==================== seven_seg_scan_monitor
Figure 1. Wiring by layer (seven_seg_scan_monitor).
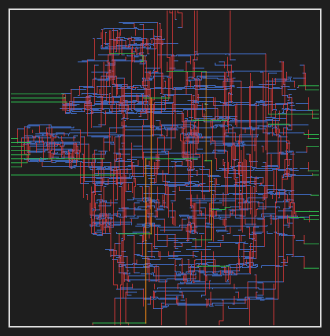
$ cat src/rtl/seven_seg_scan_monitor.sv
// ----------------------------------------------------------------------------
// seven_seg_scan_monitor: rebuilds the 4-digit value from a scanned 7-seg bus.
// Option macro SEG_MONITOR_CONFIRM_EN: accept only two identical good frames.
// Revision: 1.0
// ----------------------------------------------------------------------------
`default_nettype none

module seven_seg_scan_monitor #(
  parameter int MAX_DWELL = 4
) (
  input  logic        clock_1KHz,
  input  logic        reset,
  input  logic [6:0]  display,
  input  logic [2:0]  digitSelect,
  output logic [13:0] value,
  output logic [15:0] bcd,
  output logic        valueValid,
  output logic        frameError,
  output logic        locked
);

  typedef enum logic [1:0] {
    S_HUNT     = 2'd0,
    S_ONES     = 2'd1,
    S_TENS     = 2'd2,
    S_HUNDREDS = 2'd3
  } state_t;

  localparam logic [2:0] c_SEL_ONES = 3'b000;
  localparam logic [2:0] c_SEL_TENS = 3'b001;
  localparam logic [2:0] c_SEL_HUND = 3'b011;
  localparam logic [2:0] c_SEL_THOU = 3'b100;
  localparam logic [3:0] c_DWELL_LAST = 4'(MAX_DWELL - 1);

  state_t      r_state, w_state_next;
  logic [3:0]  r_dwell, w_dwell_next;
  logic [3:0]  r_ones, r_tens, r_hund;
  logic        r_bad, w_bad_next;
  logic        w_cap_ones, w_cap_tens, w_cap_hund;
  logic        w_err, w_frame_done, w_good, w_accept, w_illegal;
  logic [2:0]  w_cur_sel, w_next_sel;
  logic [3:0]  w_digit;
  logic        w_digit_bad;
  logic [15:0] w_new_bcd;
  logic [13:0] w_new_value;

  // Blank (00) reads as zero so leading digits may be suppressed.
  always_comb begin
    w_digit     = 4'd0;
    w_digit_bad = 1'b0;
    case (display)
      7'h3F, 7'h00: w_digit = 4'd0;
      7'h06:        w_digit = 4'd1;
      7'h5B:        w_digit = 4'd2;
      7'h4F:        w_digit = 4'd3;
      7'h66:        w_digit = 4'd4;
      7'h6D:        w_digit = 4'd5;
      7'h7D:        w_digit = 4'd6;
      7'h07:        w_digit = 4'd7;
      7'h7F:        w_digit = 4'd8;
      7'h6F:        w_digit = 4'd9;
      default:      w_digit_bad = 1'b1;
    endcase
  end

  always_comb begin
    w_cur_sel  = c_SEL_ONES;
    w_next_sel = c_SEL_ONES;
    case (r_state)
      S_ONES:     begin w_cur_sel = c_SEL_ONES; w_next_sel = c_SEL_TENS; end
      S_TENS:     begin w_cur_sel = c_SEL_TENS; w_next_sel = c_SEL_HUND; end
      S_HUNDREDS: begin w_cur_sel = c_SEL_HUND; w_next_sel = c_SEL_THOU; end
      default:    begin w_cur_sel = c_SEL_ONES; w_next_sel = c_SEL_ONES; end
    endcase
  end

  assign w_illegal = (digitSelect == 3'b010) || (digitSelect == 3'b101) ||
                     (digitSelect == 3'b110) || (digitSelect == 3'b111);

  always_comb begin
    w_state_next = r_state;
    w_dwell_next = r_dwell;
    w_bad_next   = r_bad;
    w_cap_ones   = 1'b0;
    w_cap_tens   = 1'b0;
    w_cap_hund   = 1'b0;
    w_err        = 1'b0;
    w_frame_done = 1'b0;
    if (w_illegal) begin
      w_err        = 1'b1;
      w_state_next = S_HUNT;
      w_dwell_next = 4'd0;
    end else if (r_state == S_HUNT) begin
      if (digitSelect == c_SEL_ONES) begin
        w_cap_ones   = 1'b1;
        w_bad_next   = w_digit_bad;
        w_state_next = S_ONES;
        w_dwell_next = 4'd0;
      end
    end else if (digitSelect == w_cur_sel) begin
      if (r_dwell == c_DWELL_LAST) begin
        w_err        = 1'b1;
        w_state_next = S_HUNT;
        w_dwell_next = 4'd0;
      end else begin
        w_dwell_next = r_dwell + 4'd1;
      end
    end else if (digitSelect == w_next_sel) begin
      w_dwell_next = 4'd0;
      w_bad_next   = r_bad | w_digit_bad;
      case (r_state)
        S_ONES:  begin w_cap_tens = 1'b1; w_state_next = S_TENS; end
        S_TENS:  begin w_cap_hund = 1'b1; w_state_next = S_HUNDREDS; end
        default: begin w_frame_done = 1'b1; w_state_next = S_HUNT; end
      endcase
    end else begin
      // Out-of-order legal code; a fresh ones digit restarts capture at once.
      w_err        = 1'b1;
      w_dwell_next = 4'd0;
      if (digitSelect == c_SEL_ONES) begin
        w_cap_ones   = 1'b1;
        w_bad_next   = w_digit_bad;
        w_state_next = S_ONES;
      end else begin
        w_state_next = S_HUNT;
      end
    end
  end

  assign w_good      = w_frame_done && !(r_bad || w_digit_bad);
  assign w_new_bcd   = {w_digit, r_hund, r_tens, r_ones};
  assign w_new_value = ({10'd0, w_digit} * 14'd1000) + ({10'd0, r_hund} * 14'd100) +
                       ({10'd0, r_tens} * 14'd10) + {10'd0, r_ones};

`ifdef SEG_MONITOR_CONFIRM_EN
  logic [15:0] r_prev_bcd;
  logic        r_prev_ok;

  assign w_accept = w_good && r_prev_ok && (r_prev_bcd == w_new_bcd);

  always_ff @(posedge clock_1KHz) begin
    if (reset) begin
      r_prev_bcd <= 16'd0;
      r_prev_ok  <= 1'b0;
    end else if (w_err || (w_frame_done && !w_good)) begin
      r_prev_ok <= 1'b0;
    end else if (w_good) begin
      r_prev_bcd <= w_new_bcd;
      r_prev_ok  <= 1'b1;
    end
  end
`else
  assign w_accept = w_good;
`endif

  always_ff @(posedge clock_1KHz) begin
    if (reset) begin
      r_state    <= S_HUNT;
      r_dwell    <= 4'd0;
      r_bad      <= 1'b0;
      r_ones     <= 4'd0;
      r_tens     <= 4'd0;
      r_hund     <= 4'd0;
      value      <= 14'd0;
      bcd        <= 16'd0;
      valueValid <= 1'b0;
      frameError <= 1'b0;
      locked     <= 1'b0;
    end else begin
      r_state    <= w_state_next;
      r_dwell    <= w_dwell_next;
      r_bad      <= w_bad_next;
      valueValid <= w_accept;
      frameError <= w_err || (w_frame_done && !w_good);
      if (w_cap_ones) r_ones <= w_digit;
      if (w_cap_tens) r_tens <= w_digit;
      if (w_cap_hund) r_hund <= w_digit;
      if (w_accept) begin
        value <= w_new_value;
        bcd   <= w_new_bcd;
      end
      if (w_err || (w_frame_done && !w_good)) locked <= 1'b0;
      else if (w_good)                        locked <= 1'b1;
    end
  end

endmodule

`default_nettype wire

$ cat config.mk
export PLATFORM = sky130hd
export DESIGN_NAME = seven_seg_scan_monitor
export DESIGN_NICKNAME = d
export VERILOG_FILES = /design/src/rtl/seven_seg_scan_monitor.sv
export SDC_FILE = /design/constraint.sdc
export NUM_CORES = 1
export LEC_CHECK = 0
export CAP_MARGIN = 5
export CORE_AREA = 2 2 102 104
export DETAILED_ROUTE_END_ITERATION = 10
export DIE_AREA = 0 0 104 106
export DONT_BUFFER_PORTS = 1
export GPL_TIMING_DRIVEN = 0
export REMOVE_ABC_BUFFERS = 1
export SYNTH_ARGS = -nofsm -noshare
export SYNTH_HDL_FRONTEND = slang
export SYNTH_SLANG_ARGS = --single-unit
$ cat constraint.sdc
create_clock -name clock_1KHz -period 7.4 [get_ports clock_1KHz]
set_input_delay 1.48 -clock clock_1KHz [delete_from_list [all_inputs] [get_ports clock_1KHz]]
set_output_delay 1.48 -clock clock_1KHz [all_outputs]
set_load 0.05 [all_outputs]
==> run notes <==
run results: main kind of combinational logic by area adder cells, largest registers bcd: 15 flops, value: 14 flops, type of element capturing the critical path flip-flop, antenna-violating nets left 0, CTS tree built, number of flops mapped to enable cells by yosys 0, Slew Viols, Final 0, number of I/O port buffers 0, aggregate routed wire length 8020 µm, most frequent cells in the layout 64 x nand2_1, 56 x ha_1, 51 x dfxtp_1, Hold Startpoint r_ones[0]$_SDFFE_PP0P_, share of final layout cell area taken by clock buffers and inverters 0.0280, Power Dens Cells 127 nW/µm², Clock Buffer Count 5, number of DRC markers after the initial detailed-route iteration 100, critical path arrival 6.84 ns, wire length of the first global-routing pass 13,800 µm, pin count of the biggest net entering global routing 46, Die X-Extent 104 µm, XOR-XNOR Cells, Area Fraction 0.0425, Synth cell types 60, startpoint of the most critical setup path display[4], cell at the root of the clock tree clkbuf_8, sequential portion of the cell area 0.248, result of the run finished, final reports clean, biggest area consumer among cell classes multi-input combinational cells, most used standard cell by instance count after synthesis nand2_1, total setup violations reported at the end of the flow 0, worst max-slew margin expressed relative to the limit 0.344, number of clock sinks seen by CTS 51, remaining design rule violation count 0, Die Area 11,000 µm², Worst path depth 20, count of state elements after synthesis 51, Post-Synthesis Mean Instance Area 8.63 µm², portion of the post-synthesis area used by sequential elements 0.261, MUX area fraction 0.0105
Notes on Figure 1 above:
| layer | colour | wire length |
|---|---|---|
| met2 | red | 3,650 µm |
| met1 | blue | 3,850 µm |
| met4 | orange | 157 µm |
| met3 | green | 362 µm |

through the flow:
step	hold WS [ns]	setup slack [ns]
2_1_floorplan	0.431	1.17
3_3_place_gp	0.459	0.474
3_5_place_dp	0.459	0.454
4_1_cts	0.475	0.749
5_1_grt	0.497	0.362
6_report	0.474	0.764
metal layers:
metal	GRT usage	vias up	routed length, µm
met5	0	-	0
met1	0.192	1386	3850
met2	0.252	51	3650
met3	0.0325	10	362
li1	-	1534	-
met4	0.0483	0	157
power breakdown:
part	internal [mW]	switching, mW	total, mW
logic	0.0173	0.0237	0.0411
registers	0.276	0.00267	0.279
clock network	0.102	0.101	0.203

==================== multicycle_datapath
Figure 2. Wiring by layer (multicycle_datapath).
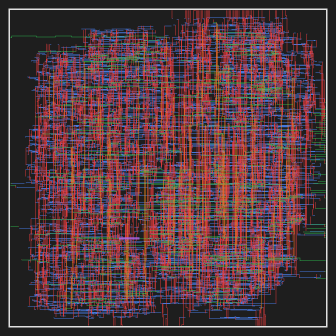
Figure 3. The metal 3 layer (multicycle_datapath).
The bar under the picture is 50 µm long. Cells faint in the background.
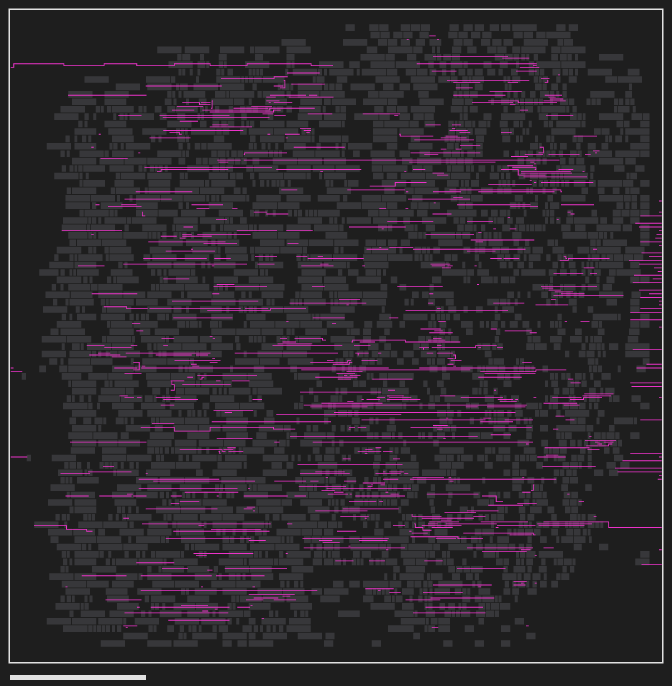
## src/rtl/multicycle_datapath.sv

```systemverilog
`default_nettype none
`timescale 1ns/1ps
// ============================================================================
// Module  : multicycle_datapath
// Purpose : FSM-sequenced CPU datapath. It holds the register file, ALU,
//           shifter, flag register and program counter. It accepts one decoded
//           instruction per valid/ready handshake and runs it through execute,
//           an optional memory access (req/ack) and writeback.
// Option  : define MULTICYCLE_DATAPATH_MUL_EN to add an iterative shift-add
//           multiplier for alu_op 7 (WIDTH cycles in state MUL).
// Revision: 1.0 - initial release
// ============================================================================
module multicycle_datapath #(
  parameter int               WIDTH    = 16,
  parameter int               REGBITS  = 4,
  parameter logic [WIDTH-1:0] RESET_PC = '0
) (
  input  logic               clk,
  input  logic               reset,
  input  logic               inst_valid,
  output logic               inst_ready,
  input  logic [2:0]         op,
  input  logic [2:0]         alu_op,
  input  logic [REGBITS-1:0] rdest,
  input  logic [REGBITS-1:0] rsrc,
  input  logic [WIDTH-1:0]   imm,
  input  logic               use_imm,
  input  logic [3:0]         cond,
  output logic               mem_req,
  output logic               mem_we,
  output logic [WIDTH-1:0]   mem_addr,
  output logic [WIDTH-1:0]   mem_wdata,
  input  logic [WIDTH-1:0]   mem_rdata,
  input  logic               mem_ack,
  output logic [WIDTH-1:0]   pc,
  output logic [4:0]         flags,
  output logic               retire
);

  localparam int NREGS = 2**REGBITS;
  localparam int MSB   = WIDTH - 1;

  // Flag bit positions inside {N,Z,F,L,C}
  localparam int FN = 4;
  localparam int FZ = 3;
  localparam int FF = 2;
  localparam int FL = 1;
  localparam int FC = 0;

  localparam logic [WIDTH-1:0] ONE  = {{(WIDTH-1){1'b0}}, 1'b1};
  localparam logic [WIDTH-1:0] WVAL = WIDTH'(WIDTH);

  localparam logic [2:0] OP_ALU   = 3'd0;
  localparam logic [2:0] OP_SHIFT = 3'd1;
  localparam logic [2:0] OP_LOAD  = 3'd2;
  localparam logic [2:0] OP_STOR  = 3'd3;
  localparam logic [2:0] OP_LUI   = 3'd4;
  localparam logic [2:0] OP_BCOND = 3'd5;
  localparam logic [2:0] OP_JCOND = 3'd6;
  localparam logic [2:0] OP_JAL   = 3'd7;

  localparam logic [2:0] ALU_ADD = 3'd0;
  localparam logic [2:0] ALU_SUB = 3'd1;
  localparam logic [2:0] ALU_CMP = 3'd2;
  localparam logic [2:0] ALU_AND = 3'd3;
  localparam logic [2:0] ALU_OR  = 3'd4;
  localparam logic [2:0] ALU_XOR = 3'd5;
  localparam logic [2:0] ALU_MOV = 3'd6;

  localparam logic [1:0] S_IDLE = 2'd0;
  localparam logic [1:0] S_EXEC = 2'd1;
  localparam logic [1:0] S_MEM  = 2'd2;
`ifdef MULTICYCLE_DATAPATH_MUL_EN
  localparam logic [1:0] S_MUL   = 2'd3;
  localparam logic [2:0] ALU_MUL = 3'd7;
  localparam int         CNTW    = $clog2(WIDTH);
`endif

  logic [1:0]         state, state_nxt;
  logic [WIDTH-1:0]   regs [NREGS];
  logic [WIDTH-1:0]   pc_r;
  logic [4:0]         flags_r;
  logic               retire_r;

  // Instruction fields and operands frozen at accept time
  logic [2:0]         op_q, alu_op_q;
  logic [REGBITS-1:0] rdest_q;
  logic [3:0]         cond_q;
  logic [WIDTH-1:0]   imm_q, a_q, b_q, src_q;

  logic               is_mem, is_mul, taken;
  logic [WIDTH:0]     sum_ext, diff_ext;
  logic [WIDTH-1:0]   shamt, shift_res;
  logic               ex_wr;
  logic [WIDTH-1:0]   ex_res, ex_pc;
  logic [4:0]         ex_flags;

  assign is_mem = (op_q == OP_LOAD) || (op_q == OP_STOR);

`ifdef MULTICYCLE_DATAPATH_MUL_EN
  logic [WIDTH-1:0] mul_acc, mul_mcand, mul_mplier, mul_sum;
  logic [CNTW-1:0]  mul_cnt;
  logic             mul_last;
  assign is_mul   = (op_q == OP_ALU) && (alu_op_q == ALU_MUL);
  assign mul_sum  = mul_acc + (mul_mplier[0] ? mul_mcand : '0);
  assign mul_last = (mul_cnt == CNTW'(WIDTH - 1));
`else
  assign is_mul = 1'b0;
`endif

  assign sum_ext  = {1'b0, a_q} + {1'b0, b_q};
  assign diff_ext = {1'b0, a_q} - {1'b0, b_q};

  // Signed shift amount: positive shifts left, negative shifts right
  assign shamt     = b_q[MSB] ? (~b_q + ONE) : b_q;
  assign shift_res = (shamt >= WVAL) ? '0 :
                     (b_q[MSB] ? (a_q >> shamt) : (a_q << shamt));

  assign mem_addr  = src_q;
  assign mem_wdata = a_q;
  assign pc        = pc_r;
  assign flags     = flags_r;
  assign retire    = retire_r;

  // State register
  always_ff @(posedge clk or negedge reset) begin
    if (!reset) state <= S_IDLE;
    else        state <= state_nxt;
  end

  // Next-state logic
  always_comb begin
    state_nxt = state;
    case (state)
      S_IDLE: if (inst_valid) state_nxt = S_EXEC;
      S_EXEC: begin
        if (is_mem) state_nxt = S_MEM;
`ifdef MULTICYCLE_DATAPATH_MUL_EN
        else if (is_mul) state_nxt = S_MUL;
`endif
        else state_nxt = S_IDLE;
      end
      S_MEM:  if (mem_ack) state_nxt = S_IDLE;
`ifdef MULTICYCLE_DATAPATH_MUL_EN
      S_MUL:  if (mul_last) state_nxt = S_IDLE;
`endif
      default: state_nxt = S_IDLE;
    endcase
  end

  // State-decoded outputs; mem_req follows state so reset drops it at once
  always_comb begin
    inst_ready = (state == S_IDLE);
    mem_req    = (state == S_MEM);
    mem_we     = (state == S_MEM) && (op_q == OP_STOR);
  end

  // Branch/jump condition evaluated against the current flags
  always_comb begin
    case (cond_q)
      4'd0:    taken =  flags_r[FZ];
      4'd1:    taken = ~flags_r[FZ];
      4'd2:    taken =  flags_r[FC];
      4'd3:    taken = ~flags_r[FC];
      4'd4:    taken =  flags_r[FL];
      4'd5:    taken = ~flags_r[FL];
      4'd6:    taken =  flags_r[FN];
      4'd7:    taken = ~flags_r[FN];
      4'd8:    taken =  flags_r[FF];
      4'd9:    taken = ~flags_r[FF];
      4'd14:   taken = 1'b1;
      default: taken = 1'b0;
    endcase
  end

  // Single-cycle execute result, flag and PC update
  always_comb begin
    ex_wr    = 1'b0;
    ex_res   = b_q;
    ex_flags = flags_r;
    ex_pc    = pc_r + ONE;
    case (op_q)
      OP_ALU: begin
        case (alu_op_q)
          ALU_ADD: begin
            ex_wr        = 1'b1;
            ex_res       = sum_ext[MSB:0];
            ex_flags[FC] = sum_ext[WIDTH];
            ex_flags[FF] = (a_q[MSB] == b_q[MSB]) && (sum_ext[MSB] != a_q[MSB]);
          end
          ALU_SUB: begin
            ex_wr        = 1'b1;
            ex_res       = diff_ext[MSB:0];
            ex_flags[FC] = diff_ext[WIDTH];
            ex_flags[FF] = (a_q[MSB] != b_q[MSB]) && (diff_ext[MSB] != a_q[MSB]);
          end
          ALU_CMP: begin
            ex_flags[FZ] = (a_q == b_q);
            ex_flags[FL] = (a_q < b_q);
            ex_flags[FN] = ($signed(a_q) < $signed(b_q));
          end
          ALU_AND: begin ex_wr = 1'b1; ex_res = a_q & b_q; end
          ALU_OR:  begin ex_wr = 1'b1; ex_res = a_q | b_q; end
          ALU_XOR: begin ex_wr = 1'b1; ex_res = a_q ^ b_q; end
          ALU_MOV: begin ex_wr = 1'b1; ex_res = b_q; end
          default: ;
        endcase
      end
      OP_SHIFT: begin ex_wr = 1'b1; ex_res = shift_res; end
      OP_LUI:   begin ex_wr = 1'b1; ex_res = {imm_q[7:0], {(WIDTH-8){1'b0}}}; end
      OP_BCOND: if (taken) ex_pc = pc_r + imm_q;
      OP_JCOND: if (taken) ex_pc = src_q;
      OP_JAL: begin
        ex_wr  = 1'b1;
        ex_res = pc_r + ONE;
        ex_pc  = src_q;
      end
      default: ;
    endcase
  end

  // Datapath registers: capture, writeback, flags, PC and retire pulse
  always_ff @(posedge clk or negedge reset) begin
    if (!reset) begin
      for (int i = 0; i < NREGS; i++) regs[i] <= '0;
      pc_r     <= RESET_PC;
      flags_r  <= '0;
      retire_r <= 1'b0;
      op_q     <= '0;
      alu_op_q <= '0;
      rdest_q  <= '0;
      cond_q   <= '0;
      imm_q    <= '0;
      a_q      <= '0;
      b_q      <= '0;
      src_q    <= '0;
    end else begin
      retire_r <= 1'b0;
      case (state)
        S_IDLE: begin
          if (inst_valid) begin
            op_q     <= op;
            alu_op_q <= alu_op;
            rdest_q  <= rdest;
            cond_q   <= cond;
            imm_q    <= imm;
            a_q      <= regs[rdest];
            b_q      <= use_imm ? imm : regs[rsrc];
            src_q    <= regs[rsrc];
          end
        end
        S_EXEC: begin
          if (!is_mem && !is_mul) begin
            if (ex_wr) regs[rdest_q] <= ex_res;
            flags_r  <= ex_flags;
            pc_r     <= ex_pc;
            retire_r <= 1'b1;
          end
        end
        S_MEM: begin
          if (mem_ack) begin
            if (op_q == OP_LOAD) regs[rdest_q] <= mem_rdata;
            pc_r     <= pc_r + ONE;
            retire_r <= 1'b1;
          end
        end
`ifdef MULTICYCLE_DATAPATH_MUL_EN
        S_MUL: begin
          if (mul_last) begin
            regs[rdest_q] <= mul_sum;
            pc_r          <= pc_r + ONE;
            retire_r      <= 1'b1;
          end
        end
`endif
        default: ;
      endcase
    end
  end

`ifdef MULTICYCLE_DATAPATH_MUL_EN
  // Shift-add multiplier: one multiplier bit consumed per MUL cycle
  always_ff @(posedge clk or negedge reset) begin
    if (!reset) begin
      mul_acc    <= '0;
      mul_mcand  <= '0;
      mul_mplier <= '0;
      mul_cnt    <= '0;
    end else if (state == S_EXEC) begin
      mul_acc    <= '0;
      mul_mcand  <= a_q;
      mul_mplier <= b_q;
      mul_cnt    <= '0;
    end else if (state == S_MUL) begin
      mul_acc    <= mul_sum;
      mul_mcand  <= mul_mcand << 1;
      mul_mplier <= mul_mplier >> 1;
      mul_cnt    <= mul_cnt + CNTW'(1);
    end
  end
`endif

endmodule
`default_nettype wire

```

## config.mk

```make
export PLATFORM = sky130hd
export DESIGN_NAME = multicycle_datapath
export DESIGN_NICKNAME = d
export VERILOG_FILES = /design/src/rtl/multicycle_datapath.sv
export SDC_FILE = /design/constraint.sdc
export NUM_CORES = 1
export LEC_CHECK = 0
export ABC_CLOCK_PERIOD_IN_PS = 4000
export CORE_MARGIN = 4
export CORE_UTILIZATION = 45
export CTS_CLUSTER_SIZE = 8
export DETAILED_ROUTE_END_ITERATION = 7
export GPL_TIMING_DRIVEN = 1
export PLACE_DENSITY = 0.65
export SYNTH_ARGS = -nofsm -noshare
export SYNTH_HDL_FRONTEND = slang
export SYNTH_SLANG_ARGS = --single-unit
```

## constraint.sdc

```tcl
create_clock -name clk -period 4 [get_ports clk]
set_clock_uncertainty 0.2 [all_clocks]
set_input_delay 0.6 -clock clk [delete_from_list [all_inputs] [get_ports clk]]
set_output_delay 0.6 -clock clk [all_outputs]
set_load 0.1 [all_outputs]
```

==> run notes <==
run results: final setup slack of the worst path 0.144 ns, total area of multi-input combinational cells 14,200 µm², dominant power group combinational logic, Slew Viols, Final 0, count of plain and timing-repair buffers in the layout 316, number of global-route vias before repair 21,100, main kind of combinational logic by area multiplexers, Worst Max-Slew Pin Slew 1.17 ns, time the worst path needs with I/O delays and setup 3.86 ns, clock network power 4.08 mW, worst-case setup slack after placement -0.287 ns, pin count of the biggest net entering global routing 108, CP bufs+invs 3, result of the run finished, final reports clean, CTS H-Tree Depth 2, category of the worst setup path launch point flip-flop, count of state elements after synthesis 358, sequential portion of the cell area 0.314, Die Height 239 µm, cell family with most CP delay AND-OR/OR-AND gates, max-cap check violation count 0, worst max-slew margin expressed relative to the limit 0.208, number of post-CTS setup repair buffers 0, seq pwr 6.52 mW, first drt pass iteration count 6, number of I/O pins 112, largest incremental delay on the critical path 0.50 ns, multi-input logic portion of the cell area 0.497, startpoint of the most critical setup path mem_wdata[0]$_DFFE_PN0P_, critical path arrival 4.12 ns, Clock Buffer Count 56, Die Area 57,100 µm², overall fraction of global-route tracks in use 0.307, number of clock sinks seen by CTS 358, Yosys Instances 2,458, Hold Crit Endpoint regs[27]$_DFFE_PN0P_, data required time at the worst endpoint 4.27 ns, Clock power frac 0.146, most frequent cells in the layout 361 x nand2_1, 354 x dfrtp_1, 300 x o21ai_0, Die X-Extent 239 µm, netlist area before placement 24,000 µm², most numerous logic cell after layout nand2_1
Notes on Figure 2 above:
| layer | colour | wire length |
|---|---|---|
| met3 | green | 6,620 µm |
| met1 | blue | 34.9 mm |
| met2 | red | 42.3 mm |
| met5 | purple | 13.8 µm |
| met4 | orange | 4,900 µm |
aggregate routed wire length: 88,800 µm
average wire per standard cell: 26.7 µm

Notes on Figure 3 above:
longest straight run: 116 µm
main direction: horizontal
nets with wire on the layer: 390
share of all routed wire: 7.5%
GR Layer Usage met3: 0.0471
via count of the routed design: 21,400

## per-layer routing
metal / vias to the layer above / track usage / wire length [µm]
li1: 9425 / - / -
met1: 10700 / 0.404 / 34900
met2: 1074 / 0.503 / 42300
met3: 243 / 0.0471 / 6620
met4: 2 / 0.147 / 4900
met5: - / 0 / 13
## metrics by stage
step / cells / util
final: 3322 / 0.542
after global routing: 3322 / 0.542
after CTS: 3316 / 0.539
after detailed placement: 3251 / 0.510
after global placement: 3251 / 0.510
after floorplan: 2458 / -

==================== muldiv_sequencer_flat
<file path="src/rtl/muldiv_sequencer_pkg.sv">
// muldiv_sequencer_pkg: shared op and state encodings for the RV32M multiply/divide sequencer
package muldiv_sequencer_pkg;
  typedef enum logic [2:0] {
    MD_MUL    = 3'b000,
    MD_MULH   = 3'b001,
    MD_MULHSU = 3'b010,
    MD_MULHU  = 3'b011,
    MD_DIV    = 3'b100,
    MD_DIVU   = 3'b101,
    MD_REM    = 3'b110,
    MD_REMU   = 3'b111
  } muldiv_op_t;
  typedef enum logic [1:0] {
    MD_IDLE = 2'd0,
    MD_MUL_ST = 2'd1,
    MD_DIV_ST = 2'd2,
    MD_DONE = 2'd3
  } md_state_t;
endpackage

</file>
<file path="src/rtl/muldiv_sequencer_if.sv">
// muldiv_sequencer_if: execute-stage handshake between the decode path and the mul/div sequencer
interface muldiv_sequencer_if #(parameter int XLEN = 32);
  logic            in_valid;
  logic            in_ready;
  logic [2:0]      funct3;
  logic [XLEN-1:0] op_a;
  logic [XLEN-1:0] op_b;
  logic            kill;
  logic            busy;
  logic            out_valid;
  logic [XLEN-1:0] result;
  modport master (output in_valid, funct3, op_a, op_b, kill,
                  input  in_ready, busy, out_valid, result);
  modport slave  (input  in_valid, funct3, op_a, op_b, kill,
                  output in_ready, busy, out_valid, result);
endinterface

</file>
<file path="src/rtl/muldiv_sign_prep.sv">
// muldiv_sign_prep: operand magnitudes and result-negate flag for an M-extension op
module muldiv_sign_prep
  import muldiv_sequencer_pkg::*;
#(
  parameter int XLEN = 32
) (
  input  logic [2:0]      funct3,
  input  logic [XLEN-1:0] op_a,
  input  logic [XLEN-1:0] op_b,
  output logic [XLEN-1:0] mag_a,
  output logic [XLEN-1:0] mag_b,
  output logic            neg
);
  logic a_signed, b_signed, sa, sb;
  always_comb begin
    a_signed = funct3 == MD_MUL || funct3 == MD_MULH || funct3 == MD_MULHSU ||
               funct3 == MD_DIV || funct3 == MD_REM;
    b_signed = funct3 == MD_MUL || funct3 == MD_MULH || funct3 == MD_DIV || funct3 == MD_REM;
    sa = a_signed && op_a[XLEN-1];
    sb = b_signed && op_b[XLEN-1];
    mag_a = sa ? -op_a : op_a;
    mag_b = sb ? -op_b : op_b;
    neg = funct3 == MD_REM ? sa : sa ^ sb;
  end
endmodule

</file>
<file path="src/rtl/muldiv_sequencer.sv">
// muldiv_sequencer: multi-cycle RV32M controller; shift-add multiply or restoring divide over XLEN cycles
module muldiv_sequencer
  import muldiv_sequencer_pkg::*;
#(
  parameter int XLEN  = 32,
  parameter int CNT_W = $clog2(XLEN) + 1
) (
  input logic clk,
  input logic reset,
  muldiv_sequencer_if.slave bus
);
  localparam logic [1:0] S_IDLE = 2'(MD_IDLE);
  localparam logic [1:0] S_MUL  = 2'(MD_MUL_ST);
  localparam logic [1:0] S_DIV  = 2'(MD_DIV_ST);
  localparam logic [1:0] S_DONE = 2'(MD_DONE);
  logic [1:0]        state_q, state_d;
  logic [CNT_W-1:0]  cnt_q, cnt_d;
  logic [2*XLEN-1:0] acc_q, acc_d;
  logic [XLEN-1:0]   opnd_q, opnd_d, rem_q, rem_d, result_q, result_d;
  logic [2:0]        f3_q, f3_d;
  logic              neg_q, neg_d;
  logic [XLEN-1:0]   mag_a, mag_b;
  logic              neg_in;
  logic              accept, last, iter, ge;
  logic [XLEN:0]     sum, shifted;
  logic [2*XLEN-1:0] prod_next, prod_neg;
  logic [XLEN-1:0]   rem_next, quo_next, div_val;
  muldiv_sign_prep #(.XLEN(XLEN)) u_prep (
    .funct3(bus.funct3),
    .op_a(bus.op_a),
    .op_b(bus.op_b),
    .mag_a(mag_a),
    .mag_b(mag_b),
    .neg(neg_in)
  );
  // acc holds the product (MUL) or dividend/quotient in its low half (DIV)
  always_comb begin
    accept = bus.in_valid && state_q == S_IDLE && !bus.kill;
    last = cnt_q == CNT_W'(XLEN - 1);
    iter = state_q == S_MUL || state_q == S_DIV;
    sum = {1'b0, acc_q[2*XLEN-1:XLEN]} + (acc_q[0] ? {1'b0, opnd_q} : '0);
    prod_next = {sum, acc_q[XLEN-1:1]};
    prod_neg = neg_q ? -prod_next : prod_next;
    shifted = {rem_q, acc_q[XLEN-1]};
    ge = shifted >= {1'b0, opnd_q};
    rem_next = ge ? XLEN'(shifted - {1'b0, opnd_q}) : shifted[XLEN-1:0];
    quo_next = {acc_q[XLEN-2:0], ge};
    div_val = f3_q[1] ? rem_next : quo_next;
    state_d = bus.kill ? S_IDLE
            : accept ? (!bus.funct3[2] ? S_MUL : (|bus.op_b ? S_DIV : S_DONE))
            : state_q == S_DONE ? S_IDLE
            : iter && last ? S_DONE : state_q;
    cnt_d = iter && !last && !bus.kill ? cnt_q + 1'b1 : '0;
    acc_d = accept ? {{XLEN{1'b0}}, bus.funct3[2] ? mag_a : mag_b}
          : state_q == S_MUL ? prod_next
          : state_q == S_DIV ? {acc_q[2*XLEN-1:XLEN], quo_next} : acc_q;
    opnd_d = accept ? (bus.funct3[2] ? mag_b : mag_a) : opnd_q;
    rem_d = accept ? '0 : state_q == S_DIV ? rem_next : rem_q;
    f3_d = accept ? bus.funct3 : f3_q;
    neg_d = accept ? neg_in : neg_q;
    result_d = bus.kill ? result_q
             : accept && bus.funct3[2] && bus.op_b == '0 ? (bus.funct3[1] ? bus.op_a : '1)
             : state_q == S_MUL && last ? (f3_q == MD_MUL ? prod_neg[XLEN-1:0] : prod_neg[2*XLEN-1:XLEN])
             : state_q == S_DIV && last ? (neg_q ? -div_val : div_val) : result_q;
  end
  always_ff @(posedge clk) begin
    if (reset) begin
      state_q  <= S_IDLE;
      cnt_q    <= '0;
      acc_q    <= '0;
      opnd_q   <= '0;
      rem_q    <= '0;
      f3_q     <= '0;
      neg_q    <= 1'b0;
      result_q <= '0;
    end else begin
      state_q  <= state_d;
      cnt_q    <= cnt_d;
      acc_q    <= acc_d;
      opnd_q   <= opnd_d;
      rem_q    <= rem_d;
      f3_q     <= f3_d;
      neg_q    <= neg_d;
      result_q <= result_d;
    end
  end
  assign bus.in_ready  = state_q == S_IDLE;
  assign bus.busy      = state_q != S_IDLE;
  assign bus.out_valid = state_q == S_DONE && !bus.kill;
  assign bus.result    = result_q;
endmodule

</file>
<file path="src/flat_wrapper.sv">
// flat-port wrapper written by rule: the top's interface ports become plain ports
module muldiv_sequencer_flat import muldiv_sequencer_pkg::*;
#(
  parameter int XLEN  = 32,
  parameter int CNT_W = $clog2(XLEN) + 1
)
  (clk, reset, bus_in_valid, bus_funct3, bus_op_a, bus_op_b, bus_kill, bus_in_ready, bus_busy, bus_out_valid, bus_result);
  muldiv_sequencer_if #(.XLEN(XLEN)) bus_i ();
  input logic clk;
  input logic reset;
  input wire logic [$bits(bus_i.in_valid)-1:0] bus_in_valid;
  input wire logic [$bits(bus_i.funct3)-1:0] bus_funct3;
  input wire logic [$bits(bus_i.op_a)-1:0] bus_op_a;
  input wire logic [$bits(bus_i.op_b)-1:0] bus_op_b;
  input wire logic [$bits(bus_i.kill)-1:0] bus_kill;
  output wire logic [$bits(bus_i.in_ready)-1:0] bus_in_ready;
  output wire logic [$bits(bus_i.busy)-1:0] bus_busy;
  output wire logic [$bits(bus_i.out_valid)-1:0] bus_out_valid;
  output wire logic [$bits(bus_i.result)-1:0] bus_result;
  assign bus_i.in_valid = bus_in_valid;
  assign bus_i.funct3 = bus_funct3;
  assign bus_i.op_a = bus_op_a;
  assign bus_i.op_b = bus_op_b;
  assign bus_i.kill = bus_kill;
  assign bus_in_ready = bus_i.in_ready;
  assign bus_busy = bus_i.busy;
  assign bus_out_valid = bus_i.out_valid;
  assign bus_result = bus_i.result;
  muldiv_sequencer #(.XLEN(XLEN), .CNT_W(CNT_W)) u_core (.clk(clk), .reset(reset), .bus(bus_i));
endmodule
</file>
<file path="config.mk">
export PLATFORM = sky130hd
export DESIGN_NAME = muldiv_sequencer_flat
export DESIGN_NICKNAME = d
export VERILOG_FILES = /design/src/rtl/muldiv_sequencer_pkg.sv /design/src/rtl/muldiv_sequencer_if.sv /design/src/rtl/muldiv_sign_prep.sv /design/src/rtl/muldiv_sequencer.sv /design/src/flat_wrapper.sv
export SDC_FILE = /design/constraint.sdc
export NUM_CORES = 1
export LEC_CHECK = 0
export CAP_MARGIN = 20
export CORE_UTILIZATION = 45
export DETAILED_ROUTE_END_ITERATION = 16
export PLACE_DENSITY = 0.69
export SLEW_MARGIN = 10
export SYNTH_ARGS = -nofsm -noshare
export SYNTH_HDL_FRONTEND = slang
export SYNTH_SLANG_ARGS = --single-unit
</file>
<file path="constraint.sdc">
create_clock -name clk -period 9 [get_ports clk]
set_input_delay 1.35 -clock clk [delete_from_list [all_inputs] [get_ports clk]]
set_output_delay 1.35 -clock clk [all_outputs]
set_load 0.02 [all_outputs]
</file>
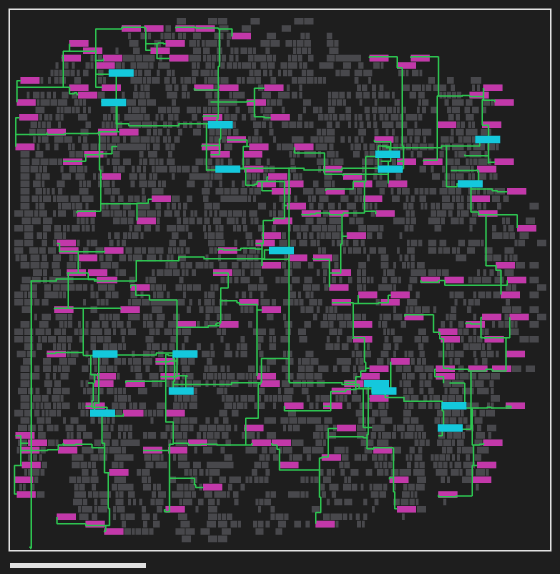
Figure 4: muldiv_sequencer_flat, clock wires, drivers and flops.
The bar under the picture is 50 µm long.
[clock wires] green | length: 2,990 µm
[cells driving clock nets] cyan | count: 17
[flip-flops] magenta | count: 172
flops lie: all over the die
routed clock nets: 18

==> run notes <==
run results: sequential standard cell area 3450 µm², switch share 0.409, cells on worst reg2reg path 14, Die Height 199 µm, maximum clock frequency 170 MHz, worst-case setup slack after placement 3.39 ns, Synth cell types 100, result of the run finished, final reports clean, Adders+Majority by Area 0.0548, number of warning messages in the yosys log 0, AO/OA Area Share 0.301, GRT met2 Usage 0.540, yosys synthesis chip area 17,400 µm², Yosys Instances 2,463, clk buf depth 2, Clock power frac 0.307
## registers in the layout, summed over array words and instances (netlist names)
register,count
u_core.acc_q,64
u_core.bus.result,32
u_core.opnd_q,32
u_core.rem_q,32
u_core.cnt_q,6
u_core.f3_q,3
u_core.state_q,2
u_core.neg_q,1
## area by class of cell
type | instances | area share
Tap cell | 511 | 0.0333
Clock inverter | 12 | 0.00723
Sequential cell | 172 | 0.179
Clock buffer | 19 | 0.0231
Timing Repair Buffer | 132 | 0.0657
Inverter | 75 | 0.0147
Multi-Input combinational cell | 2034 | 0.677

==================== i2s_receiver_flat
## src/rtl/i2s_receiver_if.sv

```systemverilog
// -----------------------------------------------------------------------------
// i2s_receiver_if
//
// Purpose: bundles the codec-side serial lines and the parallel sample outputs
// of the I2S receiver so the block and its user connect through one port.
//
// Signals:
//   AUD_BCLK        codec bit clock (asynchronous to CLOCK_50)
//   AUD_ADCLRCK     codec word clock, 0 = left, 1 = right (asynchronous)
//   AUD_ADCDAT      codec serial data (asynchronous)
//   leftSampleOut   last complete left sample, two's complement
//   rightSampleOut  last complete right sample, two's complement
//   sampleValid     one-cycle strobe when both samples update together
//   frameError      one-cycle strobe when a channel word is truncated
//
// Modports:
//   master  codec / sample consumer side (drives the serial lines)
//   slave   the receiver (drives the sample outputs and strobes)
// -----------------------------------------------------------------------------
interface i2s_receiver_if #(
    parameter int SAMPLE_WIDTH = 16
);
    logic                    AUD_BCLK;
    logic                    AUD_ADCLRCK;
    logic                    AUD_ADCDAT;
    logic [SAMPLE_WIDTH-1:0] leftSampleOut;
    logic [SAMPLE_WIDTH-1:0] rightSampleOut;
    logic                    sampleValid;
    logic                    frameError;

    modport master (
        output AUD_BCLK,
        output AUD_ADCLRCK,
        output AUD_ADCDAT,
        input  leftSampleOut,
        input  rightSampleOut,
        input  sampleValid,
        input  frameError
    );

    modport slave (
        input  AUD_BCLK,
        input  AUD_ADCLRCK,
        input  AUD_ADCDAT,
        output leftSampleOut,
        output rightSampleOut,
        output sampleValid,
        output frameError
    );
endinterface

```

## src/rtl/i2s_receiver.sv

```systemverilog
// -----------------------------------------------------------------------------
// i2s_receiver
//
// Purpose: deserialises the codec's standard-I2S ADC stream into parallel
// signed left/right sample pairs for the echo/delay stage. The codec clocks
// are oversampled and edge-detected in the CLOCK_50 domain; a one-cycle
// strobe marks each new stereo pair.
//
// Parameters:
//   SAMPLE_WIDTH  bits captured per channel, MSB first (extra slot bits ignored)
//   SYNC_STAGES   synchroniser depth on all three codec inputs (minimum 2)
//
// Ports:
//   CLOCK_50  in   system clock, all registers use its rising edge
//   Reset     in   synchronous, active-high reset
//   bus       slave modport of i2s_receiver_if (codec lines in, samples out)
// -----------------------------------------------------------------------------
module i2s_receiver #(
    parameter int SAMPLE_WIDTH = 16,
    parameter int SYNC_STAGES  = 2
) (
    input  logic          CLOCK_50,
    input  logic          Reset,
    i2s_receiver_if.slave bus
);

    localparam int CNT_W = $clog2(SAMPLE_WIDTH + 1);

    typedef enum logic [1:0] {
        ST_IDLE,
        ST_DELAY,
        ST_SHIFT,
        ST_DONE
    } state_t;

    // Synchronisers: all three lines share the same depth so they stay aligned.
    logic [SYNC_STAGES-1:0] r_bclk_sync;
    logic [SYNC_STAGES-1:0] r_lrck_sync;
    logic [SYNC_STAGES-1:0] r_data_sync;
    logic                   r_bclk_prev;
    logic                   r_lrck_prev;

    logic w_bclk;
    logic w_lrck;
    logic w_data;
    logic w_bclk_rise;
    logic w_lr_edge;

    // Capture state. The shift register holds only the bits already captured;
    // the final bit of a word is taken straight from the data line on commit.
    state_t                  r_state;
    logic                    r_chan;
    logic [CNT_W-1:0]        r_bit_cnt;
    logic [SAMPLE_WIDTH-2:0] r_shift_reg;
    logic [SAMPLE_WIDTH-1:0] r_left_pending;
    logic                    r_left_ok;
    logic [SAMPLE_WIDTH-1:0] r_left_out;
    logic [SAMPLE_WIDTH-1:0] r_right_out;
    logic                    r_valid;
    logic                    r_error;

    state_t                  w_state_next;
    logic                    w_chan_next;
    logic [CNT_W-1:0]        w_bit_cnt_next;
    logic [SAMPLE_WIDTH-2:0] w_shift_next;
    logic [SAMPLE_WIDTH-1:0] w_left_pending_next;
    logic                    w_left_ok_next;
    logic [SAMPLE_WIDTH-1:0] w_left_out_next;
    logic [SAMPLE_WIDTH-1:0] w_right_out_next;
    logic                    w_valid_next;
    logic                    w_error_next;
    logic [SAMPLE_WIDTH-1:0] w_word;

    // -------------------------------------------------------------------------
    // Input synchronisation and edge detection
    // -------------------------------------------------------------------------
    always_ff @(posedge CLOCK_50) begin
        // NOTE: sequential state uses non-blocking assignments so every flop
        // samples the pre-edge values of the others, exactly like hardware.
        if (Reset) begin
            r_bclk_sync <= '0;
            r_lrck_sync <= '0;
            r_data_sync <= '0;
            r_bclk_prev <= 1'b0;
            r_lrck_prev <= 1'b0;
        end else begin
            r_bclk_sync <= {r_bclk_sync[SYNC_STAGES-2:0], bus.AUD_BCLK};
            r_lrck_sync <= {r_lrck_sync[SYNC_STAGES-2:0], bus.AUD_ADCLRCK};
            r_data_sync <= {r_data_sync[SYNC_STAGES-2:0], bus.AUD_ADCDAT};
            r_bclk_prev <= w_bclk;
            r_lrck_prev <= w_lrck;
        end
    end

    assign w_bclk      = r_bclk_sync[SYNC_STAGES-1];
    assign w_lrck      = r_lrck_sync[SYNC_STAGES-1];
    assign w_data      = r_data_sync[SYNC_STAGES-1];
    assign w_bclk_rise = w_bclk & ~r_bclk_prev;
    assign w_lr_edge   = w_lrck ^ r_lrck_prev;

    // -------------------------------------------------------------------------
    // Framing state machine: next-state and commit logic
    // -------------------------------------------------------------------------
    always_comb begin
        // NOTE: every variable written here gets a default first, so no path
        // can leave one unassigned and infer a latch.
        w_state_next        = r_state;
        w_chan_next         = r_chan;
        w_bit_cnt_next      = r_bit_cnt;
        w_shift_next        = r_shift_reg;
        w_left_pending_next = r_left_pending;
        w_left_ok_next      = r_left_ok;
        w_left_out_next     = r_left_out;
        w_right_out_next    = r_right_out;
        w_valid_next        = 1'b0;
        w_error_next        = 1'b0;
        w_word              = {r_shift_reg, w_data};

        if (w_lr_edge) begin
            // A word still being collected is cut short: drop it and make sure
            // the next right word cannot pair with a stale left word.
            if (r_state == ST_DELAY || r_state == ST_SHIFT) begin
                w_error_next   = 1'b1;
                w_left_ok_next = 1'b0;
            end
            w_chan_next    = w_lrck;
            w_bit_cnt_next = '0;
            // An LRCK transition coinciding with a BCLK rise: the edge goes
            // first, so that rise is already the one-bit I2S delay.
            w_state_next   = w_bclk_rise ? ST_SHIFT : ST_DELAY;
        end else if (w_bclk_rise) begin
            case (r_state)
                ST_DELAY: begin
                    w_state_next   = ST_SHIFT;
                    w_bit_cnt_next = '0;
                end
                ST_SHIFT: begin
                    w_shift_next   = w_word[SAMPLE_WIDTH-2:0];
                    w_bit_cnt_next = r_bit_cnt + CNT_W'(1);
                    if (r_bit_cnt == CNT_W'(SAMPLE_WIDTH - 1)) begin
                        w_state_next = ST_DONE;
                        if (!r_chan) begin
                            w_left_pending_next = w_word;
                            w_left_ok_next      = 1'b1;
                        end else if (r_left_ok) begin
                            w_left_out_next  = r_left_pending;
                            w_right_out_next = w_word;
                            w_valid_next     = 1'b1;
                            w_left_ok_next   = 1'b0;
                        end
                    end
                end
                default: ;
            endcase
        end
    end

    // -------------------------------------------------------------------------
    // Framing state machine: state register
    // -------------------------------------------------------------------------
    always_ff @(posedge CLOCK_50) begin
        // NOTE: the data-path registers are reset too, so the outputs read 0
        // after reset and no stale word can leak into the first pair.
        if (Reset) begin
            r_state        <= ST_IDLE;
            r_chan         <= 1'b0;
            r_bit_cnt      <= '0;
            r_shift_reg    <= '0;
            r_left_pending <= '0;
            r_left_ok      <= 1'b0;
            r_left_out     <= '0;
            r_right_out    <= '0;
            r_valid        <= 1'b0;
            r_error        <= 1'b0;
        end else begin
            r_state        <= w_state_next;
            r_chan         <= w_chan_next;
            r_bit_cnt      <= w_bit_cnt_next;
            r_shift_reg    <= w_shift_next;
            r_left_pending <= w_left_pending_next;
            r_left_ok      <= w_left_ok_next;
            r_left_out     <= w_left_out_next;
            r_right_out    <= w_right_out_next;
            r_valid        <= w_valid_next;
            r_error        <= w_error_next;
        end
    end

    assign bus.leftSampleOut  = r_left_out;
    assign bus.rightSampleOut = r_right_out;
    assign bus.sampleValid    = r_valid;
    assign bus.frameError     = r_error;

endmodule

```

## src/flat_wrapper.sv

```systemverilog
// flat-port wrapper written by rule: the top's interface ports become plain ports
module i2s_receiver_flat 
#(
    parameter int SAMPLE_WIDTH = 16,
    parameter int SYNC_STAGES  = 2
)
  (CLOCK_50, Reset, bus_AUD_BCLK, bus_AUD_ADCLRCK, bus_AUD_ADCDAT, bus_leftSampleOut, bus_rightSampleOut, bus_sampleValid, bus_frameError);
  i2s_receiver_if #(.SAMPLE_WIDTH(SAMPLE_WIDTH)) bus_i ();
  input  logic CLOCK_50;
  input  logic Reset;
  input wire logic [$bits(bus_i.AUD_BCLK)-1:0] bus_AUD_BCLK;
  input wire logic [$bits(bus_i.AUD_ADCLRCK)-1:0] bus_AUD_ADCLRCK;
  input wire logic [$bits(bus_i.AUD_ADCDAT)-1:0] bus_AUD_ADCDAT;
  output wire logic [$bits(bus_i.leftSampleOut)-1:0] bus_leftSampleOut;
  output wire logic [$bits(bus_i.rightSampleOut)-1:0] bus_rightSampleOut;
  output wire logic [$bits(bus_i.sampleValid)-1:0] bus_sampleValid;
  output wire logic [$bits(bus_i.frameError)-1:0] bus_frameError;
  assign bus_i.AUD_BCLK = bus_AUD_BCLK;
  assign bus_i.AUD_ADCLRCK = bus_AUD_ADCLRCK;
  assign bus_i.AUD_ADCDAT = bus_AUD_ADCDAT;
  assign bus_leftSampleOut = bus_i.leftSampleOut;
  assign bus_rightSampleOut = bus_i.rightSampleOut;
  assign bus_sampleValid = bus_i.sampleValid;
  assign bus_frameError = bus_i.frameError;
  i2s_receiver #(.SAMPLE_WIDTH(SAMPLE_WIDTH), .SYNC_STAGES(SYNC_STAGES)) u_core (.CLOCK_50(CLOCK_50), .Reset(Reset), .bus(bus_i));
endmodule
```

## config.mk

```make
export PLATFORM = sky130hd
export DESIGN_NAME = i2s_receiver_flat
export DESIGN_NICKNAME = d
export VERILOG_FILES = /design/src/rtl/i2s_receiver_if.sv /design/src/rtl/i2s_receiver.sv /design/src/flat_wrapper.sv
export SDC_FILE = /design/constraint.sdc
export NUM_CORES = 1
export LEC_CHECK = 0
export CAP_MARGIN = 20
export CORE_MARGIN = 4
export CORE_UTILIZATION = 50
export CTS_BUF_LIST = sky130_fd_sc_hd__clkbuf_4 sky130_fd_sc_hd__clkbuf_8
export DETAILED_ROUTE_END_ITERATION = 8
export MAX_ROUTING_LAYER = met4
export PLACE_DENSITY_LB_ADDON = 0.3
export SLEW_MARGIN = 10
export SYNTH_ARGS = -nofsm -noshare
export SYNTH_HDL_FRONTEND = slang
export SYNTH_SLANG_ARGS = --single-unit
```

## constraint.sdc

```tcl
create_clock -name CLOCK_50 -period 2 [get_ports CLOCK_50]
set_input_delay 0.2 -clock CLOCK_50 [delete_from_list [all_inputs] [get_ports CLOCK_50]]
set_output_delay 0.2 -clock CLOCK_50 [all_outputs]
set_load 0.005 [all_outputs]
```

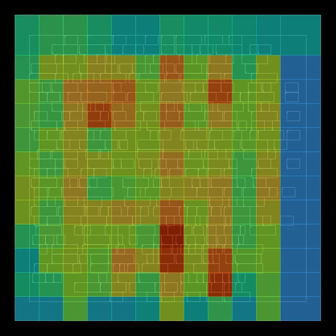
Figure 5: i2s_receiver_flat, congestion heat map.
global route hottest layer: met2
Final Util: 0.631
overall fraction of global-route tracks in use: 0.161
GRT met2 Usage: 0.234
met1 demand-to-capacity share in global routing: 0.210

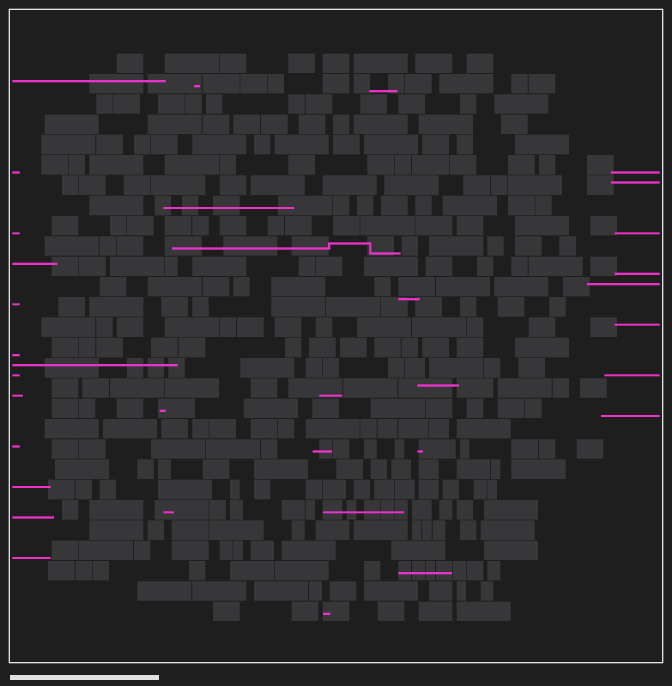
Figure 6: i2s_receiver_flat, the metal 3 layer.
The bar under the picture is 20 µm long. Cells faint in the background.
main direction: horizontal
longest straight run: 21.8 µm
via count of the routed design: 2,086
aggregate routed wire length: 5310 µm
GR Layer Usage met3: 0.0454

-- synthesized netlist by cell type (all sizes together) (2+ instances only) --
library cell	instances	area [µm²]
or4	2	15.0
a21oi	6	30.0
clkbuf	9	33.8
nor2b	10	62.6
ha	3	37.5
o21ai	4	20.0
inv	4	15.0
nand2	6	22.5
nand2b	66	413
or3	3	18.8
nand4	2	12.5
buf	7	55.1
nand3	4	20.0
mux2i	63	631
nor2	2	7.51
dfxtp	82	1640
==> run notes <==
run results: setup total negative slack 0 ns, main kind of combinational logic by area multiplexers, maximum clock frequency 534 MHz, MUX area fraction 0.200, Die Area 7640 µm², total area of multi-input combinational cells 1410 µm², tap cell count 75, Final period util 0.936, critical path capture point u_core.r_left_pending[5]$_SDFFE_PP0P_, total length of routed met2 wires 2370 µm, final weighted congestion in routability-driven placement 0.817, met3 routed WL 207 µm, fraction of layout instances using a drive strength above 1 0.0753, setup repair after global routing missed its margin no, most frequent cells in the layout 82 x dfxtp_1, 66 x nand2b_1, 63 x mux2i_1, time the worst path needs with I/O delays and setup 1.87 ns, clk buf depth 2, Highest Signal Layer met4, result of the run finished, final reports clean, Std-Cell Core Area 6030 µm², count of antenna diodes in the layout 0, netlist area before placement 3150 µm², Hold Crit Endpoint u_core.r_lrck_sync[0]$_SDFF_PP0_, worst max-slew margin expressed relative to the limit 0.620, Yosys Instances 287, power dissipated by switching net loads 0.612 mW, register-to-register setup slack 0.13 ns, crit path max-delay cell type or4_1, multi-input logic portion of the cell area 0.370, pin count of the biggest net entering global routing 43, Detailed Place HPWL 3450 µm, number of rows created at floorplan 28, Syn Inst Count 287, Adders+Majority by Area 0.0119, sequential fraction of design power 0.579, seq pwr 1.65 mW, largest incremental delay on the critical path 0.42 ns, worst flop-to-flop path endpoint u_core.r_left_pending[5]$_SDFFE_PP0P_, startpoint of the most critical setup path u_core.r_bit_cnt[0]$_SDFFE_PP0P_, final worst clock skew 0.00809 ns, register clock-pin slew on the reported worst setup and hold paths 0.08 ns, number of post-CTS setup repair buffers 0, worst-case setup slack after placement 0.127 ns, initial cell density of the core 0.523, simple-gate share of the synthesized area 0.198, cell-by-cell trace of the critical path ha_1, and3_1, ha_1, nand2_1, or4_1, buf_6, mux2i_1, Layout non-clock buf frac 0.120

==================== quiz_round_controller
Figure 7. Metal 2 (quiz_round_controller).
Cells faint in the background.
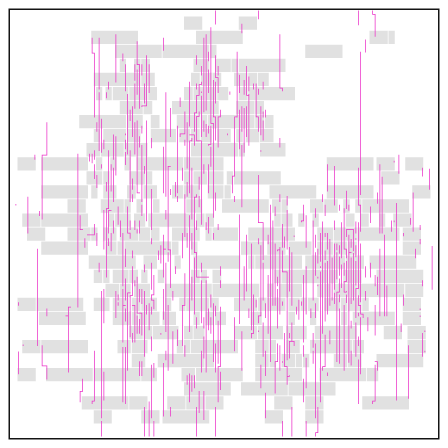
File: src/rtl/quiz_round_controller.sv
// quiz_round_controller: 4-player buzzer quiz FSM (IDLE/ARMED/ANSWER/DONE) with edge-detected buzzers, round-robin tie-break, answer-window timer, per-question lockout and saturating 4-bit scores; ports clk/rst(async high), buzzer[3:0], host_start/correct/wrong pulses in, armed/winner_valid/winner_id/lockout/timeout/scores out; define FALSE_START_LOCKOUT_EN to lock out players who press before the question opens
module quiz_round_controller #(
  parameter int N_PLAYERS = 4,
  parameter int ANSWER_CYCLES = 1000
) (
  input  logic        clk,
  input  logic        rst,
  input  logic [3:0]  buzzer,
  input  logic        host_start,
  input  logic        host_correct,
  input  logic        host_wrong,
  output logic        armed,
  output logic        winner_valid,
  output logic [1:0]  winner_id,
  output logic [3:0]  lockout,
  output logic        timeout,
  output logic [15:0] scores
);
  typedef enum logic [1:0] {IDLE, ARMED, ANSWER, DONE} state_t;
  localparam logic [3:0] ALL_LOCKED = 4'((1 << N_PLAYERS) - 1);
  state_t state, state_n;
  logic [3:0] buz_q, buz_d, press, cand, lock_set, cur_score;
  logic [1:0] rr_ptr, win, idx;
  logic [15:0] timer;
  logic found, do_start, do_capture, do_correct, do_wrong, expire;
`ifdef FALSE_START_LOCKOUT_EN
  logic [3:0] pending;
`endif
  assign press = buz_q & ~buz_d;
  assign cand = press & ~lockout;
  assign lock_set = lockout | (4'b0001 << winner_id);
  assign cur_score = scores[{winner_id, 2'b00} +: 4];
  assign armed = state == ARMED;
  assign winner_valid = state == ANSWER;
  always_comb begin
    win = rr_ptr;
    found = 1'b0;
    idx = rr_ptr;
    for (int i = 0; i < 4; i++) begin
      idx = rr_ptr + 2'(i);
      if (!found && cand[idx]) begin
        win = idx;
        found = 1'b1;
      end
    end
  end
  always_comb begin
    state_n = state;
    do_start = 1'b0;
    do_capture = 1'b0;
    do_correct = 1'b0;
    do_wrong = 1'b0;
    expire = 1'b0;
    case (state)
      IDLE, DONE: begin
        do_start = host_start;
        state_n = host_start ? ARMED : state;
      end
      ARMED: begin
        do_capture = found;
        state_n = found ? ANSWER : ARMED;
      end
      ANSWER: begin
        do_correct = host_correct;
        do_wrong = !host_correct && host_wrong;
        expire = !host_correct && !host_wrong && timer == 16'd0;
        state_n = do_correct ? DONE :
                  (do_wrong || expire) ? ((lock_set == ALL_LOCKED) ? DONE : ARMED) : ANSWER;
      end
      default: state_n = IDLE;
    endcase
  end
  always_ff @(posedge clk or posedge rst)
    if (rst) state <= IDLE;
    else state <= state_n;
  always_ff @(posedge clk or posedge rst) begin
    if (rst) begin
      buz_q <= '0;
      buz_d <= '0;
      winner_id <= '0;
      lockout <= '0;
      timeout <= 1'b0;
      scores <= '0;
      timer <= '0;
      rr_ptr <= '0;
`ifdef FALSE_START_LOCKOUT_EN
      pending <= '0;
`endif
    end else begin
      buz_q <= buzzer;
      buz_d <= buz_q;
      timeout <= expire;
`ifdef FALSE_START_LOCKOUT_EN
      if (do_start) begin
        lockout <= pending;
        pending <= '0;
      end else if (state == IDLE || state == DONE) begin
        pending <= pending | press;
      end
`else
      if (do_start) lockout <= '0;
`endif
      if (do_capture) begin
        winner_id <= win;
        rr_ptr <= win + 2'd1;
        timer <= 16'(ANSWER_CYCLES - 1);
      end else if (state == ANSWER && timer != 16'd0) begin
        timer <= timer - 16'd1;
      end
      if (do_wrong || expire) lockout <= lock_set;
      if (do_correct && cur_score != 4'hF) scores[{winner_id, 2'b00} +: 4] <= cur_score + 4'd1;
    end
  end
endmodule

File: config.mk
export PLATFORM = sky130hd
export DESIGN_NAME = quiz_round_controller
export DESIGN_NICKNAME = d
export VERILOG_FILES = /design/src/rtl/quiz_round_controller.sv
export SDC_FILE = /design/constraint.sdc
export NUM_CORES = 1
export LEC_CHECK = 0
export CAP_MARGIN = 20
export CORE_UTILIZATION = 40
export CTS_BUF_LIST = sky130_fd_sc_hd__clkbuf_4 sky130_fd_sc_hd__clkbuf_8 sky130_fd_sc_hd__clkbuf_16
export DETAILED_ROUTE_END_ITERATION = 16
export GPL_TIMING_DRIVEN = 0
export PLACE_DENSITY = 0.73
export SYNTH_ARGS = -nofsm -noshare
export SYNTH_HDL_FRONTEND = slang
export SYNTH_SLANG_ARGS = --single-unit
File: constraint.sdc
create_clock -name clk -period 4.8 [get_ports clk]
set_input_delay 0.72 -clock clk [delete_from_list [all_inputs] [get_ports clk]]
set_output_delay 0.72 -clock clk [all_outputs]
set_load 0.02 [all_outputs]
==> run notes <==
run results: post-route met1 wirelength 2480 µm, multi-input logic portion of the cell area 0.399, worst-case setup slack after placement 2.42 ns, flip-flop and latch count 51, tap cell count 77, remaining design rule violation count 0, count of plain and timing-repair buffers in the layout 39, Power Combinational 0.552 mW, stage-log warning count 33, cell-by-cell trace of the critical path buf_6, mux4_2, ha_1, a21oi_1, o21ai_0, a21oi_1, a32o_1, most numerous logic cell after layout dfrtp_1, result of the run finished, final reports clean, category of the most critical setup path reg2reg, final setup slack of the worst path 2.34 ns, most common library cells after synthesis 51 x dfrtp_1, 32 x nand2_1, 16 x nor2_1, Worst path depth 7, main flop type after synthesis dfrtp_1, Cell Int Power 0.831 mW, share of final layout cell area taken by clock buffers and inverters 0.0282, overall fraction of global-route tracks in use 0.173, simple-gate share of the synthesized area 0.214, seq pwr 0.549 mW, number of global-route vias before repair 1,899, CP bufs+invs 1, Clock power frac 0.184, netlist area before placement 2610 µm², Yosys Instances 250, Final Hold Viols 0, Layout non-clock buf frac 0.120, average wire per standard cell 14.6 µm, number of clock sinks seen by CTS 51, placed inst area 3060 µm², number of post-CTS setup repair buffers 0, Synth cell types 46, Slew Viols, Final 0, cells on worst reg2reg path 7, final weighted congestion in routability-driven placement 0.801, Hold Startpoint buz_q[3]$_DFF_PP0_, data required time at the worst endpoint 5.05 ns, hold-critical path depth 0, Worst Max-Slew Pin Slew 0.525 ns, relative contribution of combinational cells to total power 0.409, clk buf depth 2, register clock-pin slew on the reported worst setup and hold paths 0.10 ns, number of nets in the synthesized netlist 270, fraction of layout instances using a drive strength above 1 0.0890, sequential portion of the cell area 0.406, category of the worst setup path launch point flip-flop, GRT Residual Overflow 0
## Picture notes: Figure 7
share of all routed wire: 46%
main direction: vertical

-- sequential cells by signal, indices dropped and copies added (netlist names) --
register	flops
buz_d	4
buz_q	4
lockout	4
rr_ptr	2
scores	16
state	2
timeout	1
timer	16
winner_id	2
-- metrics by stage --
stage	hold WS, ns	std cells	total power [mW]	utilization
after floorplan	0.346	250	0.926	-
after global placement	0.349	360	1.10	0.481
after detailed placement	0.367	361	1.11	0.484
after CTS	0.383	369	1.36	0.498
after global routing	0.393	369	1.45	0.498
final	0.374	369	1.35	0.498

==================== usb_frame_arbiter
[src/rtl/usb_frame_arbiter.sv]
// ============================================================================
//  Module   : usb_frame_arbiter
//  Purpose  : Round-robin, frame-granular sharing of one USB byte stream with
//             inter-frame gap, idle timeout and length cap. Optional source-0
//             absolute priority when USB_ARB_PRIO0_EN is defined.
//  Revision : 1.0
// ============================================================================
`default_nettype none

module usb_frame_arbiter #(
    parameter int NB_SRC     = 4,
    parameter int GAP_CYCLES = 2,
    parameter int TIMEOUT    = 64,
    parameter int MAX_BYTES  = 64
) (
    input  logic                  clk_i,
    input  logic                  rst_i,
    input  logic [NB_SRC-1:0]     req_i,
    input  logic [NB_SRC-1:0]     frame_i,
    input  logic [NB_SRC-1:0]     valid_i,
    input  logic [NB_SRC*8-1:0]   data_i,
    output logic [NB_SRC-1:0]     gnt_o,
    output logic [7:0]            data_o,
    output logic                  valid_o,
    output logic                  frame_o,
    output logic                  abort_o,
    output logic                  trunc_o
);

    localparam int SELW = $clog2(NB_SRC);
    localparam int BCW  = $clog2(MAX_BYTES + 1);
    localparam int TCW  = $clog2(TIMEOUT + 1);
    localparam int GCW  = $clog2(GAP_CYCLES + 1);

    localparam logic [BCW-1:0] c_MAXB  = BCW'(MAX_BYTES);
    localparam logic [TCW-1:0] c_TLAST = TCW'(TIMEOUT - 1);
    localparam logic [GCW-1:0] c_GLAST = GCW'(GAP_CYCLES - 1);

`ifdef USB_ARB_PRIO0_EN
    localparam bit c_PRIO0 = 1'b1;
`else
    localparam bit c_PRIO0 = 1'b0;
`endif

    localparam logic [1:0] c_ST_IDLE     = 2'd0;
    localparam logic [1:0] c_ST_WAIT_SOF = 2'd1;
    localparam logic [1:0] c_ST_XFER     = 2'd2;
    localparam logic [1:0] c_ST_GAP      = 2'd3;

    logic [1:0]      r_state;
    logic [SELW-1:0] r_sel;
    logic [SELW-1:0] r_rr;
    logic [BCW-1:0]  r_bcnt;
    logic [TCW-1:0]  r_tcnt;
    logic [GCW-1:0]  r_gcnt;
    logic            r_dropped;

    logic            w_frm;
    logic            w_vld;
    logic [7:0]      w_dat;
    logic            w_byte;
    logic            w_any;
    logic [SELW-1:0] w_win;
    int              w_idx;

    always_comb begin
        w_frm = 1'b0;
        w_vld = 1'b0;
        w_dat = 8'h00;
        for (int k = 0; k < NB_SRC; k++) begin
            if (r_sel == k[SELW-1:0]) begin
                w_frm = frame_i[k];
                w_vld = valid_i[k];
                w_dat = data_i[k*8 +: 8];
            end
        end
    end

    assign w_byte = w_vld & w_frm;

    // Round-robin search starting after r_rr; in priority mode source 0 is
    // excluded from the rotation and overrides it whenever it requests.
    always_comb begin
        w_any = 1'b0;
        w_win = r_rr;
        w_idx = 0;
        for (int i = 1; i <= NB_SRC; i++) begin
            w_idx = int'(r_rr) + i;
            if (w_idx >= NB_SRC) begin
                w_idx = w_idx - NB_SRC;
            end
            if (!w_any && req_i[w_idx] && !(c_PRIO0 && w_idx == 0)) begin
                w_any = 1'b1;
                w_win = w_idx[SELW-1:0];
            end
        end
        if (c_PRIO0 && req_i[0]) begin
            w_any = 1'b1;
            w_win = '0;
        end
    end

    always_ff @(posedge clk_i) begin
        if (rst_i) begin
            r_state   <= c_ST_IDLE;
            r_sel     <= '0;
            r_rr      <= SELW'(NB_SRC - 1);
            r_bcnt    <= '0;
            r_tcnt    <= '0;
            r_gcnt    <= '0;
            r_dropped <= 1'b0;
            gnt_o     <= '0;
            data_o    <= 8'h00;
            valid_o   <= 1'b0;
            frame_o   <= 1'b0;
            abort_o   <= 1'b0;
            trunc_o   <= 1'b0;
        end else begin
            abort_o <= 1'b0;
            trunc_o <= 1'b0;
            valid_o <= 1'b0;
            case (r_state)
                c_ST_IDLE: begin
                    if (w_any) begin
                        gnt_o        <= '0;
                        gnt_o[w_win] <= 1'b1;
                        r_sel        <= w_win;
                        if (!(c_PRIO0 && w_win == '0)) begin
                            r_rr <= w_win;
                        end
                        r_tcnt    <= '0;
                        r_bcnt    <= '0;
                        r_dropped <= 1'b0;
                        r_state   <= c_ST_WAIT_SOF;
                    end
                end
                c_ST_WAIT_SOF, c_ST_XFER: begin
                    if (r_state == c_ST_XFER && !w_frm) begin
                        // Normal end wins over a coincident timeout.
                        frame_o <= 1'b0;
                        gnt_o   <= '0;
                        r_gcnt  <= '0;
                        r_state <= c_ST_GAP;
                    end else begin
                        if (r_state == c_ST_WAIT_SOF && w_frm) begin
                            frame_o <= 1'b1;
                            r_state <= c_ST_XFER;
                        end
                        if (w_byte) begin
                            r_tcnt <= '0;
                            if (r_bcnt < c_MAXB) begin
                                valid_o <= 1'b1;
                                data_o  <= w_dat;
                                r_bcnt  <= r_bcnt + 1'b1;
                            end else if (!r_dropped) begin
                                trunc_o   <= 1'b1;
                                r_dropped <= 1'b1;
                            end
                        end else if (r_tcnt == c_TLAST) begin
                            abort_o <= 1'b1;
                            frame_o <= 1'b0;
                            gnt_o   <= '0;
                            r_gcnt  <= '0;
                            r_state <= c_ST_GAP;
                        end else begin
                            r_tcnt <= r_tcnt + 1'b1;
                        end
                    end
                end
                c_ST_GAP: begin
                    if (r_gcnt == c_GLAST) begin
                        r_state <= c_ST_IDLE;
                    end else begin
                        r_gcnt <= r_gcnt + 1'b1;
                    end
                end
                default: begin
                    r_state <= c_ST_IDLE;
                end
            endcase
        end
    end

endmodule

`default_nettype wire

[config.mk]
export PLATFORM = sky130hd
export DESIGN_NAME = usb_frame_arbiter
export DESIGN_NICKNAME = d
export VERILOG_FILES = /design/src/rtl/usb_frame_arbiter.sv
export SDC_FILE = /design/constraint.sdc
export NUM_CORES = 1
export LEC_CHECK = 0
export ABC_CLOCK_PERIOD_IN_PS = 3700
export CORE_ASPECT_RATIO = 0.9
export CORE_UTILIZATION = 50
export CTS_BUF_LIST = sky130_fd_sc_hd__clkbuf_16
export CTS_CLUSTER_DIAMETER = 150
export DETAILED_ROUTE_END_ITERATION = 10
export HOLD_SLACK_MARGIN = 0.12
export PLACE_DENSITY = 0.83
export SLEW_MARGIN = 25
export SYNTH_ARGS = -nofsm -noshare
export SYNTH_HDL_FRONTEND = slang
export SYNTH_SLANG_ARGS = --single-unit
[constraint.sdc]
create_clock -name clk_i -period 3.7 [get_ports clk_i]
set_input_delay 0.74 -clock clk_i [delete_from_list [all_inputs] [get_ports clk_i]]
set_output_delay 0.74 -clock clk_i [all_outputs]
set_load 0.01 [all_outputs]
==> run notes <==
run results: category of the worst setup path launch point primary input, worst flop-to-flop path endpoint r_gcnt[1]$_SDFFE_PP0P_, antenna violations before repair 0, flip-flop count of the largest register after layout 8, number of buffers created by CTS 5, netlist area before placement 2210 µm², result of the run finished, final reports clean, CTS H-Tree Depth 2, crit path max-delay cell type a21o_1, number of DRC markers after the initial detailed-route iteration 55, time the worst path needs with I/O delays and setup 2.76 ns, count of antenna diodes in the layout 0, Die Area 4700 µm², main area contributors dfxtp_1 35%, mux4_1 9.5%, nor2_1 4.6%, a21oi_1 4.5%, ha_1 4.5%, Final period util 0.747, worst max-slew margin expressed relative to the limit 0.530, sequential fraction of design power 0.382, via count of the routed design 1,980, XOR-XNOR Cells, Area Fraction 0.0316, wire length of the first global-routing pass 8110 µm, largest registers data_o: 8 flops, r_bcnt: 7 flops, r_tcnt: 7 flops, Critical R2R Launch r_sel[0]$_SDFFE_PP0P_, Layout Area Growth over Synthesis 36.6%, Slew Viols, Final 0, power dissipated by switching net loads 0.334 mW, total setup violations reported at the end of the flow 0, setup repair after global routing missed its margin no, critical path arrival 2.96 ns, Gates resized, CTS repair 0, max-cap check violation count 0, critical-path maximum fanout 23, cells on worst reg2reg path 5, largest incremental delay on the critical path 0.65 ns, number of rows created at floorplan 22, portion of the post-synthesis area used by sequential elements 0.353, yosys synthesis chip area 2210 µm², dominant cell type by area after synthesis dfxtp_1, Placed Instances 345, main flop type after synthesis dfxtp_1, Cell Int Power 0.925 mW, number of global-route vias before repair 1,877, hold-critical path depth 1, GRT Residual Overflow 0, category of the most critical setup path in2reg, number of clock sinks seen by CTS 39, Synth cell types 52, aggregate routed wire length 4750 µm, most common library cells after synthesis 39 x dfxtp_1, 27 x nor2_1, 20 x a21oi_1, non-filler instance count after layout 352, worst hold margin 0.433 ns, CTS tree built, Via-to-Cell Ratio 5.63, Min-Delay Path Class reg2reg, final net count 346, Std-Cell Core Area 4160 µm², most frequent cells in the layout 61 x clkdlybuf4s50_1, 39 x dfxtp_1, 27 x nor2_1
==> area by class of cell <==
class	instances	area [µm²]	area share
Multi-Input combinational cell	171	1340	0.441
Sequential cell	39	781	0.258
Timing Repair Buffer	63	626	0.207
Clock buffer	5	125	0.0414
Tap cell	60	75.1	0.0248
Inverter	12	45.0	0.0149
Clock inverter	2	37.5	0.0124
==> metal layers <==
metal | track usage | part of all wire | wire length, µm
met5 | 0 | 0 | 0
met4 | 0.0784 | 0.014 | 68
met3 | 0.0813 | 0.076 | 359
met2 | 0.400 | 0.48 | 2290
met1 | 0.249 | 0.43 | 2040
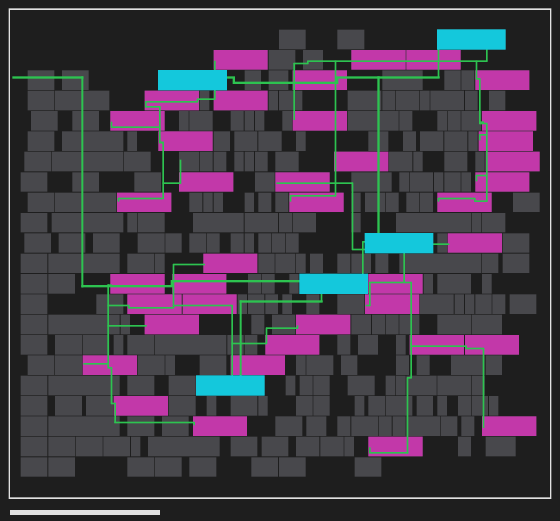
Figure 8: usb_frame_arbiter, clock wires, drivers and flops.
The bar under the picture is 20 µm long.
[clock wires] green | length: 496 µm
[cells driving clock nets] cyan | count: 5
[flip-flops] magenta | count: 39
routed clock nets: 6
clock network power: 0.475 mW
insertion delay to the later sink of the worst-skew pair: 0.28 ns
Clock power frac: 0.378
final worst clock skew: 0.00549 ns

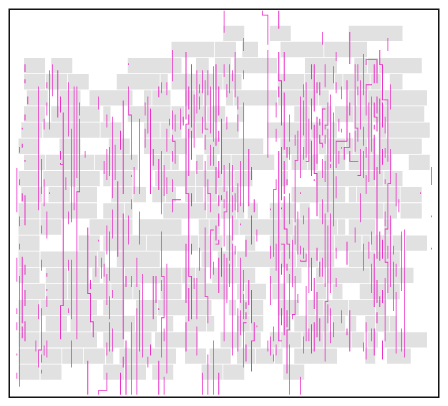
Figure 9: usb_frame_arbiter, metal 2.
Cells faint in the background.
nets with wire on the layer: 295
wire length on this layer: 2,290 µm

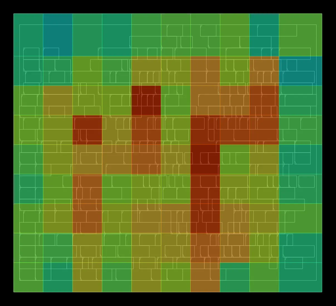
Figure 10: usb_frame_arbiter, congestion heat map.
met1 demand-to-capacity share in global routing: 0.249
Final Util: 0.728
average wire per standard cell: 13.5 µm


==================== mem_arbiter
$ cat config.mk
export PLATFORM = sky130hd
export DESIGN_NAME = mem_arbiter
export DESIGN_NICKNAME = d
export VERILOG_FILES = /design/src/rtl/mem_arbiter.sv
export SDC_FILE = /design/constraint.sdc
export NUM_CORES = 1
export LEC_CHECK = 0
export CORE_AREA = 5 5 101 103
export CTS_CLUSTER_DIAMETER = 50
export CTS_CLUSTER_SIZE = 14
export DETAILED_ROUTE_END_ITERATION = 12
export DIE_AREA = 0 0 106 108
export GPL_TIMING_DRIVEN = 0
export PLACE_DENSITY = 0.72
export SLEW_MARGIN = 40
export SYNTH_ARGS = -nofsm -noshare
export SYNTH_HDL_FRONTEND = slang
export SYNTH_SLANG_ARGS = --single-unit
$ cat constraint.sdc
create_clock -name CLK -period 1.6 [get_ports CLK]
set_input_delay 0.32 -clock CLK [delete_from_list [all_inputs] [get_ports CLK]]
set_output_delay 0.32 -clock CLK [all_outputs]
set_load 0.01 [all_outputs]
$ cat src/rtl/mem_arbiter.sv
// Arbitrates one single-ported RAM between instruction fetch and data access.
// Data has priority; a starvation counter forces an instruction grant after a run of data grants.
module mem_arbiter #(
  parameter int STARVE_MAX = 4,
  parameter int WORD_W     = 32
) (
  input  logic              CLK,
  input  logic              RST,
  input  logic              iREN,
  input  logic [WORD_W-1:0] iaddr,
  output logic              iwait,
  output logic [WORD_W-1:0] iload,
  input  logic              dREN,
  input  logic              dWEN,
  input  logic [WORD_W-1:0] daddr,
  input  logic [WORD_W-1:0] dstore,
  output logic              dwait,
  output logic [WORD_W-1:0] dload,
  output logic              ramREN,
  output logic              ramWEN,
  output logic [WORD_W-1:0] ramaddr,
  output logic [WORD_W-1:0] ramstore,
  input  logic [WORD_W-1:0] ramload,
  input  logic [1:0]        ramstate,
  output logic              ram_err
);

  typedef enum logic [1:0] {IDLE, IGRANT, DGRANT} state_t;

  localparam logic [1:0] RAM_ACCESS = 2'd2;
  localparam logic [1:0] RAM_ERROR  = 2'd3;
  localparam logic [3:0] STARVE_LIM = 4'(STARVE_MAX);

  state_t     state, next_state;
  logic [3:0] starve_cnt, next_starve;
  logic       dreq, ram_access, ram_error;

  assign dreq       = dREN | dWEN;
  assign ram_access = (ramstate == RAM_ACCESS);
  assign ram_error  = (ramstate == RAM_ERROR);

  always_ff @(posedge CLK or posedge RST) begin
    if (RST) begin
      state      <= IDLE;
      starve_cnt <= 4'd0;
    end else begin
      state      <= next_state;
      starve_cnt <= next_starve;
    end
  end

  // A grant whose requester has dropped out drives nothing and falls back to IDLE.
  always_comb begin
    next_state  = state;
    next_starve = starve_cnt;
    iwait       = iREN;
    dwait       = dreq;
    iload       = '0;
    dload       = '0;
    ramREN      = 1'b0;
    ramWEN      = 1'b0;
    ramaddr     = '0;
    ramstore    = '0;
    ram_err     = 1'b0;

    unique case (state)
      IDLE: begin
        if (iREN && (starve_cnt == STARVE_LIM)) next_state = IGRANT;
        else if (dreq)                           next_state = DGRANT;
        else if (iREN)                           next_state = IGRANT;
        else                                     next_state = IDLE;
      end

      IGRANT: begin
        if (!iREN) begin
          next_state = IDLE;
        end else begin
          ramREN  = 1'b1;
          ramaddr = iaddr;
          if (ram_access) begin
            iwait       = 1'b0;
            iload       = ramload;
            next_state  = IDLE;
            next_starve = 4'd0;
          end else if (ram_error) begin
            ram_err    = 1'b1;
            next_state = IDLE;
          end
        end
      end

      DGRANT: begin
        if (!dreq) begin
          next_state = IDLE;
        end else begin
          ramWEN   = dWEN;
          ramREN   = dREN & ~dWEN;
          ramaddr  = daddr;
          ramstore = dstore;
          if (ram_access) begin
            dwait      = 1'b0;
            dload      = ramload;
            next_state = IDLE;
            if (!iREN)                    next_starve = 4'd0;
            else if (starve_cnt < STARVE_LIM) next_starve = starve_cnt + 4'd1;
          end else if (ram_error) begin
            ram_err    = 1'b1;
            next_state = IDLE;
          end
        end
      end

      default: next_state = IDLE;
    endcase
  end

endmodule
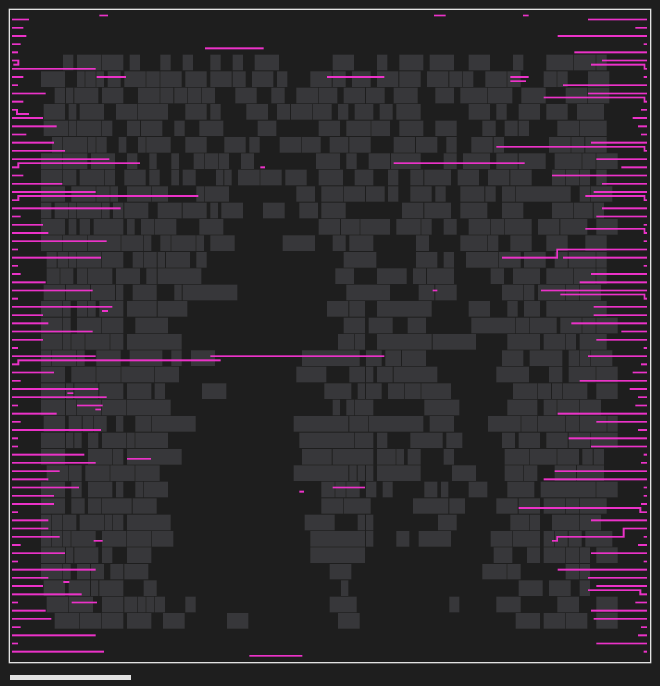
Figure 11: mem_arbiter, the metal 3 layer.
The bar under the picture is 20 µm long. Cells faint in the background.
nets with wire on the layer: 171
wire length on this layer: 1,260 µm
longest straight run: 33.4 µm
share of all routed wire: 9.3%
main direction: horizontal

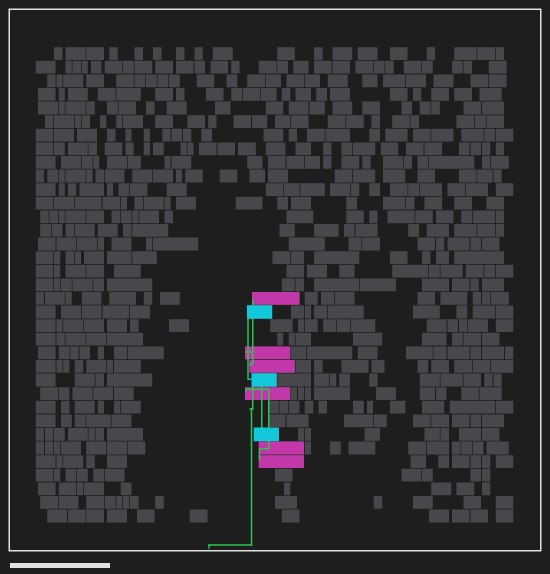
Figure 12: mem_arbiter, clock wires, drivers and flops.
The bar under the picture is 20 µm long.
[cells driving clock nets] cyan | count: 3
[flip-flops] magenta | count: 6
[clock wires] green | length: 113 µm
routed clock nets: 4
final worst clock skew: 0.00141 ns
Clock power frac: 0.041
clock network power: 0.218 mW

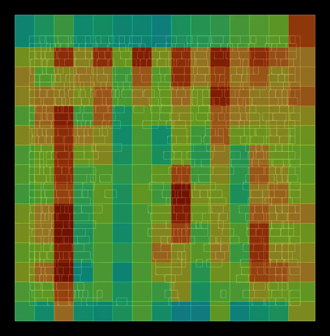
Figure 13: mem_arbiter, congestion heat map.
met1 demand-to-capacity share in global routing: 0.224
overall fraction of global-route tracks in use: 0.209
Final Util: 0.607

==> run notes <==
run results: cell-by-cell trace of the critical path inv_2, ha_4, o21a_4, buf_8, clkbuf_16, a22oi_2, nor2b_1, buf_2, GR Layer Usage met3 0.0627, number of clock sinks seen by CTS 6, most frequent cells in the layout 129 x clkdlybuf4s50_1, 86 x buf_2, 71 x buf_6, Final period util 1.27, data required time at the worst endpoint 1.28 ns, type of element capturing the critical path output port, max-cap check violation count 0, Die Height 108 µm, failing checks setup timing, Min-Delay Path Class in2async, relative contribution of combinational cells to total power 0.912, Post-Synthesis Mean Instance Area 5.80 µm², time the worst path needs with I/O delays and setup 2.03 ns, Layout Area Growth over Synthesis 250%, fraction of layout instances using a drive strength above 1 0.557, first drt pass iteration count 4, total setup violations reported at the end of the flow 135, number of non-clock inverters in the layout 7, maximum clock frequency 493 MHz, final setup slack of the worst path -0.427 ns, register-to-register setup slack -0.06 ns, critical path arrival 1.71 ns, number of I/O pins 268, CP bufs+invs 4, number of nets in the synthesized netlist 413, worst hold margin 0.322 ns, result of the run finished, violations left, total area of multi-input combinational cells 1900 µm², portion of the post-synthesis area used by sequential elements 0.0952, final instance area 5530 µm²
[cells by family after synthesis]
kind of cell             synth area share
AND/OR/NAND/NOR                     0.553
AND-OR/OR-AND                       0.205
buffers and inverters              0.0864
adder cells (fa/ha/maj)            0.0476
flip-flops                         0.0952
multiplexers                       0.0127
[layer usage]
metal,routed length (µm),vias to the layer above,part of all wire
li1,-,1524,-
met5,0,-,0
met2,7170,187,0.53
met4,251,0,0.019
met3,1260,16,0.093
met1,4810,1492,0.36
[sequential cells by signal, indices dropped and copies added, names as in the netlist]
signal / flops
starve_cnt: 4
state: 2

==================== wb_usbdev_regfifo_flat
File: src/rtl/wb_usbdev_regfifo_if.sv
// Wishbone classic bus bundle between the pin-to-wishbone master and the USB register block.
// Latency: none, wires only.
// Backpressure: the slave stalls the master by withholding wb_ACK.
interface wb_usbdev_regfifo_if;
  logic        wb_CYC;
  logic        wb_STB;
  logic        wb_WE;
  logic [13:0] wb_ADR;
  logic [31:0] wb_DAT_MOSI;
  logic [3:0]  wb_SEL;
  logic        wb_ACK;
  logic [31:0] wb_DAT_MISO;

  modport master (
    output wb_CYC, wb_STB, wb_WE, wb_ADR, wb_DAT_MOSI, wb_SEL,
    input  wb_ACK, wb_DAT_MISO
  );

  modport slave (
    input  wb_CYC, wb_STB, wb_WE, wb_ADR, wb_DAT_MOSI, wb_SEL,
    output wb_ACK, wb_DAT_MISO
  );
endinterface

File: src/rtl/wb_usbdev_regfifo.sv
// Byte FIFO with flush, simultaneous push/pop when full, and an overflow strobe.
// Latency: a pushed byte is visible at head one cycle after the push edge.
// Backpressure: none; a push into a full FIFO without a same-cycle pop is dropped and flagged.
module wb_usbdev_regfifo_fifo #(
  parameter int DEPTH = 8,
  parameter int LW    = $clog2(DEPTH) + 1
) (
  input  logic          clk,
  input  logic          rst,
  input  logic          flush,
  input  logic          push,
  input  logic [7:0]    push_dat,
  input  logic          pop,
  output logic [7:0]    head,
  output logic [LW-1:0] level,
  output logic          full,
  output logic          empty,
  output logic          ovf
);
  localparam int AW = $clog2(DEPTH);

  logic [7:0]    mem_q [DEPTH];
  logic [7:0]    mem_d [DEPTH];
  logic [AW-1:0] rd_ptr_q, rd_ptr_d, wr_ptr_q, wr_ptr_d;
  logic [LW-1:0] level_q, level_d;
  logic          do_push, do_pop;

  assign full  = (level_q == LW'(DEPTH));
  assign empty = (level_q == '0);
  assign head  = mem_q[rd_ptr_q];
  assign level = level_q;

  // Next pointers/level; a pop frees the slot a same-cycle push needs, flush overrides everything.
  always_comb begin
    mem_d    = mem_q;
    rd_ptr_d = rd_ptr_q;
    wr_ptr_d = wr_ptr_q;
    level_d  = level_q;
    do_pop   = pop && !empty;
    do_push  = push && (!full || do_pop);
    ovf      = push && full && !do_pop && !flush;
    if (flush) begin
      rd_ptr_d = '0;
      wr_ptr_d = '0;
      level_d  = '0;
    end else begin
      if (do_push) begin
        mem_d[wr_ptr_q] = push_dat;
        wr_ptr_d        = wr_ptr_q + AW'(1);
      end
      if (do_pop) begin
        rd_ptr_d = rd_ptr_q + AW'(1);
      end
      level_d = level_q + LW'(do_push) - LW'(do_pop);
    end
  end

  // Storage and pointer registers.
  always_ff @(posedge clk) begin
    if (rst) begin
      mem_q    <= '{default: '0};
      rd_ptr_q <= '0;
      wr_ptr_q <= '0;
      level_q  <= '0;
    end else begin
      mem_q    <= mem_d;
      rd_ptr_q <= rd_ptr_d;
      wr_ptr_q <= wr_ptr_d;
      level_q  <= level_d;
    end
  end
endmodule

// Wishbone classic slave: ID/CTRL/STATUS/SCRATCH registers plus TX and RX byte FIFOs.
// Latency: wb_ACK rises 1+WAIT_STATES cycles after STB is first sampled; all side effects land on that edge.
// Backpressure: the bus is stalled by wait states only; TX drains on tx_valid&tx_ready, RX never stalls.
module wb_usbdev_regfifo #(
  parameter int          WAIT_STATES = 1,
  parameter int          FIFO_DEPTH  = 8,
  parameter logic [31:0] ID_VALUE    = 32'h55534231
) (
  input  logic                       clk,
  input  logic                       rst,
  wb_usbdev_regfifo_if.slave         wb,
  output logic                       usb_enable,
  output logic [7:0]                 tx_data,
  output logic                       tx_valid,
  input  logic                       tx_ready,
  input  logic [7:0]                 rx_data,
  input  logic                       rx_valid
);
  localparam int          LW      = $clog2(FIFO_DEPTH) + 1;
  localparam logic [2:0]  CNT_END = 3'(WAIT_STATES);

  localparam logic [13:0] A_ID      = 14'h000;
  localparam logic [13:0] A_CTRL    = 14'h001;
  localparam logic [13:0] A_STATUS  = 14'h002;
  localparam logic [13:0] A_SCRATCH = 14'h003;
  localparam logic [13:0] A_TXDATA  = 14'h004;
  localparam logic [13:0] A_RXDATA  = 14'h005;

  typedef enum logic [1:0] {S_IDLE, S_WAIT, S_ACK, S_HOLD} state_t;

  state_t        state_q, state_d;
  logic [2:0]    cnt_q, cnt_d;
  logic          lockout_q, lockout_d;
  logic          do_ack;

  logic          enable_q, enable_d;
  logic [31:0]   scratch_q, scratch_d;
  logic          tx_ovf_q, tx_ovf_d;
  logic          rx_ovf_q, rx_ovf_d;
  logic          bus_err_q, bus_err_d;
  logic [31:0]   dat_miso_q, dat_miso_d;

  logic          wr_en, rd_en, flush, tx_push, tx_pop, rx_pop, bus_err_ev;
  logic          tx_full, tx_empty, tx_ovf_ev;
  logic          rx_full, rx_empty, rx_ovf_ev;
  logic [7:0]    rx_head;
  logic [LW-1:0] tx_level, rx_level;
  logic [31:0]   status_w, rd_data;
  logic          unused_sel;

  // Only lane 0 gates writes; the upper lanes carry no meaning here.
  assign unused_sel = ^wb.wb_SEL[3:1];

  // Transaction strobes, all qualified by the edge that raises wb_ACK.
  assign wr_en      = do_ack && wb.wb_WE && wb.wb_SEL[0];
  assign rd_en      = do_ack && !wb.wb_WE;
  assign flush      = wr_en && (wb.wb_ADR == A_CTRL) && wb.wb_DAT_MOSI[1];
  assign tx_push    = wr_en && (wb.wb_ADR == A_TXDATA);
  assign rx_pop     = rd_en && (wb.wb_ADR == A_RXDATA);
  assign tx_pop     = tx_valid && tx_ready;
  assign bus_err_ev = do_ack && (wb.wb_ADR > A_RXDATA);

  wb_usbdev_regfifo_fifo #(.DEPTH(FIFO_DEPTH), .LW(LW)) u_tx_fifo (
    .clk(clk), .rst(rst), .flush(flush),
    .push(tx_push), .push_dat(wb.wb_DAT_MOSI[7:0]), .pop(tx_pop),
    .head(tx_data), .level(tx_level), .full(tx_full), .empty(tx_empty), .ovf(tx_ovf_ev)
  );

  wb_usbdev_regfifo_fifo #(.DEPTH(FIFO_DEPTH), .LW(LW)) u_rx_fifo (
    .clk(clk), .rst(rst), .flush(flush),
    .push(rx_valid), .push_dat(rx_data), .pop(rx_pop),
    .head(rx_head), .level(rx_level), .full(rx_full), .empty(rx_empty), .ovf(rx_ovf_ev)
  );

  assign tx_valid        = !tx_empty;
  assign usb_enable      = enable_q;
  assign wb.wb_ACK       = (state_q == S_ACK);
  assign wb.wb_DAT_MISO  = dat_miso_q;

  assign status_w = {16'h0, 4'(rx_level), 4'(tx_level), 1'b0, bus_err_q, rx_ovf_q, tx_ovf_q,
                     rx_empty, rx_full, tx_empty, tx_full};

  // Handshake FSM: wait-state count, one-cycle ACK, then hold off until the master drops STB.
  always_comb begin
    state_d   = state_q;
    cnt_d     = cnt_q;
    lockout_d = lockout_q;
    do_ack    = 1'b0;
    if (!(wb.wb_CYC && wb.wb_STB)) begin
      lockout_d = 1'b0;
    end
    case (state_q)
      S_IDLE: begin
        cnt_d = '0;
        if (wb.wb_CYC && wb.wb_STB && !lockout_q) begin
          state_d = S_WAIT;
        end
      end
      S_WAIT: begin
        if (!wb.wb_CYC) begin
          state_d = S_IDLE;
          cnt_d   = '0;
        end else if (cnt_q == CNT_END) begin
          state_d   = S_ACK;
          do_ack    = 1'b1;
          lockout_d = 1'b1;
        end else begin
          cnt_d = cnt_q + 3'd1;
        end
      end
      S_ACK: begin
        state_d = wb.wb_CYC ? S_HOLD : S_IDLE;
      end
      S_HOLD: begin
        if (!wb.wb_CYC || !wb.wb_STB) begin
          state_d = S_IDLE;
        end
      end
      default: state_d = S_IDLE;
    endcase
  end

  // Read mux: values as they stand before the ACK edge.
  always_comb begin
    rd_data = '0;
    case (wb.wb_ADR)
      A_ID:      rd_data = ID_VALUE;
      A_CTRL:    rd_data = {31'h0, enable_q};
      A_STATUS:  rd_data = status_w;
      A_SCRATCH: rd_data = scratch_q;
      A_RXDATA:  rd_data = rx_empty ? 32'h100 : {24'h0, rx_head};
      default:   rd_data = '0;
    endcase
  end

  // Register writes, W1C clears and sticky flags; a new event outranks a same-cycle clear.
  always_comb begin
    enable_d   = enable_q;
    scratch_d  = scratch_q;
    tx_ovf_d   = tx_ovf_q;
    rx_ovf_d   = rx_ovf_q;
    bus_err_d  = bus_err_q;
    dat_miso_d = dat_miso_q;
    if (wr_en) begin
      case (wb.wb_ADR)
        A_CTRL:    enable_d  = wb.wb_DAT_MOSI[0];
        A_SCRATCH: scratch_d = wb.wb_DAT_MOSI;
        A_STATUS: begin
          if (wb.wb_DAT_MOSI[4]) tx_ovf_d  = 1'b0;
          if (wb.wb_DAT_MOSI[5]) rx_ovf_d  = 1'b0;
          if (wb.wb_DAT_MOSI[6]) bus_err_d = 1'b0;
        end
        default: ;
      endcase
    end
    if (tx_ovf_ev)  tx_ovf_d  = 1'b1;
    if (rx_ovf_ev)  rx_ovf_d  = 1'b1;
    if (bus_err_ev) bus_err_d = 1'b1;
    if (do_ack) begin
      dat_miso_d = wb.wb_WE ? 32'h0 : rd_data;
    end
  end

  // State and register file flops.
  always_ff @(posedge clk) begin
    if (rst) begin
      state_q    <= S_IDLE;
      cnt_q      <= '0;
      lockout_q  <= 1'b0;
      enable_q   <= 1'b0;
      scratch_q  <= '0;
      tx_ovf_q   <= 1'b0;
      rx_ovf_q   <= 1'b0;
      bus_err_q  <= 1'b0;
      dat_miso_q <= '0;
    end else begin
      state_q    <= state_d;
      cnt_q      <= cnt_d;
      lockout_q  <= lockout_d;
      enable_q   <= enable_d;
      scratch_q  <= scratch_d;
      tx_ovf_q   <= tx_ovf_d;
      rx_ovf_q   <= rx_ovf_d;
      bus_err_q  <= bus_err_d;
      dat_miso_q <= dat_miso_d;
    end
  end
endmodule

File: src/flat_wrapper.sv
// flat-port wrapper written by rule: the top's interface ports become plain ports
module wb_usbdev_regfifo_flat 
#(
  parameter int          WAIT_STATES = 1,
  parameter int          FIFO_DEPTH  = 8,
  parameter logic [31:0] ID_VALUE    = 32'h55534231
)
  (clk, rst, usb_enable, tx_data, tx_valid, tx_ready, rx_data, rx_valid, wb_wb_CYC, wb_wb_STB, wb_wb_WE, wb_wb_ADR, wb_wb_DAT_MOSI, wb_wb_SEL, wb_wb_ACK, wb_wb_DAT_MISO);
  wb_usbdev_regfifo_if wb_i ();
  input  logic clk;
  input  logic rst;
  output logic usb_enable;
  output logic [7:0] tx_data;
  output logic tx_valid;
  input  logic tx_ready;
  input  logic [7:0] rx_data;
  input  logic rx_valid;
  input wire logic [$bits(wb_i.wb_CYC)-1:0] wb_wb_CYC;
  input wire logic [$bits(wb_i.wb_STB)-1:0] wb_wb_STB;
  input wire logic [$bits(wb_i.wb_WE)-1:0] wb_wb_WE;
  input wire logic [$bits(wb_i.wb_ADR)-1:0] wb_wb_ADR;
  input wire logic [$bits(wb_i.wb_DAT_MOSI)-1:0] wb_wb_DAT_MOSI;
  input wire logic [$bits(wb_i.wb_SEL)-1:0] wb_wb_SEL;
  output wire logic [$bits(wb_i.wb_ACK)-1:0] wb_wb_ACK;
  output wire logic [$bits(wb_i.wb_DAT_MISO)-1:0] wb_wb_DAT_MISO;
  assign wb_i.wb_CYC = wb_wb_CYC;
  assign wb_i.wb_STB = wb_wb_STB;
  assign wb_i.wb_WE = wb_wb_WE;
  assign wb_i.wb_ADR = wb_wb_ADR;
  assign wb_i.wb_DAT_MOSI = wb_wb_DAT_MOSI;
  assign wb_i.wb_SEL = wb_wb_SEL;
  assign wb_wb_ACK = wb_i.wb_ACK;
  assign wb_wb_DAT_MISO = wb_i.wb_DAT_MISO;
  wb_usbdev_regfifo #(.WAIT_STATES(WAIT_STATES), .FIFO_DEPTH(FIFO_DEPTH), .ID_VALUE(ID_VALUE)) u_core (.clk(clk), .rst(rst), .wb(wb_i), .usb_enable(usb_enable), .tx_data(tx_data), .tx_valid(tx_valid), .tx_ready(tx_ready), .rx_data(rx_data), .rx_valid(rx_valid));
endmodule
File: config.mk
export PLATFORM = sky130hd
export DESIGN_NAME = wb_usbdev_regfifo_flat
export DESIGN_NICKNAME = d
export VERILOG_FILES = /design/src/rtl/wb_usbdev_regfifo_if.sv /design/src/rtl/wb_usbdev_regfifo.sv /design/src/flat_wrapper.sv
export SDC_FILE = /design/constraint.sdc
export NUM_CORES = 1
export LEC_CHECK = 0
export CAP_MARGIN = 15
export CORE_UTILIZATION = 40
export DETAILED_ROUTE_END_ITERATION = 8
export PLACE_DENSITY = 0.6
export SETUP_SLACK_MARGIN = 0.4
export SLEW_MARGIN = 20
export SYNTH_ARGS = -nofsm -noshare
export SYNTH_HDL_FRONTEND = slang
export SYNTH_HIERARCHICAL = 1
export SYNTH_SLANG_ARGS = --single-unit
File: constraint.sdc
create_clock -name clk -period 7.6 [get_ports clk]
set_input_delay 1.52 -clock clk [delete_from_list [all_inputs] [get_ports clk]]
set_output_delay 1.52 -clock clk [all_outputs]
set_load 0.02 [all_outputs]
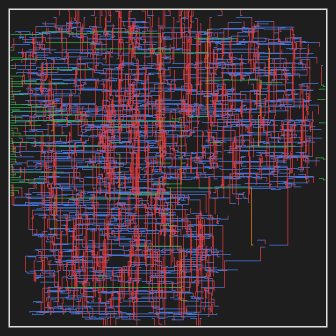
Figure 14: wb_usbdev_regfifo_flat, wiring by layer.
| layer | colour | wire length |
|---|---|---|
| met3 | green | 1,110 µm |
| met1 | blue | 12,400 µm |
| met4 | orange | 346 µm |
| met2 | red | 11,500 µm |

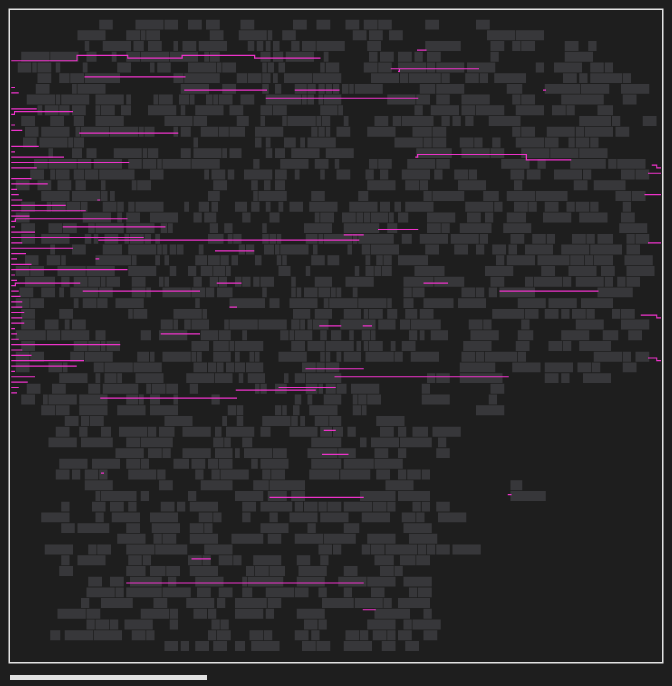
Figure 15: wb_usbdev_regfifo_flat, the metal 3 layer.
The bar under the picture is 50 µm long. Cells faint in the background.
nets with wire on the layer: 75
wire length on this layer: 1,110 µm
share of all routed wire: 4.4%
main direction: horizontal

==> run notes <==
run results: failing checks DRC, Hold Startpoint u_core/wb.wb_DAT_MISO[15]$_SDFFE_PP0P_, number of DRC markers after the initial detailed-route iteration 430, count of antenna diodes in the layout 0, number of rows created at floorplan 59, Clock Buffer Count 39, remaining design rule violation count 6, result of the run finished, violations left, yosys synthesis chip area 10,700 µm², average wire per standard cell 17.6 µm, seq pwr 1.23 mW, count of state elements after synthesis 222, Slew Viols, Final 0, number of I/O port buffers 104, fraction of layout instances using a drive strength above 1 0.125, clock network power 1.23 mW, number of warning messages in the yosys log 6, GRT Residual Overflow 0, total length of routed met2 wires 11,500 µm, initial cell density of the core 0.409, P_leak 5.42 nW, flip-flop and latch count 222, tap cell count 335, multi-input logic portion of the cell area 0.457, pin count of the biggest net entering global routing 109, Yosys Instances 1,020, critical path arrival 5.30 ns, final net count 1,175, main flop type after synthesis dfxtp_1, setup repair after global routing missed its margin no, number of buffers created by CTS 25, count of plain and timing-repair buffers in the layout 115, Final period util 0.637, fill cell total of the finished layout 2,424, largest registers u_core/u_rx_fifo/mem_q: 64 flops, u_core/u_tx_fifo/mem_q: 64 flops
per-stage QoR:
step	util	instance area [µm²]	instances
after detailed placement	0.455	11900	1398
after global routing	0.487	12700	1443
final	0.487	12700	1443
after CTS	0.487	12700	1443
after global placement	0.455	11900	1398
after floorplan	-	10700	1020
worst max-delay path, cell delays in order:
cell	delay (ns)
clkdlybuf4s50_1	0.93
nand2b_1	0.30
nor4_1	0.58
nor2b_1	0.23
buf_4	0.26
o21a_1	0.22
inv_1	0.07
ha_1	0.28
inv_1	0.06
ha_1	0.16
inv_1	0.05
fa_1	0.37
xor2_1	0.17
nor2_1	0.10

==================== fifo_wr_arbiter_flat
Figure 16. The metal 3 layer (fifo_wr_arbiter_flat).
The bar under the picture is 20 µm long. Cells faint in the background.
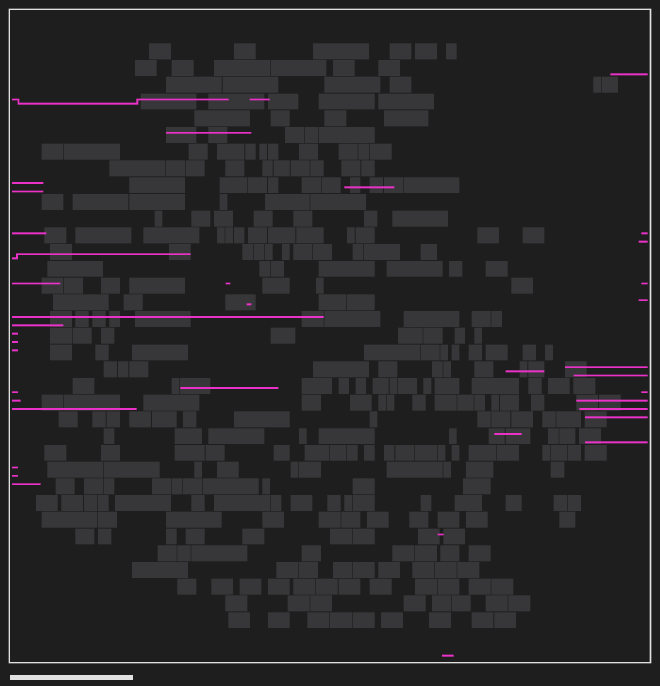
Figure 17. Clock wires, drivers and flops (fifo_wr_arbiter_flat).
The bar under the picture is 20 µm long.
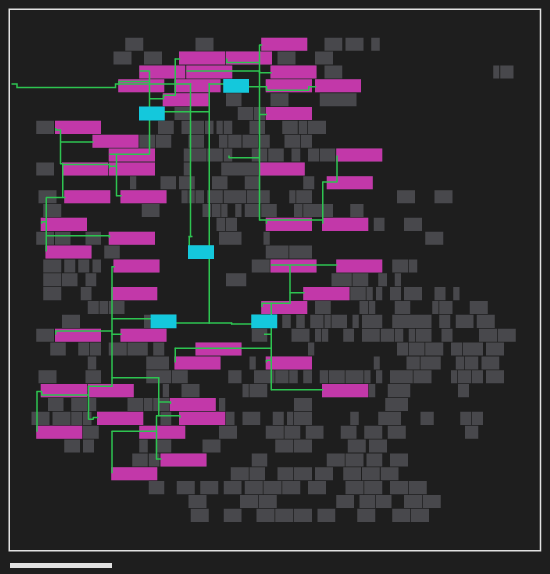
**config.mk**
```make
export PLATFORM = sky130hd
export DESIGN_NAME = fifo_wr_arbiter_flat
export DESIGN_NICKNAME = d
export VERILOG_FILES = /design/src/rtl/fifo_wr_arbiter_pkg.sv /design/src/rtl/fifo_wr_arbiter_if.sv /design/src/rtl/fifo_wr_arbiter_ptr_sync_2ff.sv /design/src/rtl/fifo_wr_arbiter.sv /design/src/flat_wrapper.sv
export SDC_FILE = /design/constraint.sdc
export NUM_CORES = 1
export LEC_CHECK = 0
export ABC_CLOCK_PERIOD_IN_PS = 4800
export CAP_MARGIN = 20
export CORE_AREA = 4 4 100 102
export DETAILED_ROUTE_END_ITERATION = 6
export DIE_AREA = 0 0 104 106
export GPL_TIMING_DRIVEN = 0
export SKIP_LAST_GASP = 1
export SYNTH_ARGS = -nofsm -noshare
export SYNTH_HDL_FRONTEND = slang
export SYNTH_HIERARCHICAL = 1
export SYNTH_SLANG_ARGS = --single-unit
```
**constraint.sdc**
```tcl
create_clock -name w_clk -period 4.8 [get_ports w_clk]
set_input_delay 0.96 -clock w_clk [delete_from_list [all_inputs] [get_ports w_clk]]
set_output_delay 0.96 -clock w_clk [all_outputs]
set_load 0.01 [all_outputs]
```
**src/rtl/fifo_wr_arbiter_pkg.sv**
```systemverilog
// Shared constants, pointer code conversions and arbiter state encoding for
// the async FIFO write/read controllers.
package fifo_pkg;

  localparam int FIFO_ADDR_W = 5;
  localparam int FIFO_DEPTH  = 2**FIFO_ADDR_W;

  // Conversion helpers work on a wide vector; callers zero-extend their
  // pointer in and truncate the result back to pointer width.
  localparam int PTR_MAX_W = 16;

  typedef enum logic [0:0] {
    ARB  = 1'b0,
    LOCK = 1'b1
  } arb_state_t;

  function automatic logic [PTR_MAX_W-1:0] bin2gray(input logic [PTR_MAX_W-1:0] b);
    return b ^ (b >> 1);
  endfunction

  function automatic logic [PTR_MAX_W-1:0] gray2bin(input logic [PTR_MAX_W-1:0] g);
    logic [PTR_MAX_W-1:0] b;
    b[PTR_MAX_W-1] = g[PTR_MAX_W-1];
    for (int i = PTR_MAX_W-2; i >= 0; i--) begin
      b[i] = b[i+1] ^ g[i];
    end
    return b;
  endfunction

endpackage

```
**src/rtl/fifo_wr_arbiter_if.sv**
```systemverilog
// Producer-side handshake bundle: N_REQ producers each offer one word per
// cycle; the arbiter answers with a one-hot ready.
interface fifo_wr_arbiter_if #(
  parameter int N_REQ  = 3,
  parameter int DATA_W = 8
);
  logic [N_REQ-1:0]        req_valid;
  logic [N_REQ-1:0]        req_last;
  logic [N_REQ*DATA_W-1:0] req_data;
  logic [N_REQ-1:0]        req_ready;

  modport master (output req_valid, output req_last, output req_data, input req_ready);
  modport slave  (input req_valid, input req_last, input req_data, output req_ready);
endinterface

```
**src/rtl/fifo_wr_arbiter_ptr_sync_2ff.sv**
```systemverilog
// Two-flop synchronizer for a Gray-coded pointer crossing clock domains.
// Shared by the write-side and read-side controllers.
module ptr_sync_2ff #(
  parameter int W = 6
) (
  input  logic         clk,
  input  logic         arstn,
  input  logic [W-1:0] d,
  output logic [W-1:0] q
);
  logic [W-1:0] meta;

  // Two register stages to resolve metastability on the incoming pointer.
  always_ff @(posedge clk or negedge arstn) begin
    if (!arstn) begin
      meta <= '0;
      q    <= '0;
    end else begin
      meta <= d;
      q    <= meta;
    end
  end
endmodule

```
**src/rtl/fifo_wr_arbiter.sv**
```systemverilog
// Write-side controller of the async FIFO: round-robin arbitration with burst
// lock over N_REQ producers, write pointer ownership and full/almost-full flags.
//
// state | meaning
// ARB   | free arbitration; a last=1 word advances the round-robin pointer
// LOCK  | burst in progress; only the owner may be granted, bubbles allowed
module fifo_wr_arbiter
  import fifo_pkg::*;
#(
  parameter int N_REQ     = 3,
  parameter int DATA_W    = 8,
  parameter int ADDR_W    = FIFO_ADDR_W,
  parameter int AF_THRESH = 28,
  parameter int CNT_W     = 16
) (
  input  logic                       w_clk,
  input  logic                       arstn,
  fifo_wr_arbiter_if.slave           prod,
  input  logic [ADDR_W:0]            rptr_gray,
  output logic [ADDR_W:0]            wptr_gray,
  output logic                       mem_w_en,
  output logic                       mem_full,
  output logic [DATA_W-1:0]          mem_data,
  output logic [ADDR_W:0]            mem_w_ptr,
  output logic                       almost_full,
  output logic [$clog2(N_REQ)-1:0]   grant_id,
  output logic                       locked,
  output logic [CNT_W-1:0]           wr_count
);
  localparam int GW = $clog2(N_REQ);
  localparam int PW = ADDR_W + 1;
  localparam logic [ADDR_W:0] AF_LVL = PW'(AF_THRESH);

  arb_state_t       state, state_nxt;
  logic [GW-1:0]    rr_ptr, owner, pick, grant_sel, rr_inc;
  logic             pick_vld, grant_vld, grant_last, xfer, full;
  logic [N_REQ-1:0] ready_vec;
  logic [ADDR_W:0]  wbin, wbin_next, wgray_next, rq2, rbin, fill, full_cmp;

  ptr_sync_2ff #(.W(PW)) u_rptr_sync (
    .clk   (w_clk),
    .arstn (arstn),
    .d     (rptr_gray),
    .q     (rq2)
  );

  // Round-robin pick: first valid producer at or after rr_ptr, circularly.
  always_comb begin
    int idx;
    idx      = 0;
    pick     = '0;
    pick_vld = 1'b0;
    for (int off = 0; off < N_REQ; off++) begin
      idx = int'(rr_ptr) + off;
      if (idx >= N_REQ) idx = idx - N_REQ;
      if (!pick_vld && prod.req_valid[idx]) begin
        pick     = GW'(idx);
        pick_vld = 1'b1;
      end
    end
  end

  // Grant selection; during a burst the owner is the only candidate.
  // Ready is also held off while reset is asserted so no word is half-taken.
  always_comb begin
    grant_sel = pick;
    grant_vld = pick_vld;
    if (state == LOCK) begin
      grant_sel = owner;
      grant_vld = prod.req_valid[owner];
    end
    xfer       = grant_vld && !full && arstn;
    grant_last = prod.req_last[grant_sel];
    ready_vec  = '0;
    if (xfer) ready_vec[grant_sel] = 1'b1;
    rr_inc     = (grant_sel == GW'(N_REQ-1)) ? '0 : grant_sel + GW'(1);
  end

  assign prod.req_ready = ready_vec;
  assign mem_w_en       = xfer;
  assign mem_full       = full;
  assign mem_data       = prod.req_data[grant_sel*DATA_W +: DATA_W];
  assign mem_w_ptr      = {1'b0, wbin[ADDR_W-1:0]};

  // Pointer arithmetic feeding the registered flags.
  always_comb begin
    wbin_next  = wbin + PW'(xfer);
    wgray_next = PW'(bin2gray(PTR_MAX_W'(wbin_next)));
    rbin       = PW'(gray2bin(PTR_MAX_W'(rq2)));
    fill       = wbin_next - rbin;
    full_cmp   = {~rq2[ADDR_W:ADDR_W-1], rq2[ADDR_W-2:0]};
  end

  // Arbiter state register.
  always_ff @(posedge w_clk or negedge arstn) begin
    if (!arstn) state <= ARB;
    else        state <= state_nxt;
  end

  // Next-state and lock indication.
  always_comb begin
    state_nxt = state;
    locked    = (state == LOCK);
    case (state)
      ARB:     if (xfer && !grant_last) state_nxt = LOCK;
      LOCK:    if (xfer && grant_last)  state_nxt = ARB;
      default: state_nxt = ARB;
    endcase
  end

  // Pointers, flags, round-robin bookkeeping and the accepted-word counter.
  always_ff @(posedge w_clk or negedge arstn) begin
    if (!arstn) begin
      rr_ptr      <= '0;
      owner       <= '0;
      grant_id    <= '0;
      wbin        <= '0;
      wptr_gray   <= '0;
      full        <= 1'b0;
      almost_full <= 1'b0;
      wr_count    <= '0;
    end else begin
      wbin        <= wbin_next;
      wptr_gray   <= wgray_next;
      full        <= (wgray_next == full_cmp);
      almost_full <= (fill >= AF_LVL);
      if (xfer) begin
        grant_id <= grant_sel;
        wr_count <= wr_count + CNT_W'(1);
        if (grant_last)         rr_ptr <= rr_inc;
        else if (state == ARB)  owner  <= grant_sel;
      end
    end
  end
endmodule

```
**src/flat_wrapper.sv**
```systemverilog
// flat-port wrapper written by rule: the top's interface ports become plain ports
module fifo_wr_arbiter_flat import fifo_pkg::*;
#(
  parameter int N_REQ     = 3,
  parameter int DATA_W    = 8,
  parameter int ADDR_W    = FIFO_ADDR_W,
  parameter int AF_THRESH = 28,
  parameter int CNT_W     = 16
)
  (w_clk, arstn, rptr_gray, wptr_gray, mem_w_en, mem_full, mem_data, mem_w_ptr, almost_full, grant_id, locked, wr_count, prod_req_valid, prod_req_last, prod_req_data, prod_req_ready);
  fifo_wr_arbiter_if #(.N_REQ(N_REQ), .DATA_W(DATA_W)) prod_i ();
  input  logic w_clk;
  input  logic arstn;
  input  logic [ADDR_W:0] rptr_gray;
  output logic [ADDR_W:0] wptr_gray;
  output logic mem_w_en;
  output logic mem_full;
  output logic [DATA_W-1:0] mem_data;
  output logic [ADDR_W:0] mem_w_ptr;
  output logic almost_full;
  output logic [$clog2(N_REQ)-1:0] grant_id;
  output logic locked;
  output logic [CNT_W-1:0] wr_count;
  input wire logic [$bits(prod_i.req_valid)-1:0] prod_req_valid;
  input wire logic [$bits(prod_i.req_last)-1:0] prod_req_last;
  input wire logic [$bits(prod_i.req_data)-1:0] prod_req_data;
  output wire logic [$bits(prod_i.req_ready)-1:0] prod_req_ready;
  assign prod_i.req_valid = prod_req_valid;
  assign prod_i.req_last = prod_req_last;
  assign prod_i.req_data = prod_req_data;
  assign prod_req_ready = prod_i.req_ready;
  fifo_wr_arbiter #(.N_REQ(N_REQ), .DATA_W(DATA_W), .ADDR_W(ADDR_W), .AF_THRESH(AF_THRESH), .CNT_W(CNT_W)) u_core (.w_clk(w_clk), .arstn(arstn), .prod(prod_i), .rptr_gray(rptr_gray), .wptr_gray(wptr_gray), .mem_w_en(mem_w_en), .mem_full(mem_full), .mem_data(mem_data), .mem_w_ptr(mem_w_ptr), .almost_full(almost_full), .grant_id(grant_id), .locked(locked), .wr_count(wr_count));
endmodule
```
==> run notes <==
run results: Critical R2R Launch u_core/rr_ptr[0]$_DFFE_PN0P_, worst flop-to-flop path endpoint u_core/mem_full$_DFF_PN0_, total length of routed met2 wires 3100 µm, fraction of layout instances using a drive strength above 1 0.0740, remaining design rule violation count 0, cells on worst reg2reg path 16, register-to-register setup slack 0.78 ns, non-filler instance count after layout 449, Layout Area Growth over Synthesis 39.3%, category of the worst setup path launch point primary input, largest incremental delay on the critical path 0.63 ns, final net count 388, Syn Inst Count 248, CTS tree built, number of I/O port buffers 81, tap cell count 111, simple-gate share of the synthesized area 0.135, result of the run finished, final reports clean, cell-by-cell trace of the critical path clkdlybuf4s50_1, mux2i_1, o21ai_2, o31ai_4, buf_2, nor2_1, o2bb2ai_1, clkdlybuf4s50_1
## Picture notes: Figure 16
share of all routed wire: 4.7%
main direction: horizontal

## Picture notes: Figure 17
[flip-flops] magenta | count: 48
[clock wires] green | length: 595 µm
[cells driving clock nets] cyan | count: 5
routed clock nets: 6

[per-stage QoR]
stage	utilization	total power [mW]	hold slack (ns)	TNS [ns]	setup WS (ns)
CTS	0.413	1.38	0.357	0	0.209
finish	0.413	1.36	0.354	0	0.200
floorplan	-	0.872	0.331	0	1.14
detailed placement	0.402	1.12	0.336	0	0.198
global route	0.413	1.47	0.362	0	0.0121
global placement	0.400	1.11	0.334	-7.25	-1.13

==================== sbox_share_codec
**src/rtl/sbox_codec_pkg.sv**
```systemverilog
// Shared constants, share bundle type and LFSR step for the S-box share codec.
package sbox_codec_pkg;

    localparam int unsigned LFSR_W = 160;
    localparam int unsigned TAP_A  = 160;
    localparam int unsigned TAP_B  = 159;
    localparam int unsigned TAP_C  = 158;
    localparam int unsigned TAP_D  = 157;
    localparam int unsigned R_W    = 144;
    localparam int unsigned SH_W   = 8;

    localparam logic [LFSR_W-1:0] DEFAULT_SEED = LFSR_W'(1);

    typedef struct packed {
        logic [SH_W-1:0] sh3;
        logic [SH_W-1:0] sh2;
        logic [SH_W-1:0] sh1;
    } shares_t;

    // Fibonacci step: feedback from the four top taps enters at bit 0.
    function automatic logic [LFSR_W-1:0] lfsr_next(input logic [LFSR_W-1:0] r);
        logic fb;
        fb = r[TAP_A-1] ^ r[TAP_B-1] ^ r[TAP_C-1] ^ r[TAP_D-1];
        return {r[LFSR_W-2:0], fb};
    endfunction

endpackage

```
**src/rtl/sbox_codec_lfsr.sv**
```systemverilog
// Free-running 160-bit mask/randomness generator.
module sbox_codec_lfsr
    import sbox_codec_pkg::*;
#(
    parameter logic [LFSR_W-1:0] SEED = DEFAULT_SEED
) (
    input  logic              clk,
    input  logic              rst_ni,
    output logic [LFSR_W-1:0] state
);

    always_ff @(posedge clk or negedge rst_ni) begin
        if (!rst_ni) begin
            state <= SEED;
        end else begin
            state <= lfsr_next(state);
        end
    end

endmodule

```
**src/rtl/sbox_share_codec.sv**
```systemverilog
// Masks bytes into three shares for the S-box pair, recombines the returned
// shares after the fixed pipeline latency and buffers results in a credit-guarded FIFO.
module sbox_share_codec
    import sbox_codec_pkg::*;
#(
    parameter int unsigned       LAT   = 2,
    parameter int unsigned       DEPTH = 8,
    parameter logic [LFSR_W-1:0] SEED  = DEFAULT_SEED
) (
    input  logic            clk,
    input  logic            rst_ni,
    input  logic            in_valid,
    output logic            in_ready,
    input  logic [SH_W-1:0] in_data,
    output logic [SH_W-1:0] sh1_o,
    output logic [SH_W-1:0] sh2_o,
    output logic [SH_W-1:0] sh3_o,
    output logic [R_W-1:0]  r_o,
    input  logic [SH_W-1:0] sh1_i,
    input  logic [SH_W-1:0] sh2_i,
    input  logic [SH_W-1:0] sh3_i,
    output logic            out_valid,
    input  logic            out_ready,
    output logic [SH_W-1:0] out_data
);

    localparam int unsigned PW = (DEPTH > 1) ? $clog2(DEPTH) : 1;
    localparam int unsigned CW = $clog2(DEPTH + LAT + 2);

    logic [LFSR_W-1:0] r_q;
    logic [SH_W-1:0]   m1;
    logic [SH_W-1:0]   m2;
    shares_t           sh_q;
    logic [LAT:0]      vp_q;
    logic [SH_W-1:0]   mem_q [DEPTH];
    logic [PW-1:0]     wr_ptr_q;
    logic [PW-1:0]     rd_ptr_q;
    logic [CW-1:0]     cnt_q;
    logic [CW-1:0]     inflight;
    logic              accept;
    logic              push;
    logic              pop;

    sbox_codec_lfsr #(.SEED(SEED)) u_lfsr (
        .clk    (clk),
        .rst_ni (rst_ni),
        .state  (r_q)
    );

    assign m1  = r_q[SH_W-1:0];
    assign m2  = r_q[2*SH_W-1:SH_W];
    assign r_o = r_q[LFSR_W-1:2*SH_W];

    assign accept = in_valid && in_ready;
    assign push   = vp_q[LAT];
    assign pop    = out_valid && out_ready;

    // Idle cycles still present a masked 0x00 so the S-box never sees plain data.
    always_ff @(posedge clk or negedge rst_ni) begin
        if (!rst_ni) begin
            sh_q <= '0;
        end else begin
            sh_q.sh1 <= m1;
            sh_q.sh2 <= m2;
            sh_q.sh3 <= (accept ? in_data : SH_W'(0)) ^ m1 ^ m2;
        end
    end

    assign sh1_o = sh_q.sh1;
    assign sh2_o = sh_q.sh2;
    assign sh3_o = sh_q.sh3;

    always_ff @(posedge clk or negedge rst_ni) begin
        if (!rst_ni) begin
            vp_q <= '0;
        end else begin
            vp_q <= {vp_q[LAT-1:0], accept};
        end
    end

    // Every in-flight byte holds a reserved FIFO slot, so a push can never overflow.
    always_comb begin
        inflight = '0;
        for (int unsigned i = 0; i <= LAT; i++) begin
            inflight = inflight + CW'(vp_q[i]);
        end
    end

    assign in_ready = rst_ni && ((inflight + cnt_q) < CW'(DEPTH));

    function automatic logic [PW-1:0] ptr_inc(input logic [PW-1:0] p);
        return (p == PW'(DEPTH - 1)) ? '0 : p + PW'(1);
    endfunction

    always_ff @(posedge clk) begin
        if (push) begin
            mem_q[wr_ptr_q] <= sh1_i ^ sh2_i ^ sh3_i;
        end
    end

    always_ff @(posedge clk or negedge rst_ni) begin
        if (!rst_ni) begin
            wr_ptr_q <= '0;
            rd_ptr_q <= '0;
            cnt_q    <= '0;
        end else begin
            if (push) begin
                wr_ptr_q <= ptr_inc(wr_ptr_q);
            end
            if (pop) begin
                rd_ptr_q <= ptr_inc(rd_ptr_q);
            end
            case ({push, pop})
                2'b10:   cnt_q <= cnt_q + CW'(1);
                2'b01:   cnt_q <= cnt_q - CW'(1);
                default: cnt_q <= cnt_q;
            endcase
        end
    end

    assign out_valid = (cnt_q != '0);
    assign out_data  = out_valid ? mem_q[rd_ptr_q] : '0;

endmodule

```
**config.mk**
```make
export PLATFORM = sky130hd
export DESIGN_NAME = sbox_share_codec
export DESIGN_NICKNAME = d
export VERILOG_FILES = /design/src/rtl/sbox_codec_pkg.sv /design/src/rtl/sbox_codec_lfsr.sv /design/src/rtl/sbox_share_codec.sv
export SDC_FILE = /design/constraint.sdc
export NUM_CORES = 1
export LEC_CHECK = 0
export CORE_MARGIN = 2
export CORE_UTILIZATION = 51
export CTS_BUF_LIST = sky130_fd_sc_hd__clkbuf_2 sky130_fd_sc_hd__clkbuf_4 sky130_fd_sc_hd__clkbuf_8
export CTS_CLUSTER_DIAMETER = 50
export CTS_CLUSTER_SIZE = 8
export DETAILED_ROUTE_END_ITERATION = 8
export PLACE_DENSITY_LB_ADDON = 0.15
export SLEW_MARGIN = 10
export SYNTH_ARGS = -nofsm -noshare
export SYNTH_HDL_FRONTEND = slang
export SYNTH_SLANG_ARGS = --single-unit
```
**constraint.sdc**
```tcl
create_clock -name clk -period 2.6 [get_ports clk]
set_input_delay 0.39 -clock clk [delete_from_list [all_inputs] [get_ports clk]]
set_output_delay 0.39 -clock clk [all_outputs]
set_load 0.005 [all_outputs]
```
==> run notes <==
run results: flip-flop count of the largest register after layout 160, first drt pass iteration count 4, tap cell count 225, met1 demand-to-capacity share in global routing 0.208, MUX area fraction 0.0523, Highest Signal Layer met4, aggregate routed wire length 16,300 µm, power dissipated by switching net loads 2.22 mW, simple-gate share of the synthesized area 0.0281, GRT Residual Overflow 0, biggest area consumer among cell classes flip-flops and latches, Final Hold Viols 0, most numerous logic cell after layout clkdlybuf4s50_1, critical path capture point in_ready, CTS tree built, Final Util 0.638, yosys synthesis chip area 9040 µm², post-route met1 wirelength 6200 µm, GRT met2 Usage 0.296, share of final layout cell area taken by clock buffers and inverters 0.0597, seq pwr 4.31 mW, non-filler instance count after layout 908, wire length of the first global-routing pass 25,000 µm, Post-Synthesis Mean Instance Area 16.0 µm², Power Dens Cells 794 nW/µm², Layout Area Growth over Synthesis 22.0%, count of antenna diodes in the layout 0, multi-input logic portion of the cell area 0.119, netlist area before placement 9040 µm², count of plain and timing-repair buffers in the layout 232, P_leak 4.77 nW, number of buffers created by CTS 36, critical path arrival 2.18 ns, Final period util 0.987, antenna violations before repair 0, portion of the post-synthesis area used by sequential elements 0.714, Min-Delay Path Class in2async, result of the run finished, final reports clean, antenna-violating nets left 0, flip-flop and latch count 245, maximum clock frequency 390 MHz, number of post-CTS setup repair buffers 2
==> cells in the mapped netlist (all sizes together) <==
cell type / number
xnor2: 35
nand3b: 1
dfrtp: 180
a21o: 2
a21oi: 9
mux2: 2
nor2: 14
nor4: 2
o21ai: 6
ha: 8
or3: 1
nand4b: 1
mux2i: 9
dfstp: 1
xor2: 2
nand2: 9
mux4: 16
nor3b: 1
nor3: 4
nand2b: 4
and3: 1
buf: 168
fa: 2
nand3: 9
o311ai: 1
and2: 1
clkbuf: 1
edfxtp: 64
a31o: 1
inv: 9
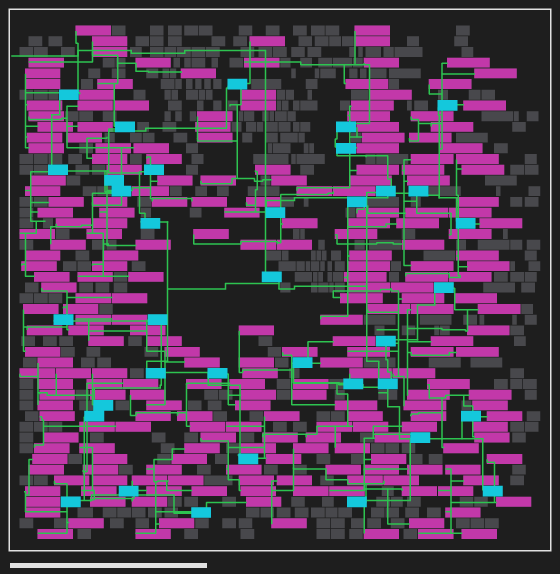
Figure 18: sbox_share_codec, clock wires, drivers and flops.
The bar under the picture is 50 µm long.
[cells driving clock nets] cyan | count: 36
[flip-flops] magenta | count: 245
[clock wires] green | length: 2,880 µm
flops lie: all over the die

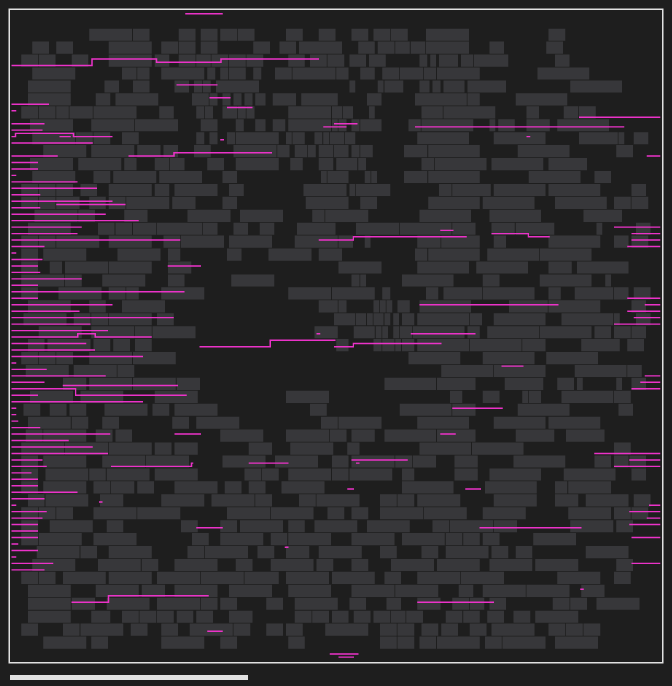
Figure 19: sbox_share_codec, the metal 3 layer.
The bar under the picture is 50 µm long. Cells faint in the background.
longest straight run: 43.7 µm
share of all routed wire: 9.1%
main direction: horizontal



==> notes/layouts.md <==
Pictures saved along the way, in no particular order.

Clock wires, drivers and flops.
shot_01.png
The bar under the picture is 20 µm long.
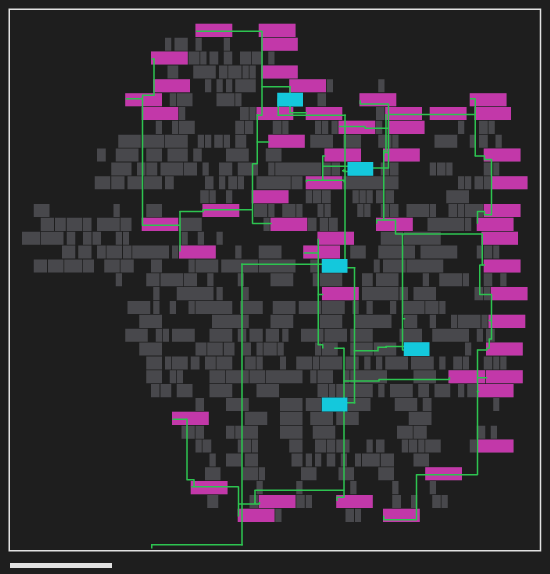
shot_02.png
The bar under the picture is 20 µm long.
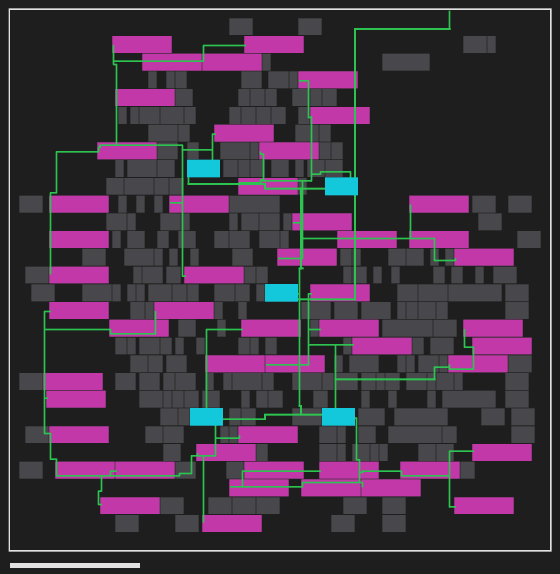
shot_03.png
The bar under the picture is 20 µm long.
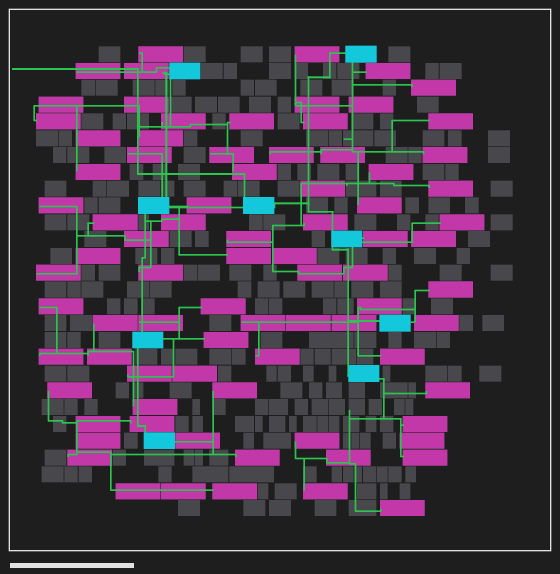
shot_04.png
The bar under the picture is 50 µm long.
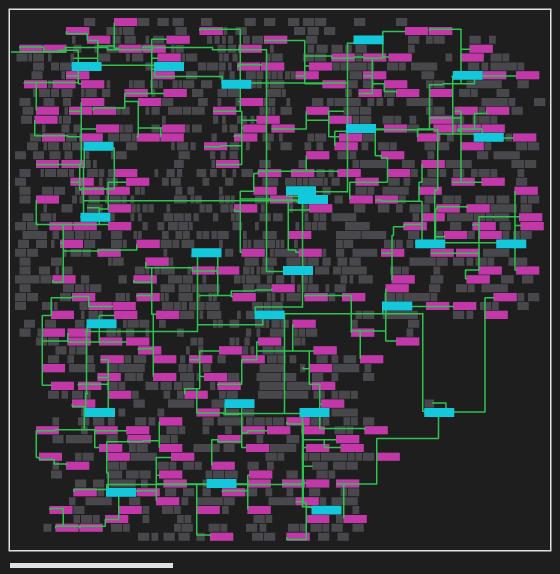
shot_05.png
The bar under the picture is 50 µm long.
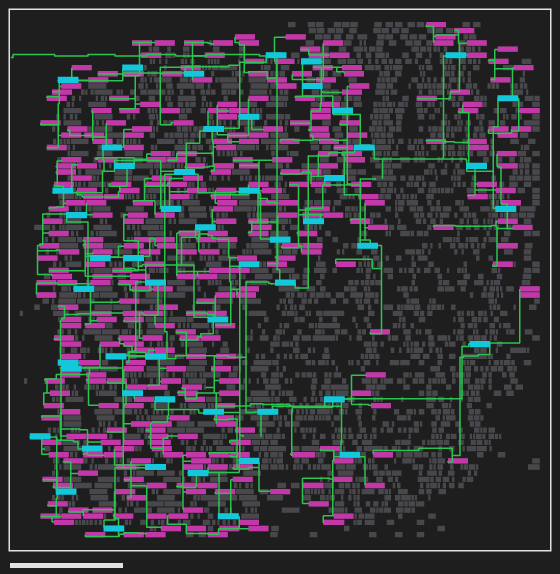
Of these, largest die: shot_05.png
Of these, most sequential cells: shot_05.png
multicycle_datapath -> shot_05.png
wb_usbdev_regfifo_flat -> shot_04.png
i2s_receiver_flat -> shot_03.png
quiz_round_controller -> shot_02.png
seven_seg_scan_monitor -> shot_01.png


## Gallery

Metal 2.
Cells faint in the background.
(a)
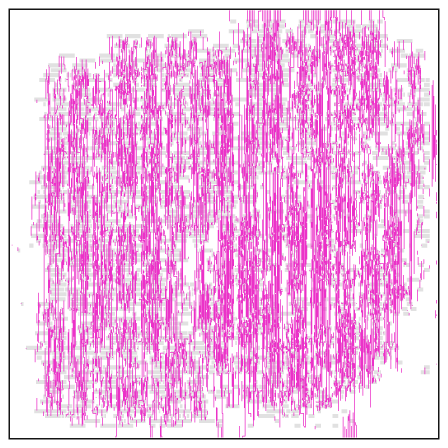
(b)
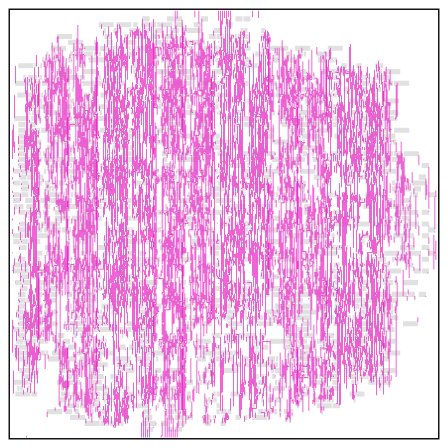
(c)
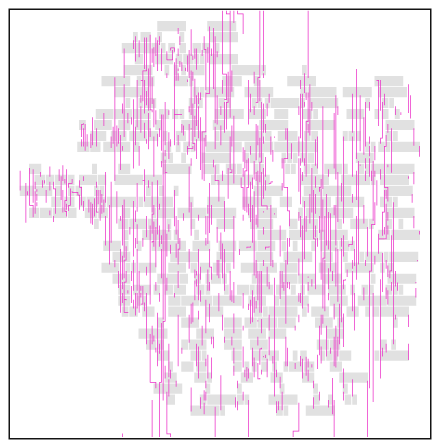
(d)
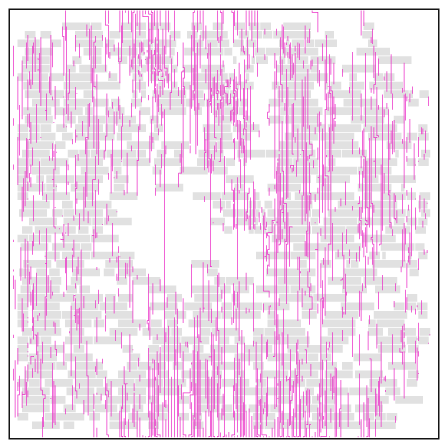
(e)
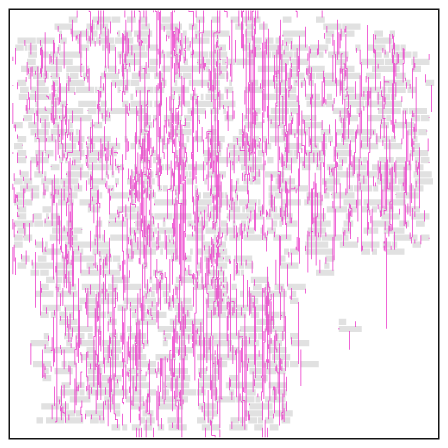
(f)
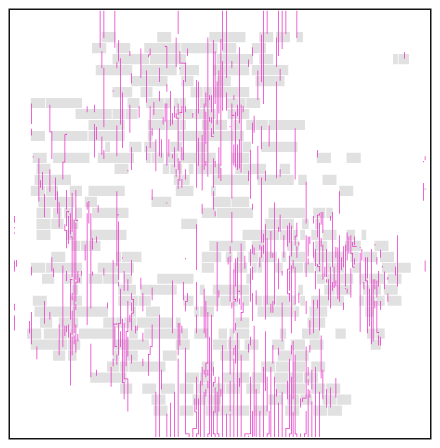
sbox_share_codec: (d)
fifo_wr_arbiter_flat: (f)
multicycle_datapath: (a)
seven_seg_scan_monitor: (c)
muldiv_sequencer_flat: (b)
wb_usbdev_regfifo_flat: (e)

Key to (f):
longest straight run: 34.3 µm
share of all routed wire: 48%
nets with wire on the layer: 325
main direction: vertical
wire length on this layer: 3,100 µm

Power figures rest on the tool's default switching activity, not on a simulated workload.
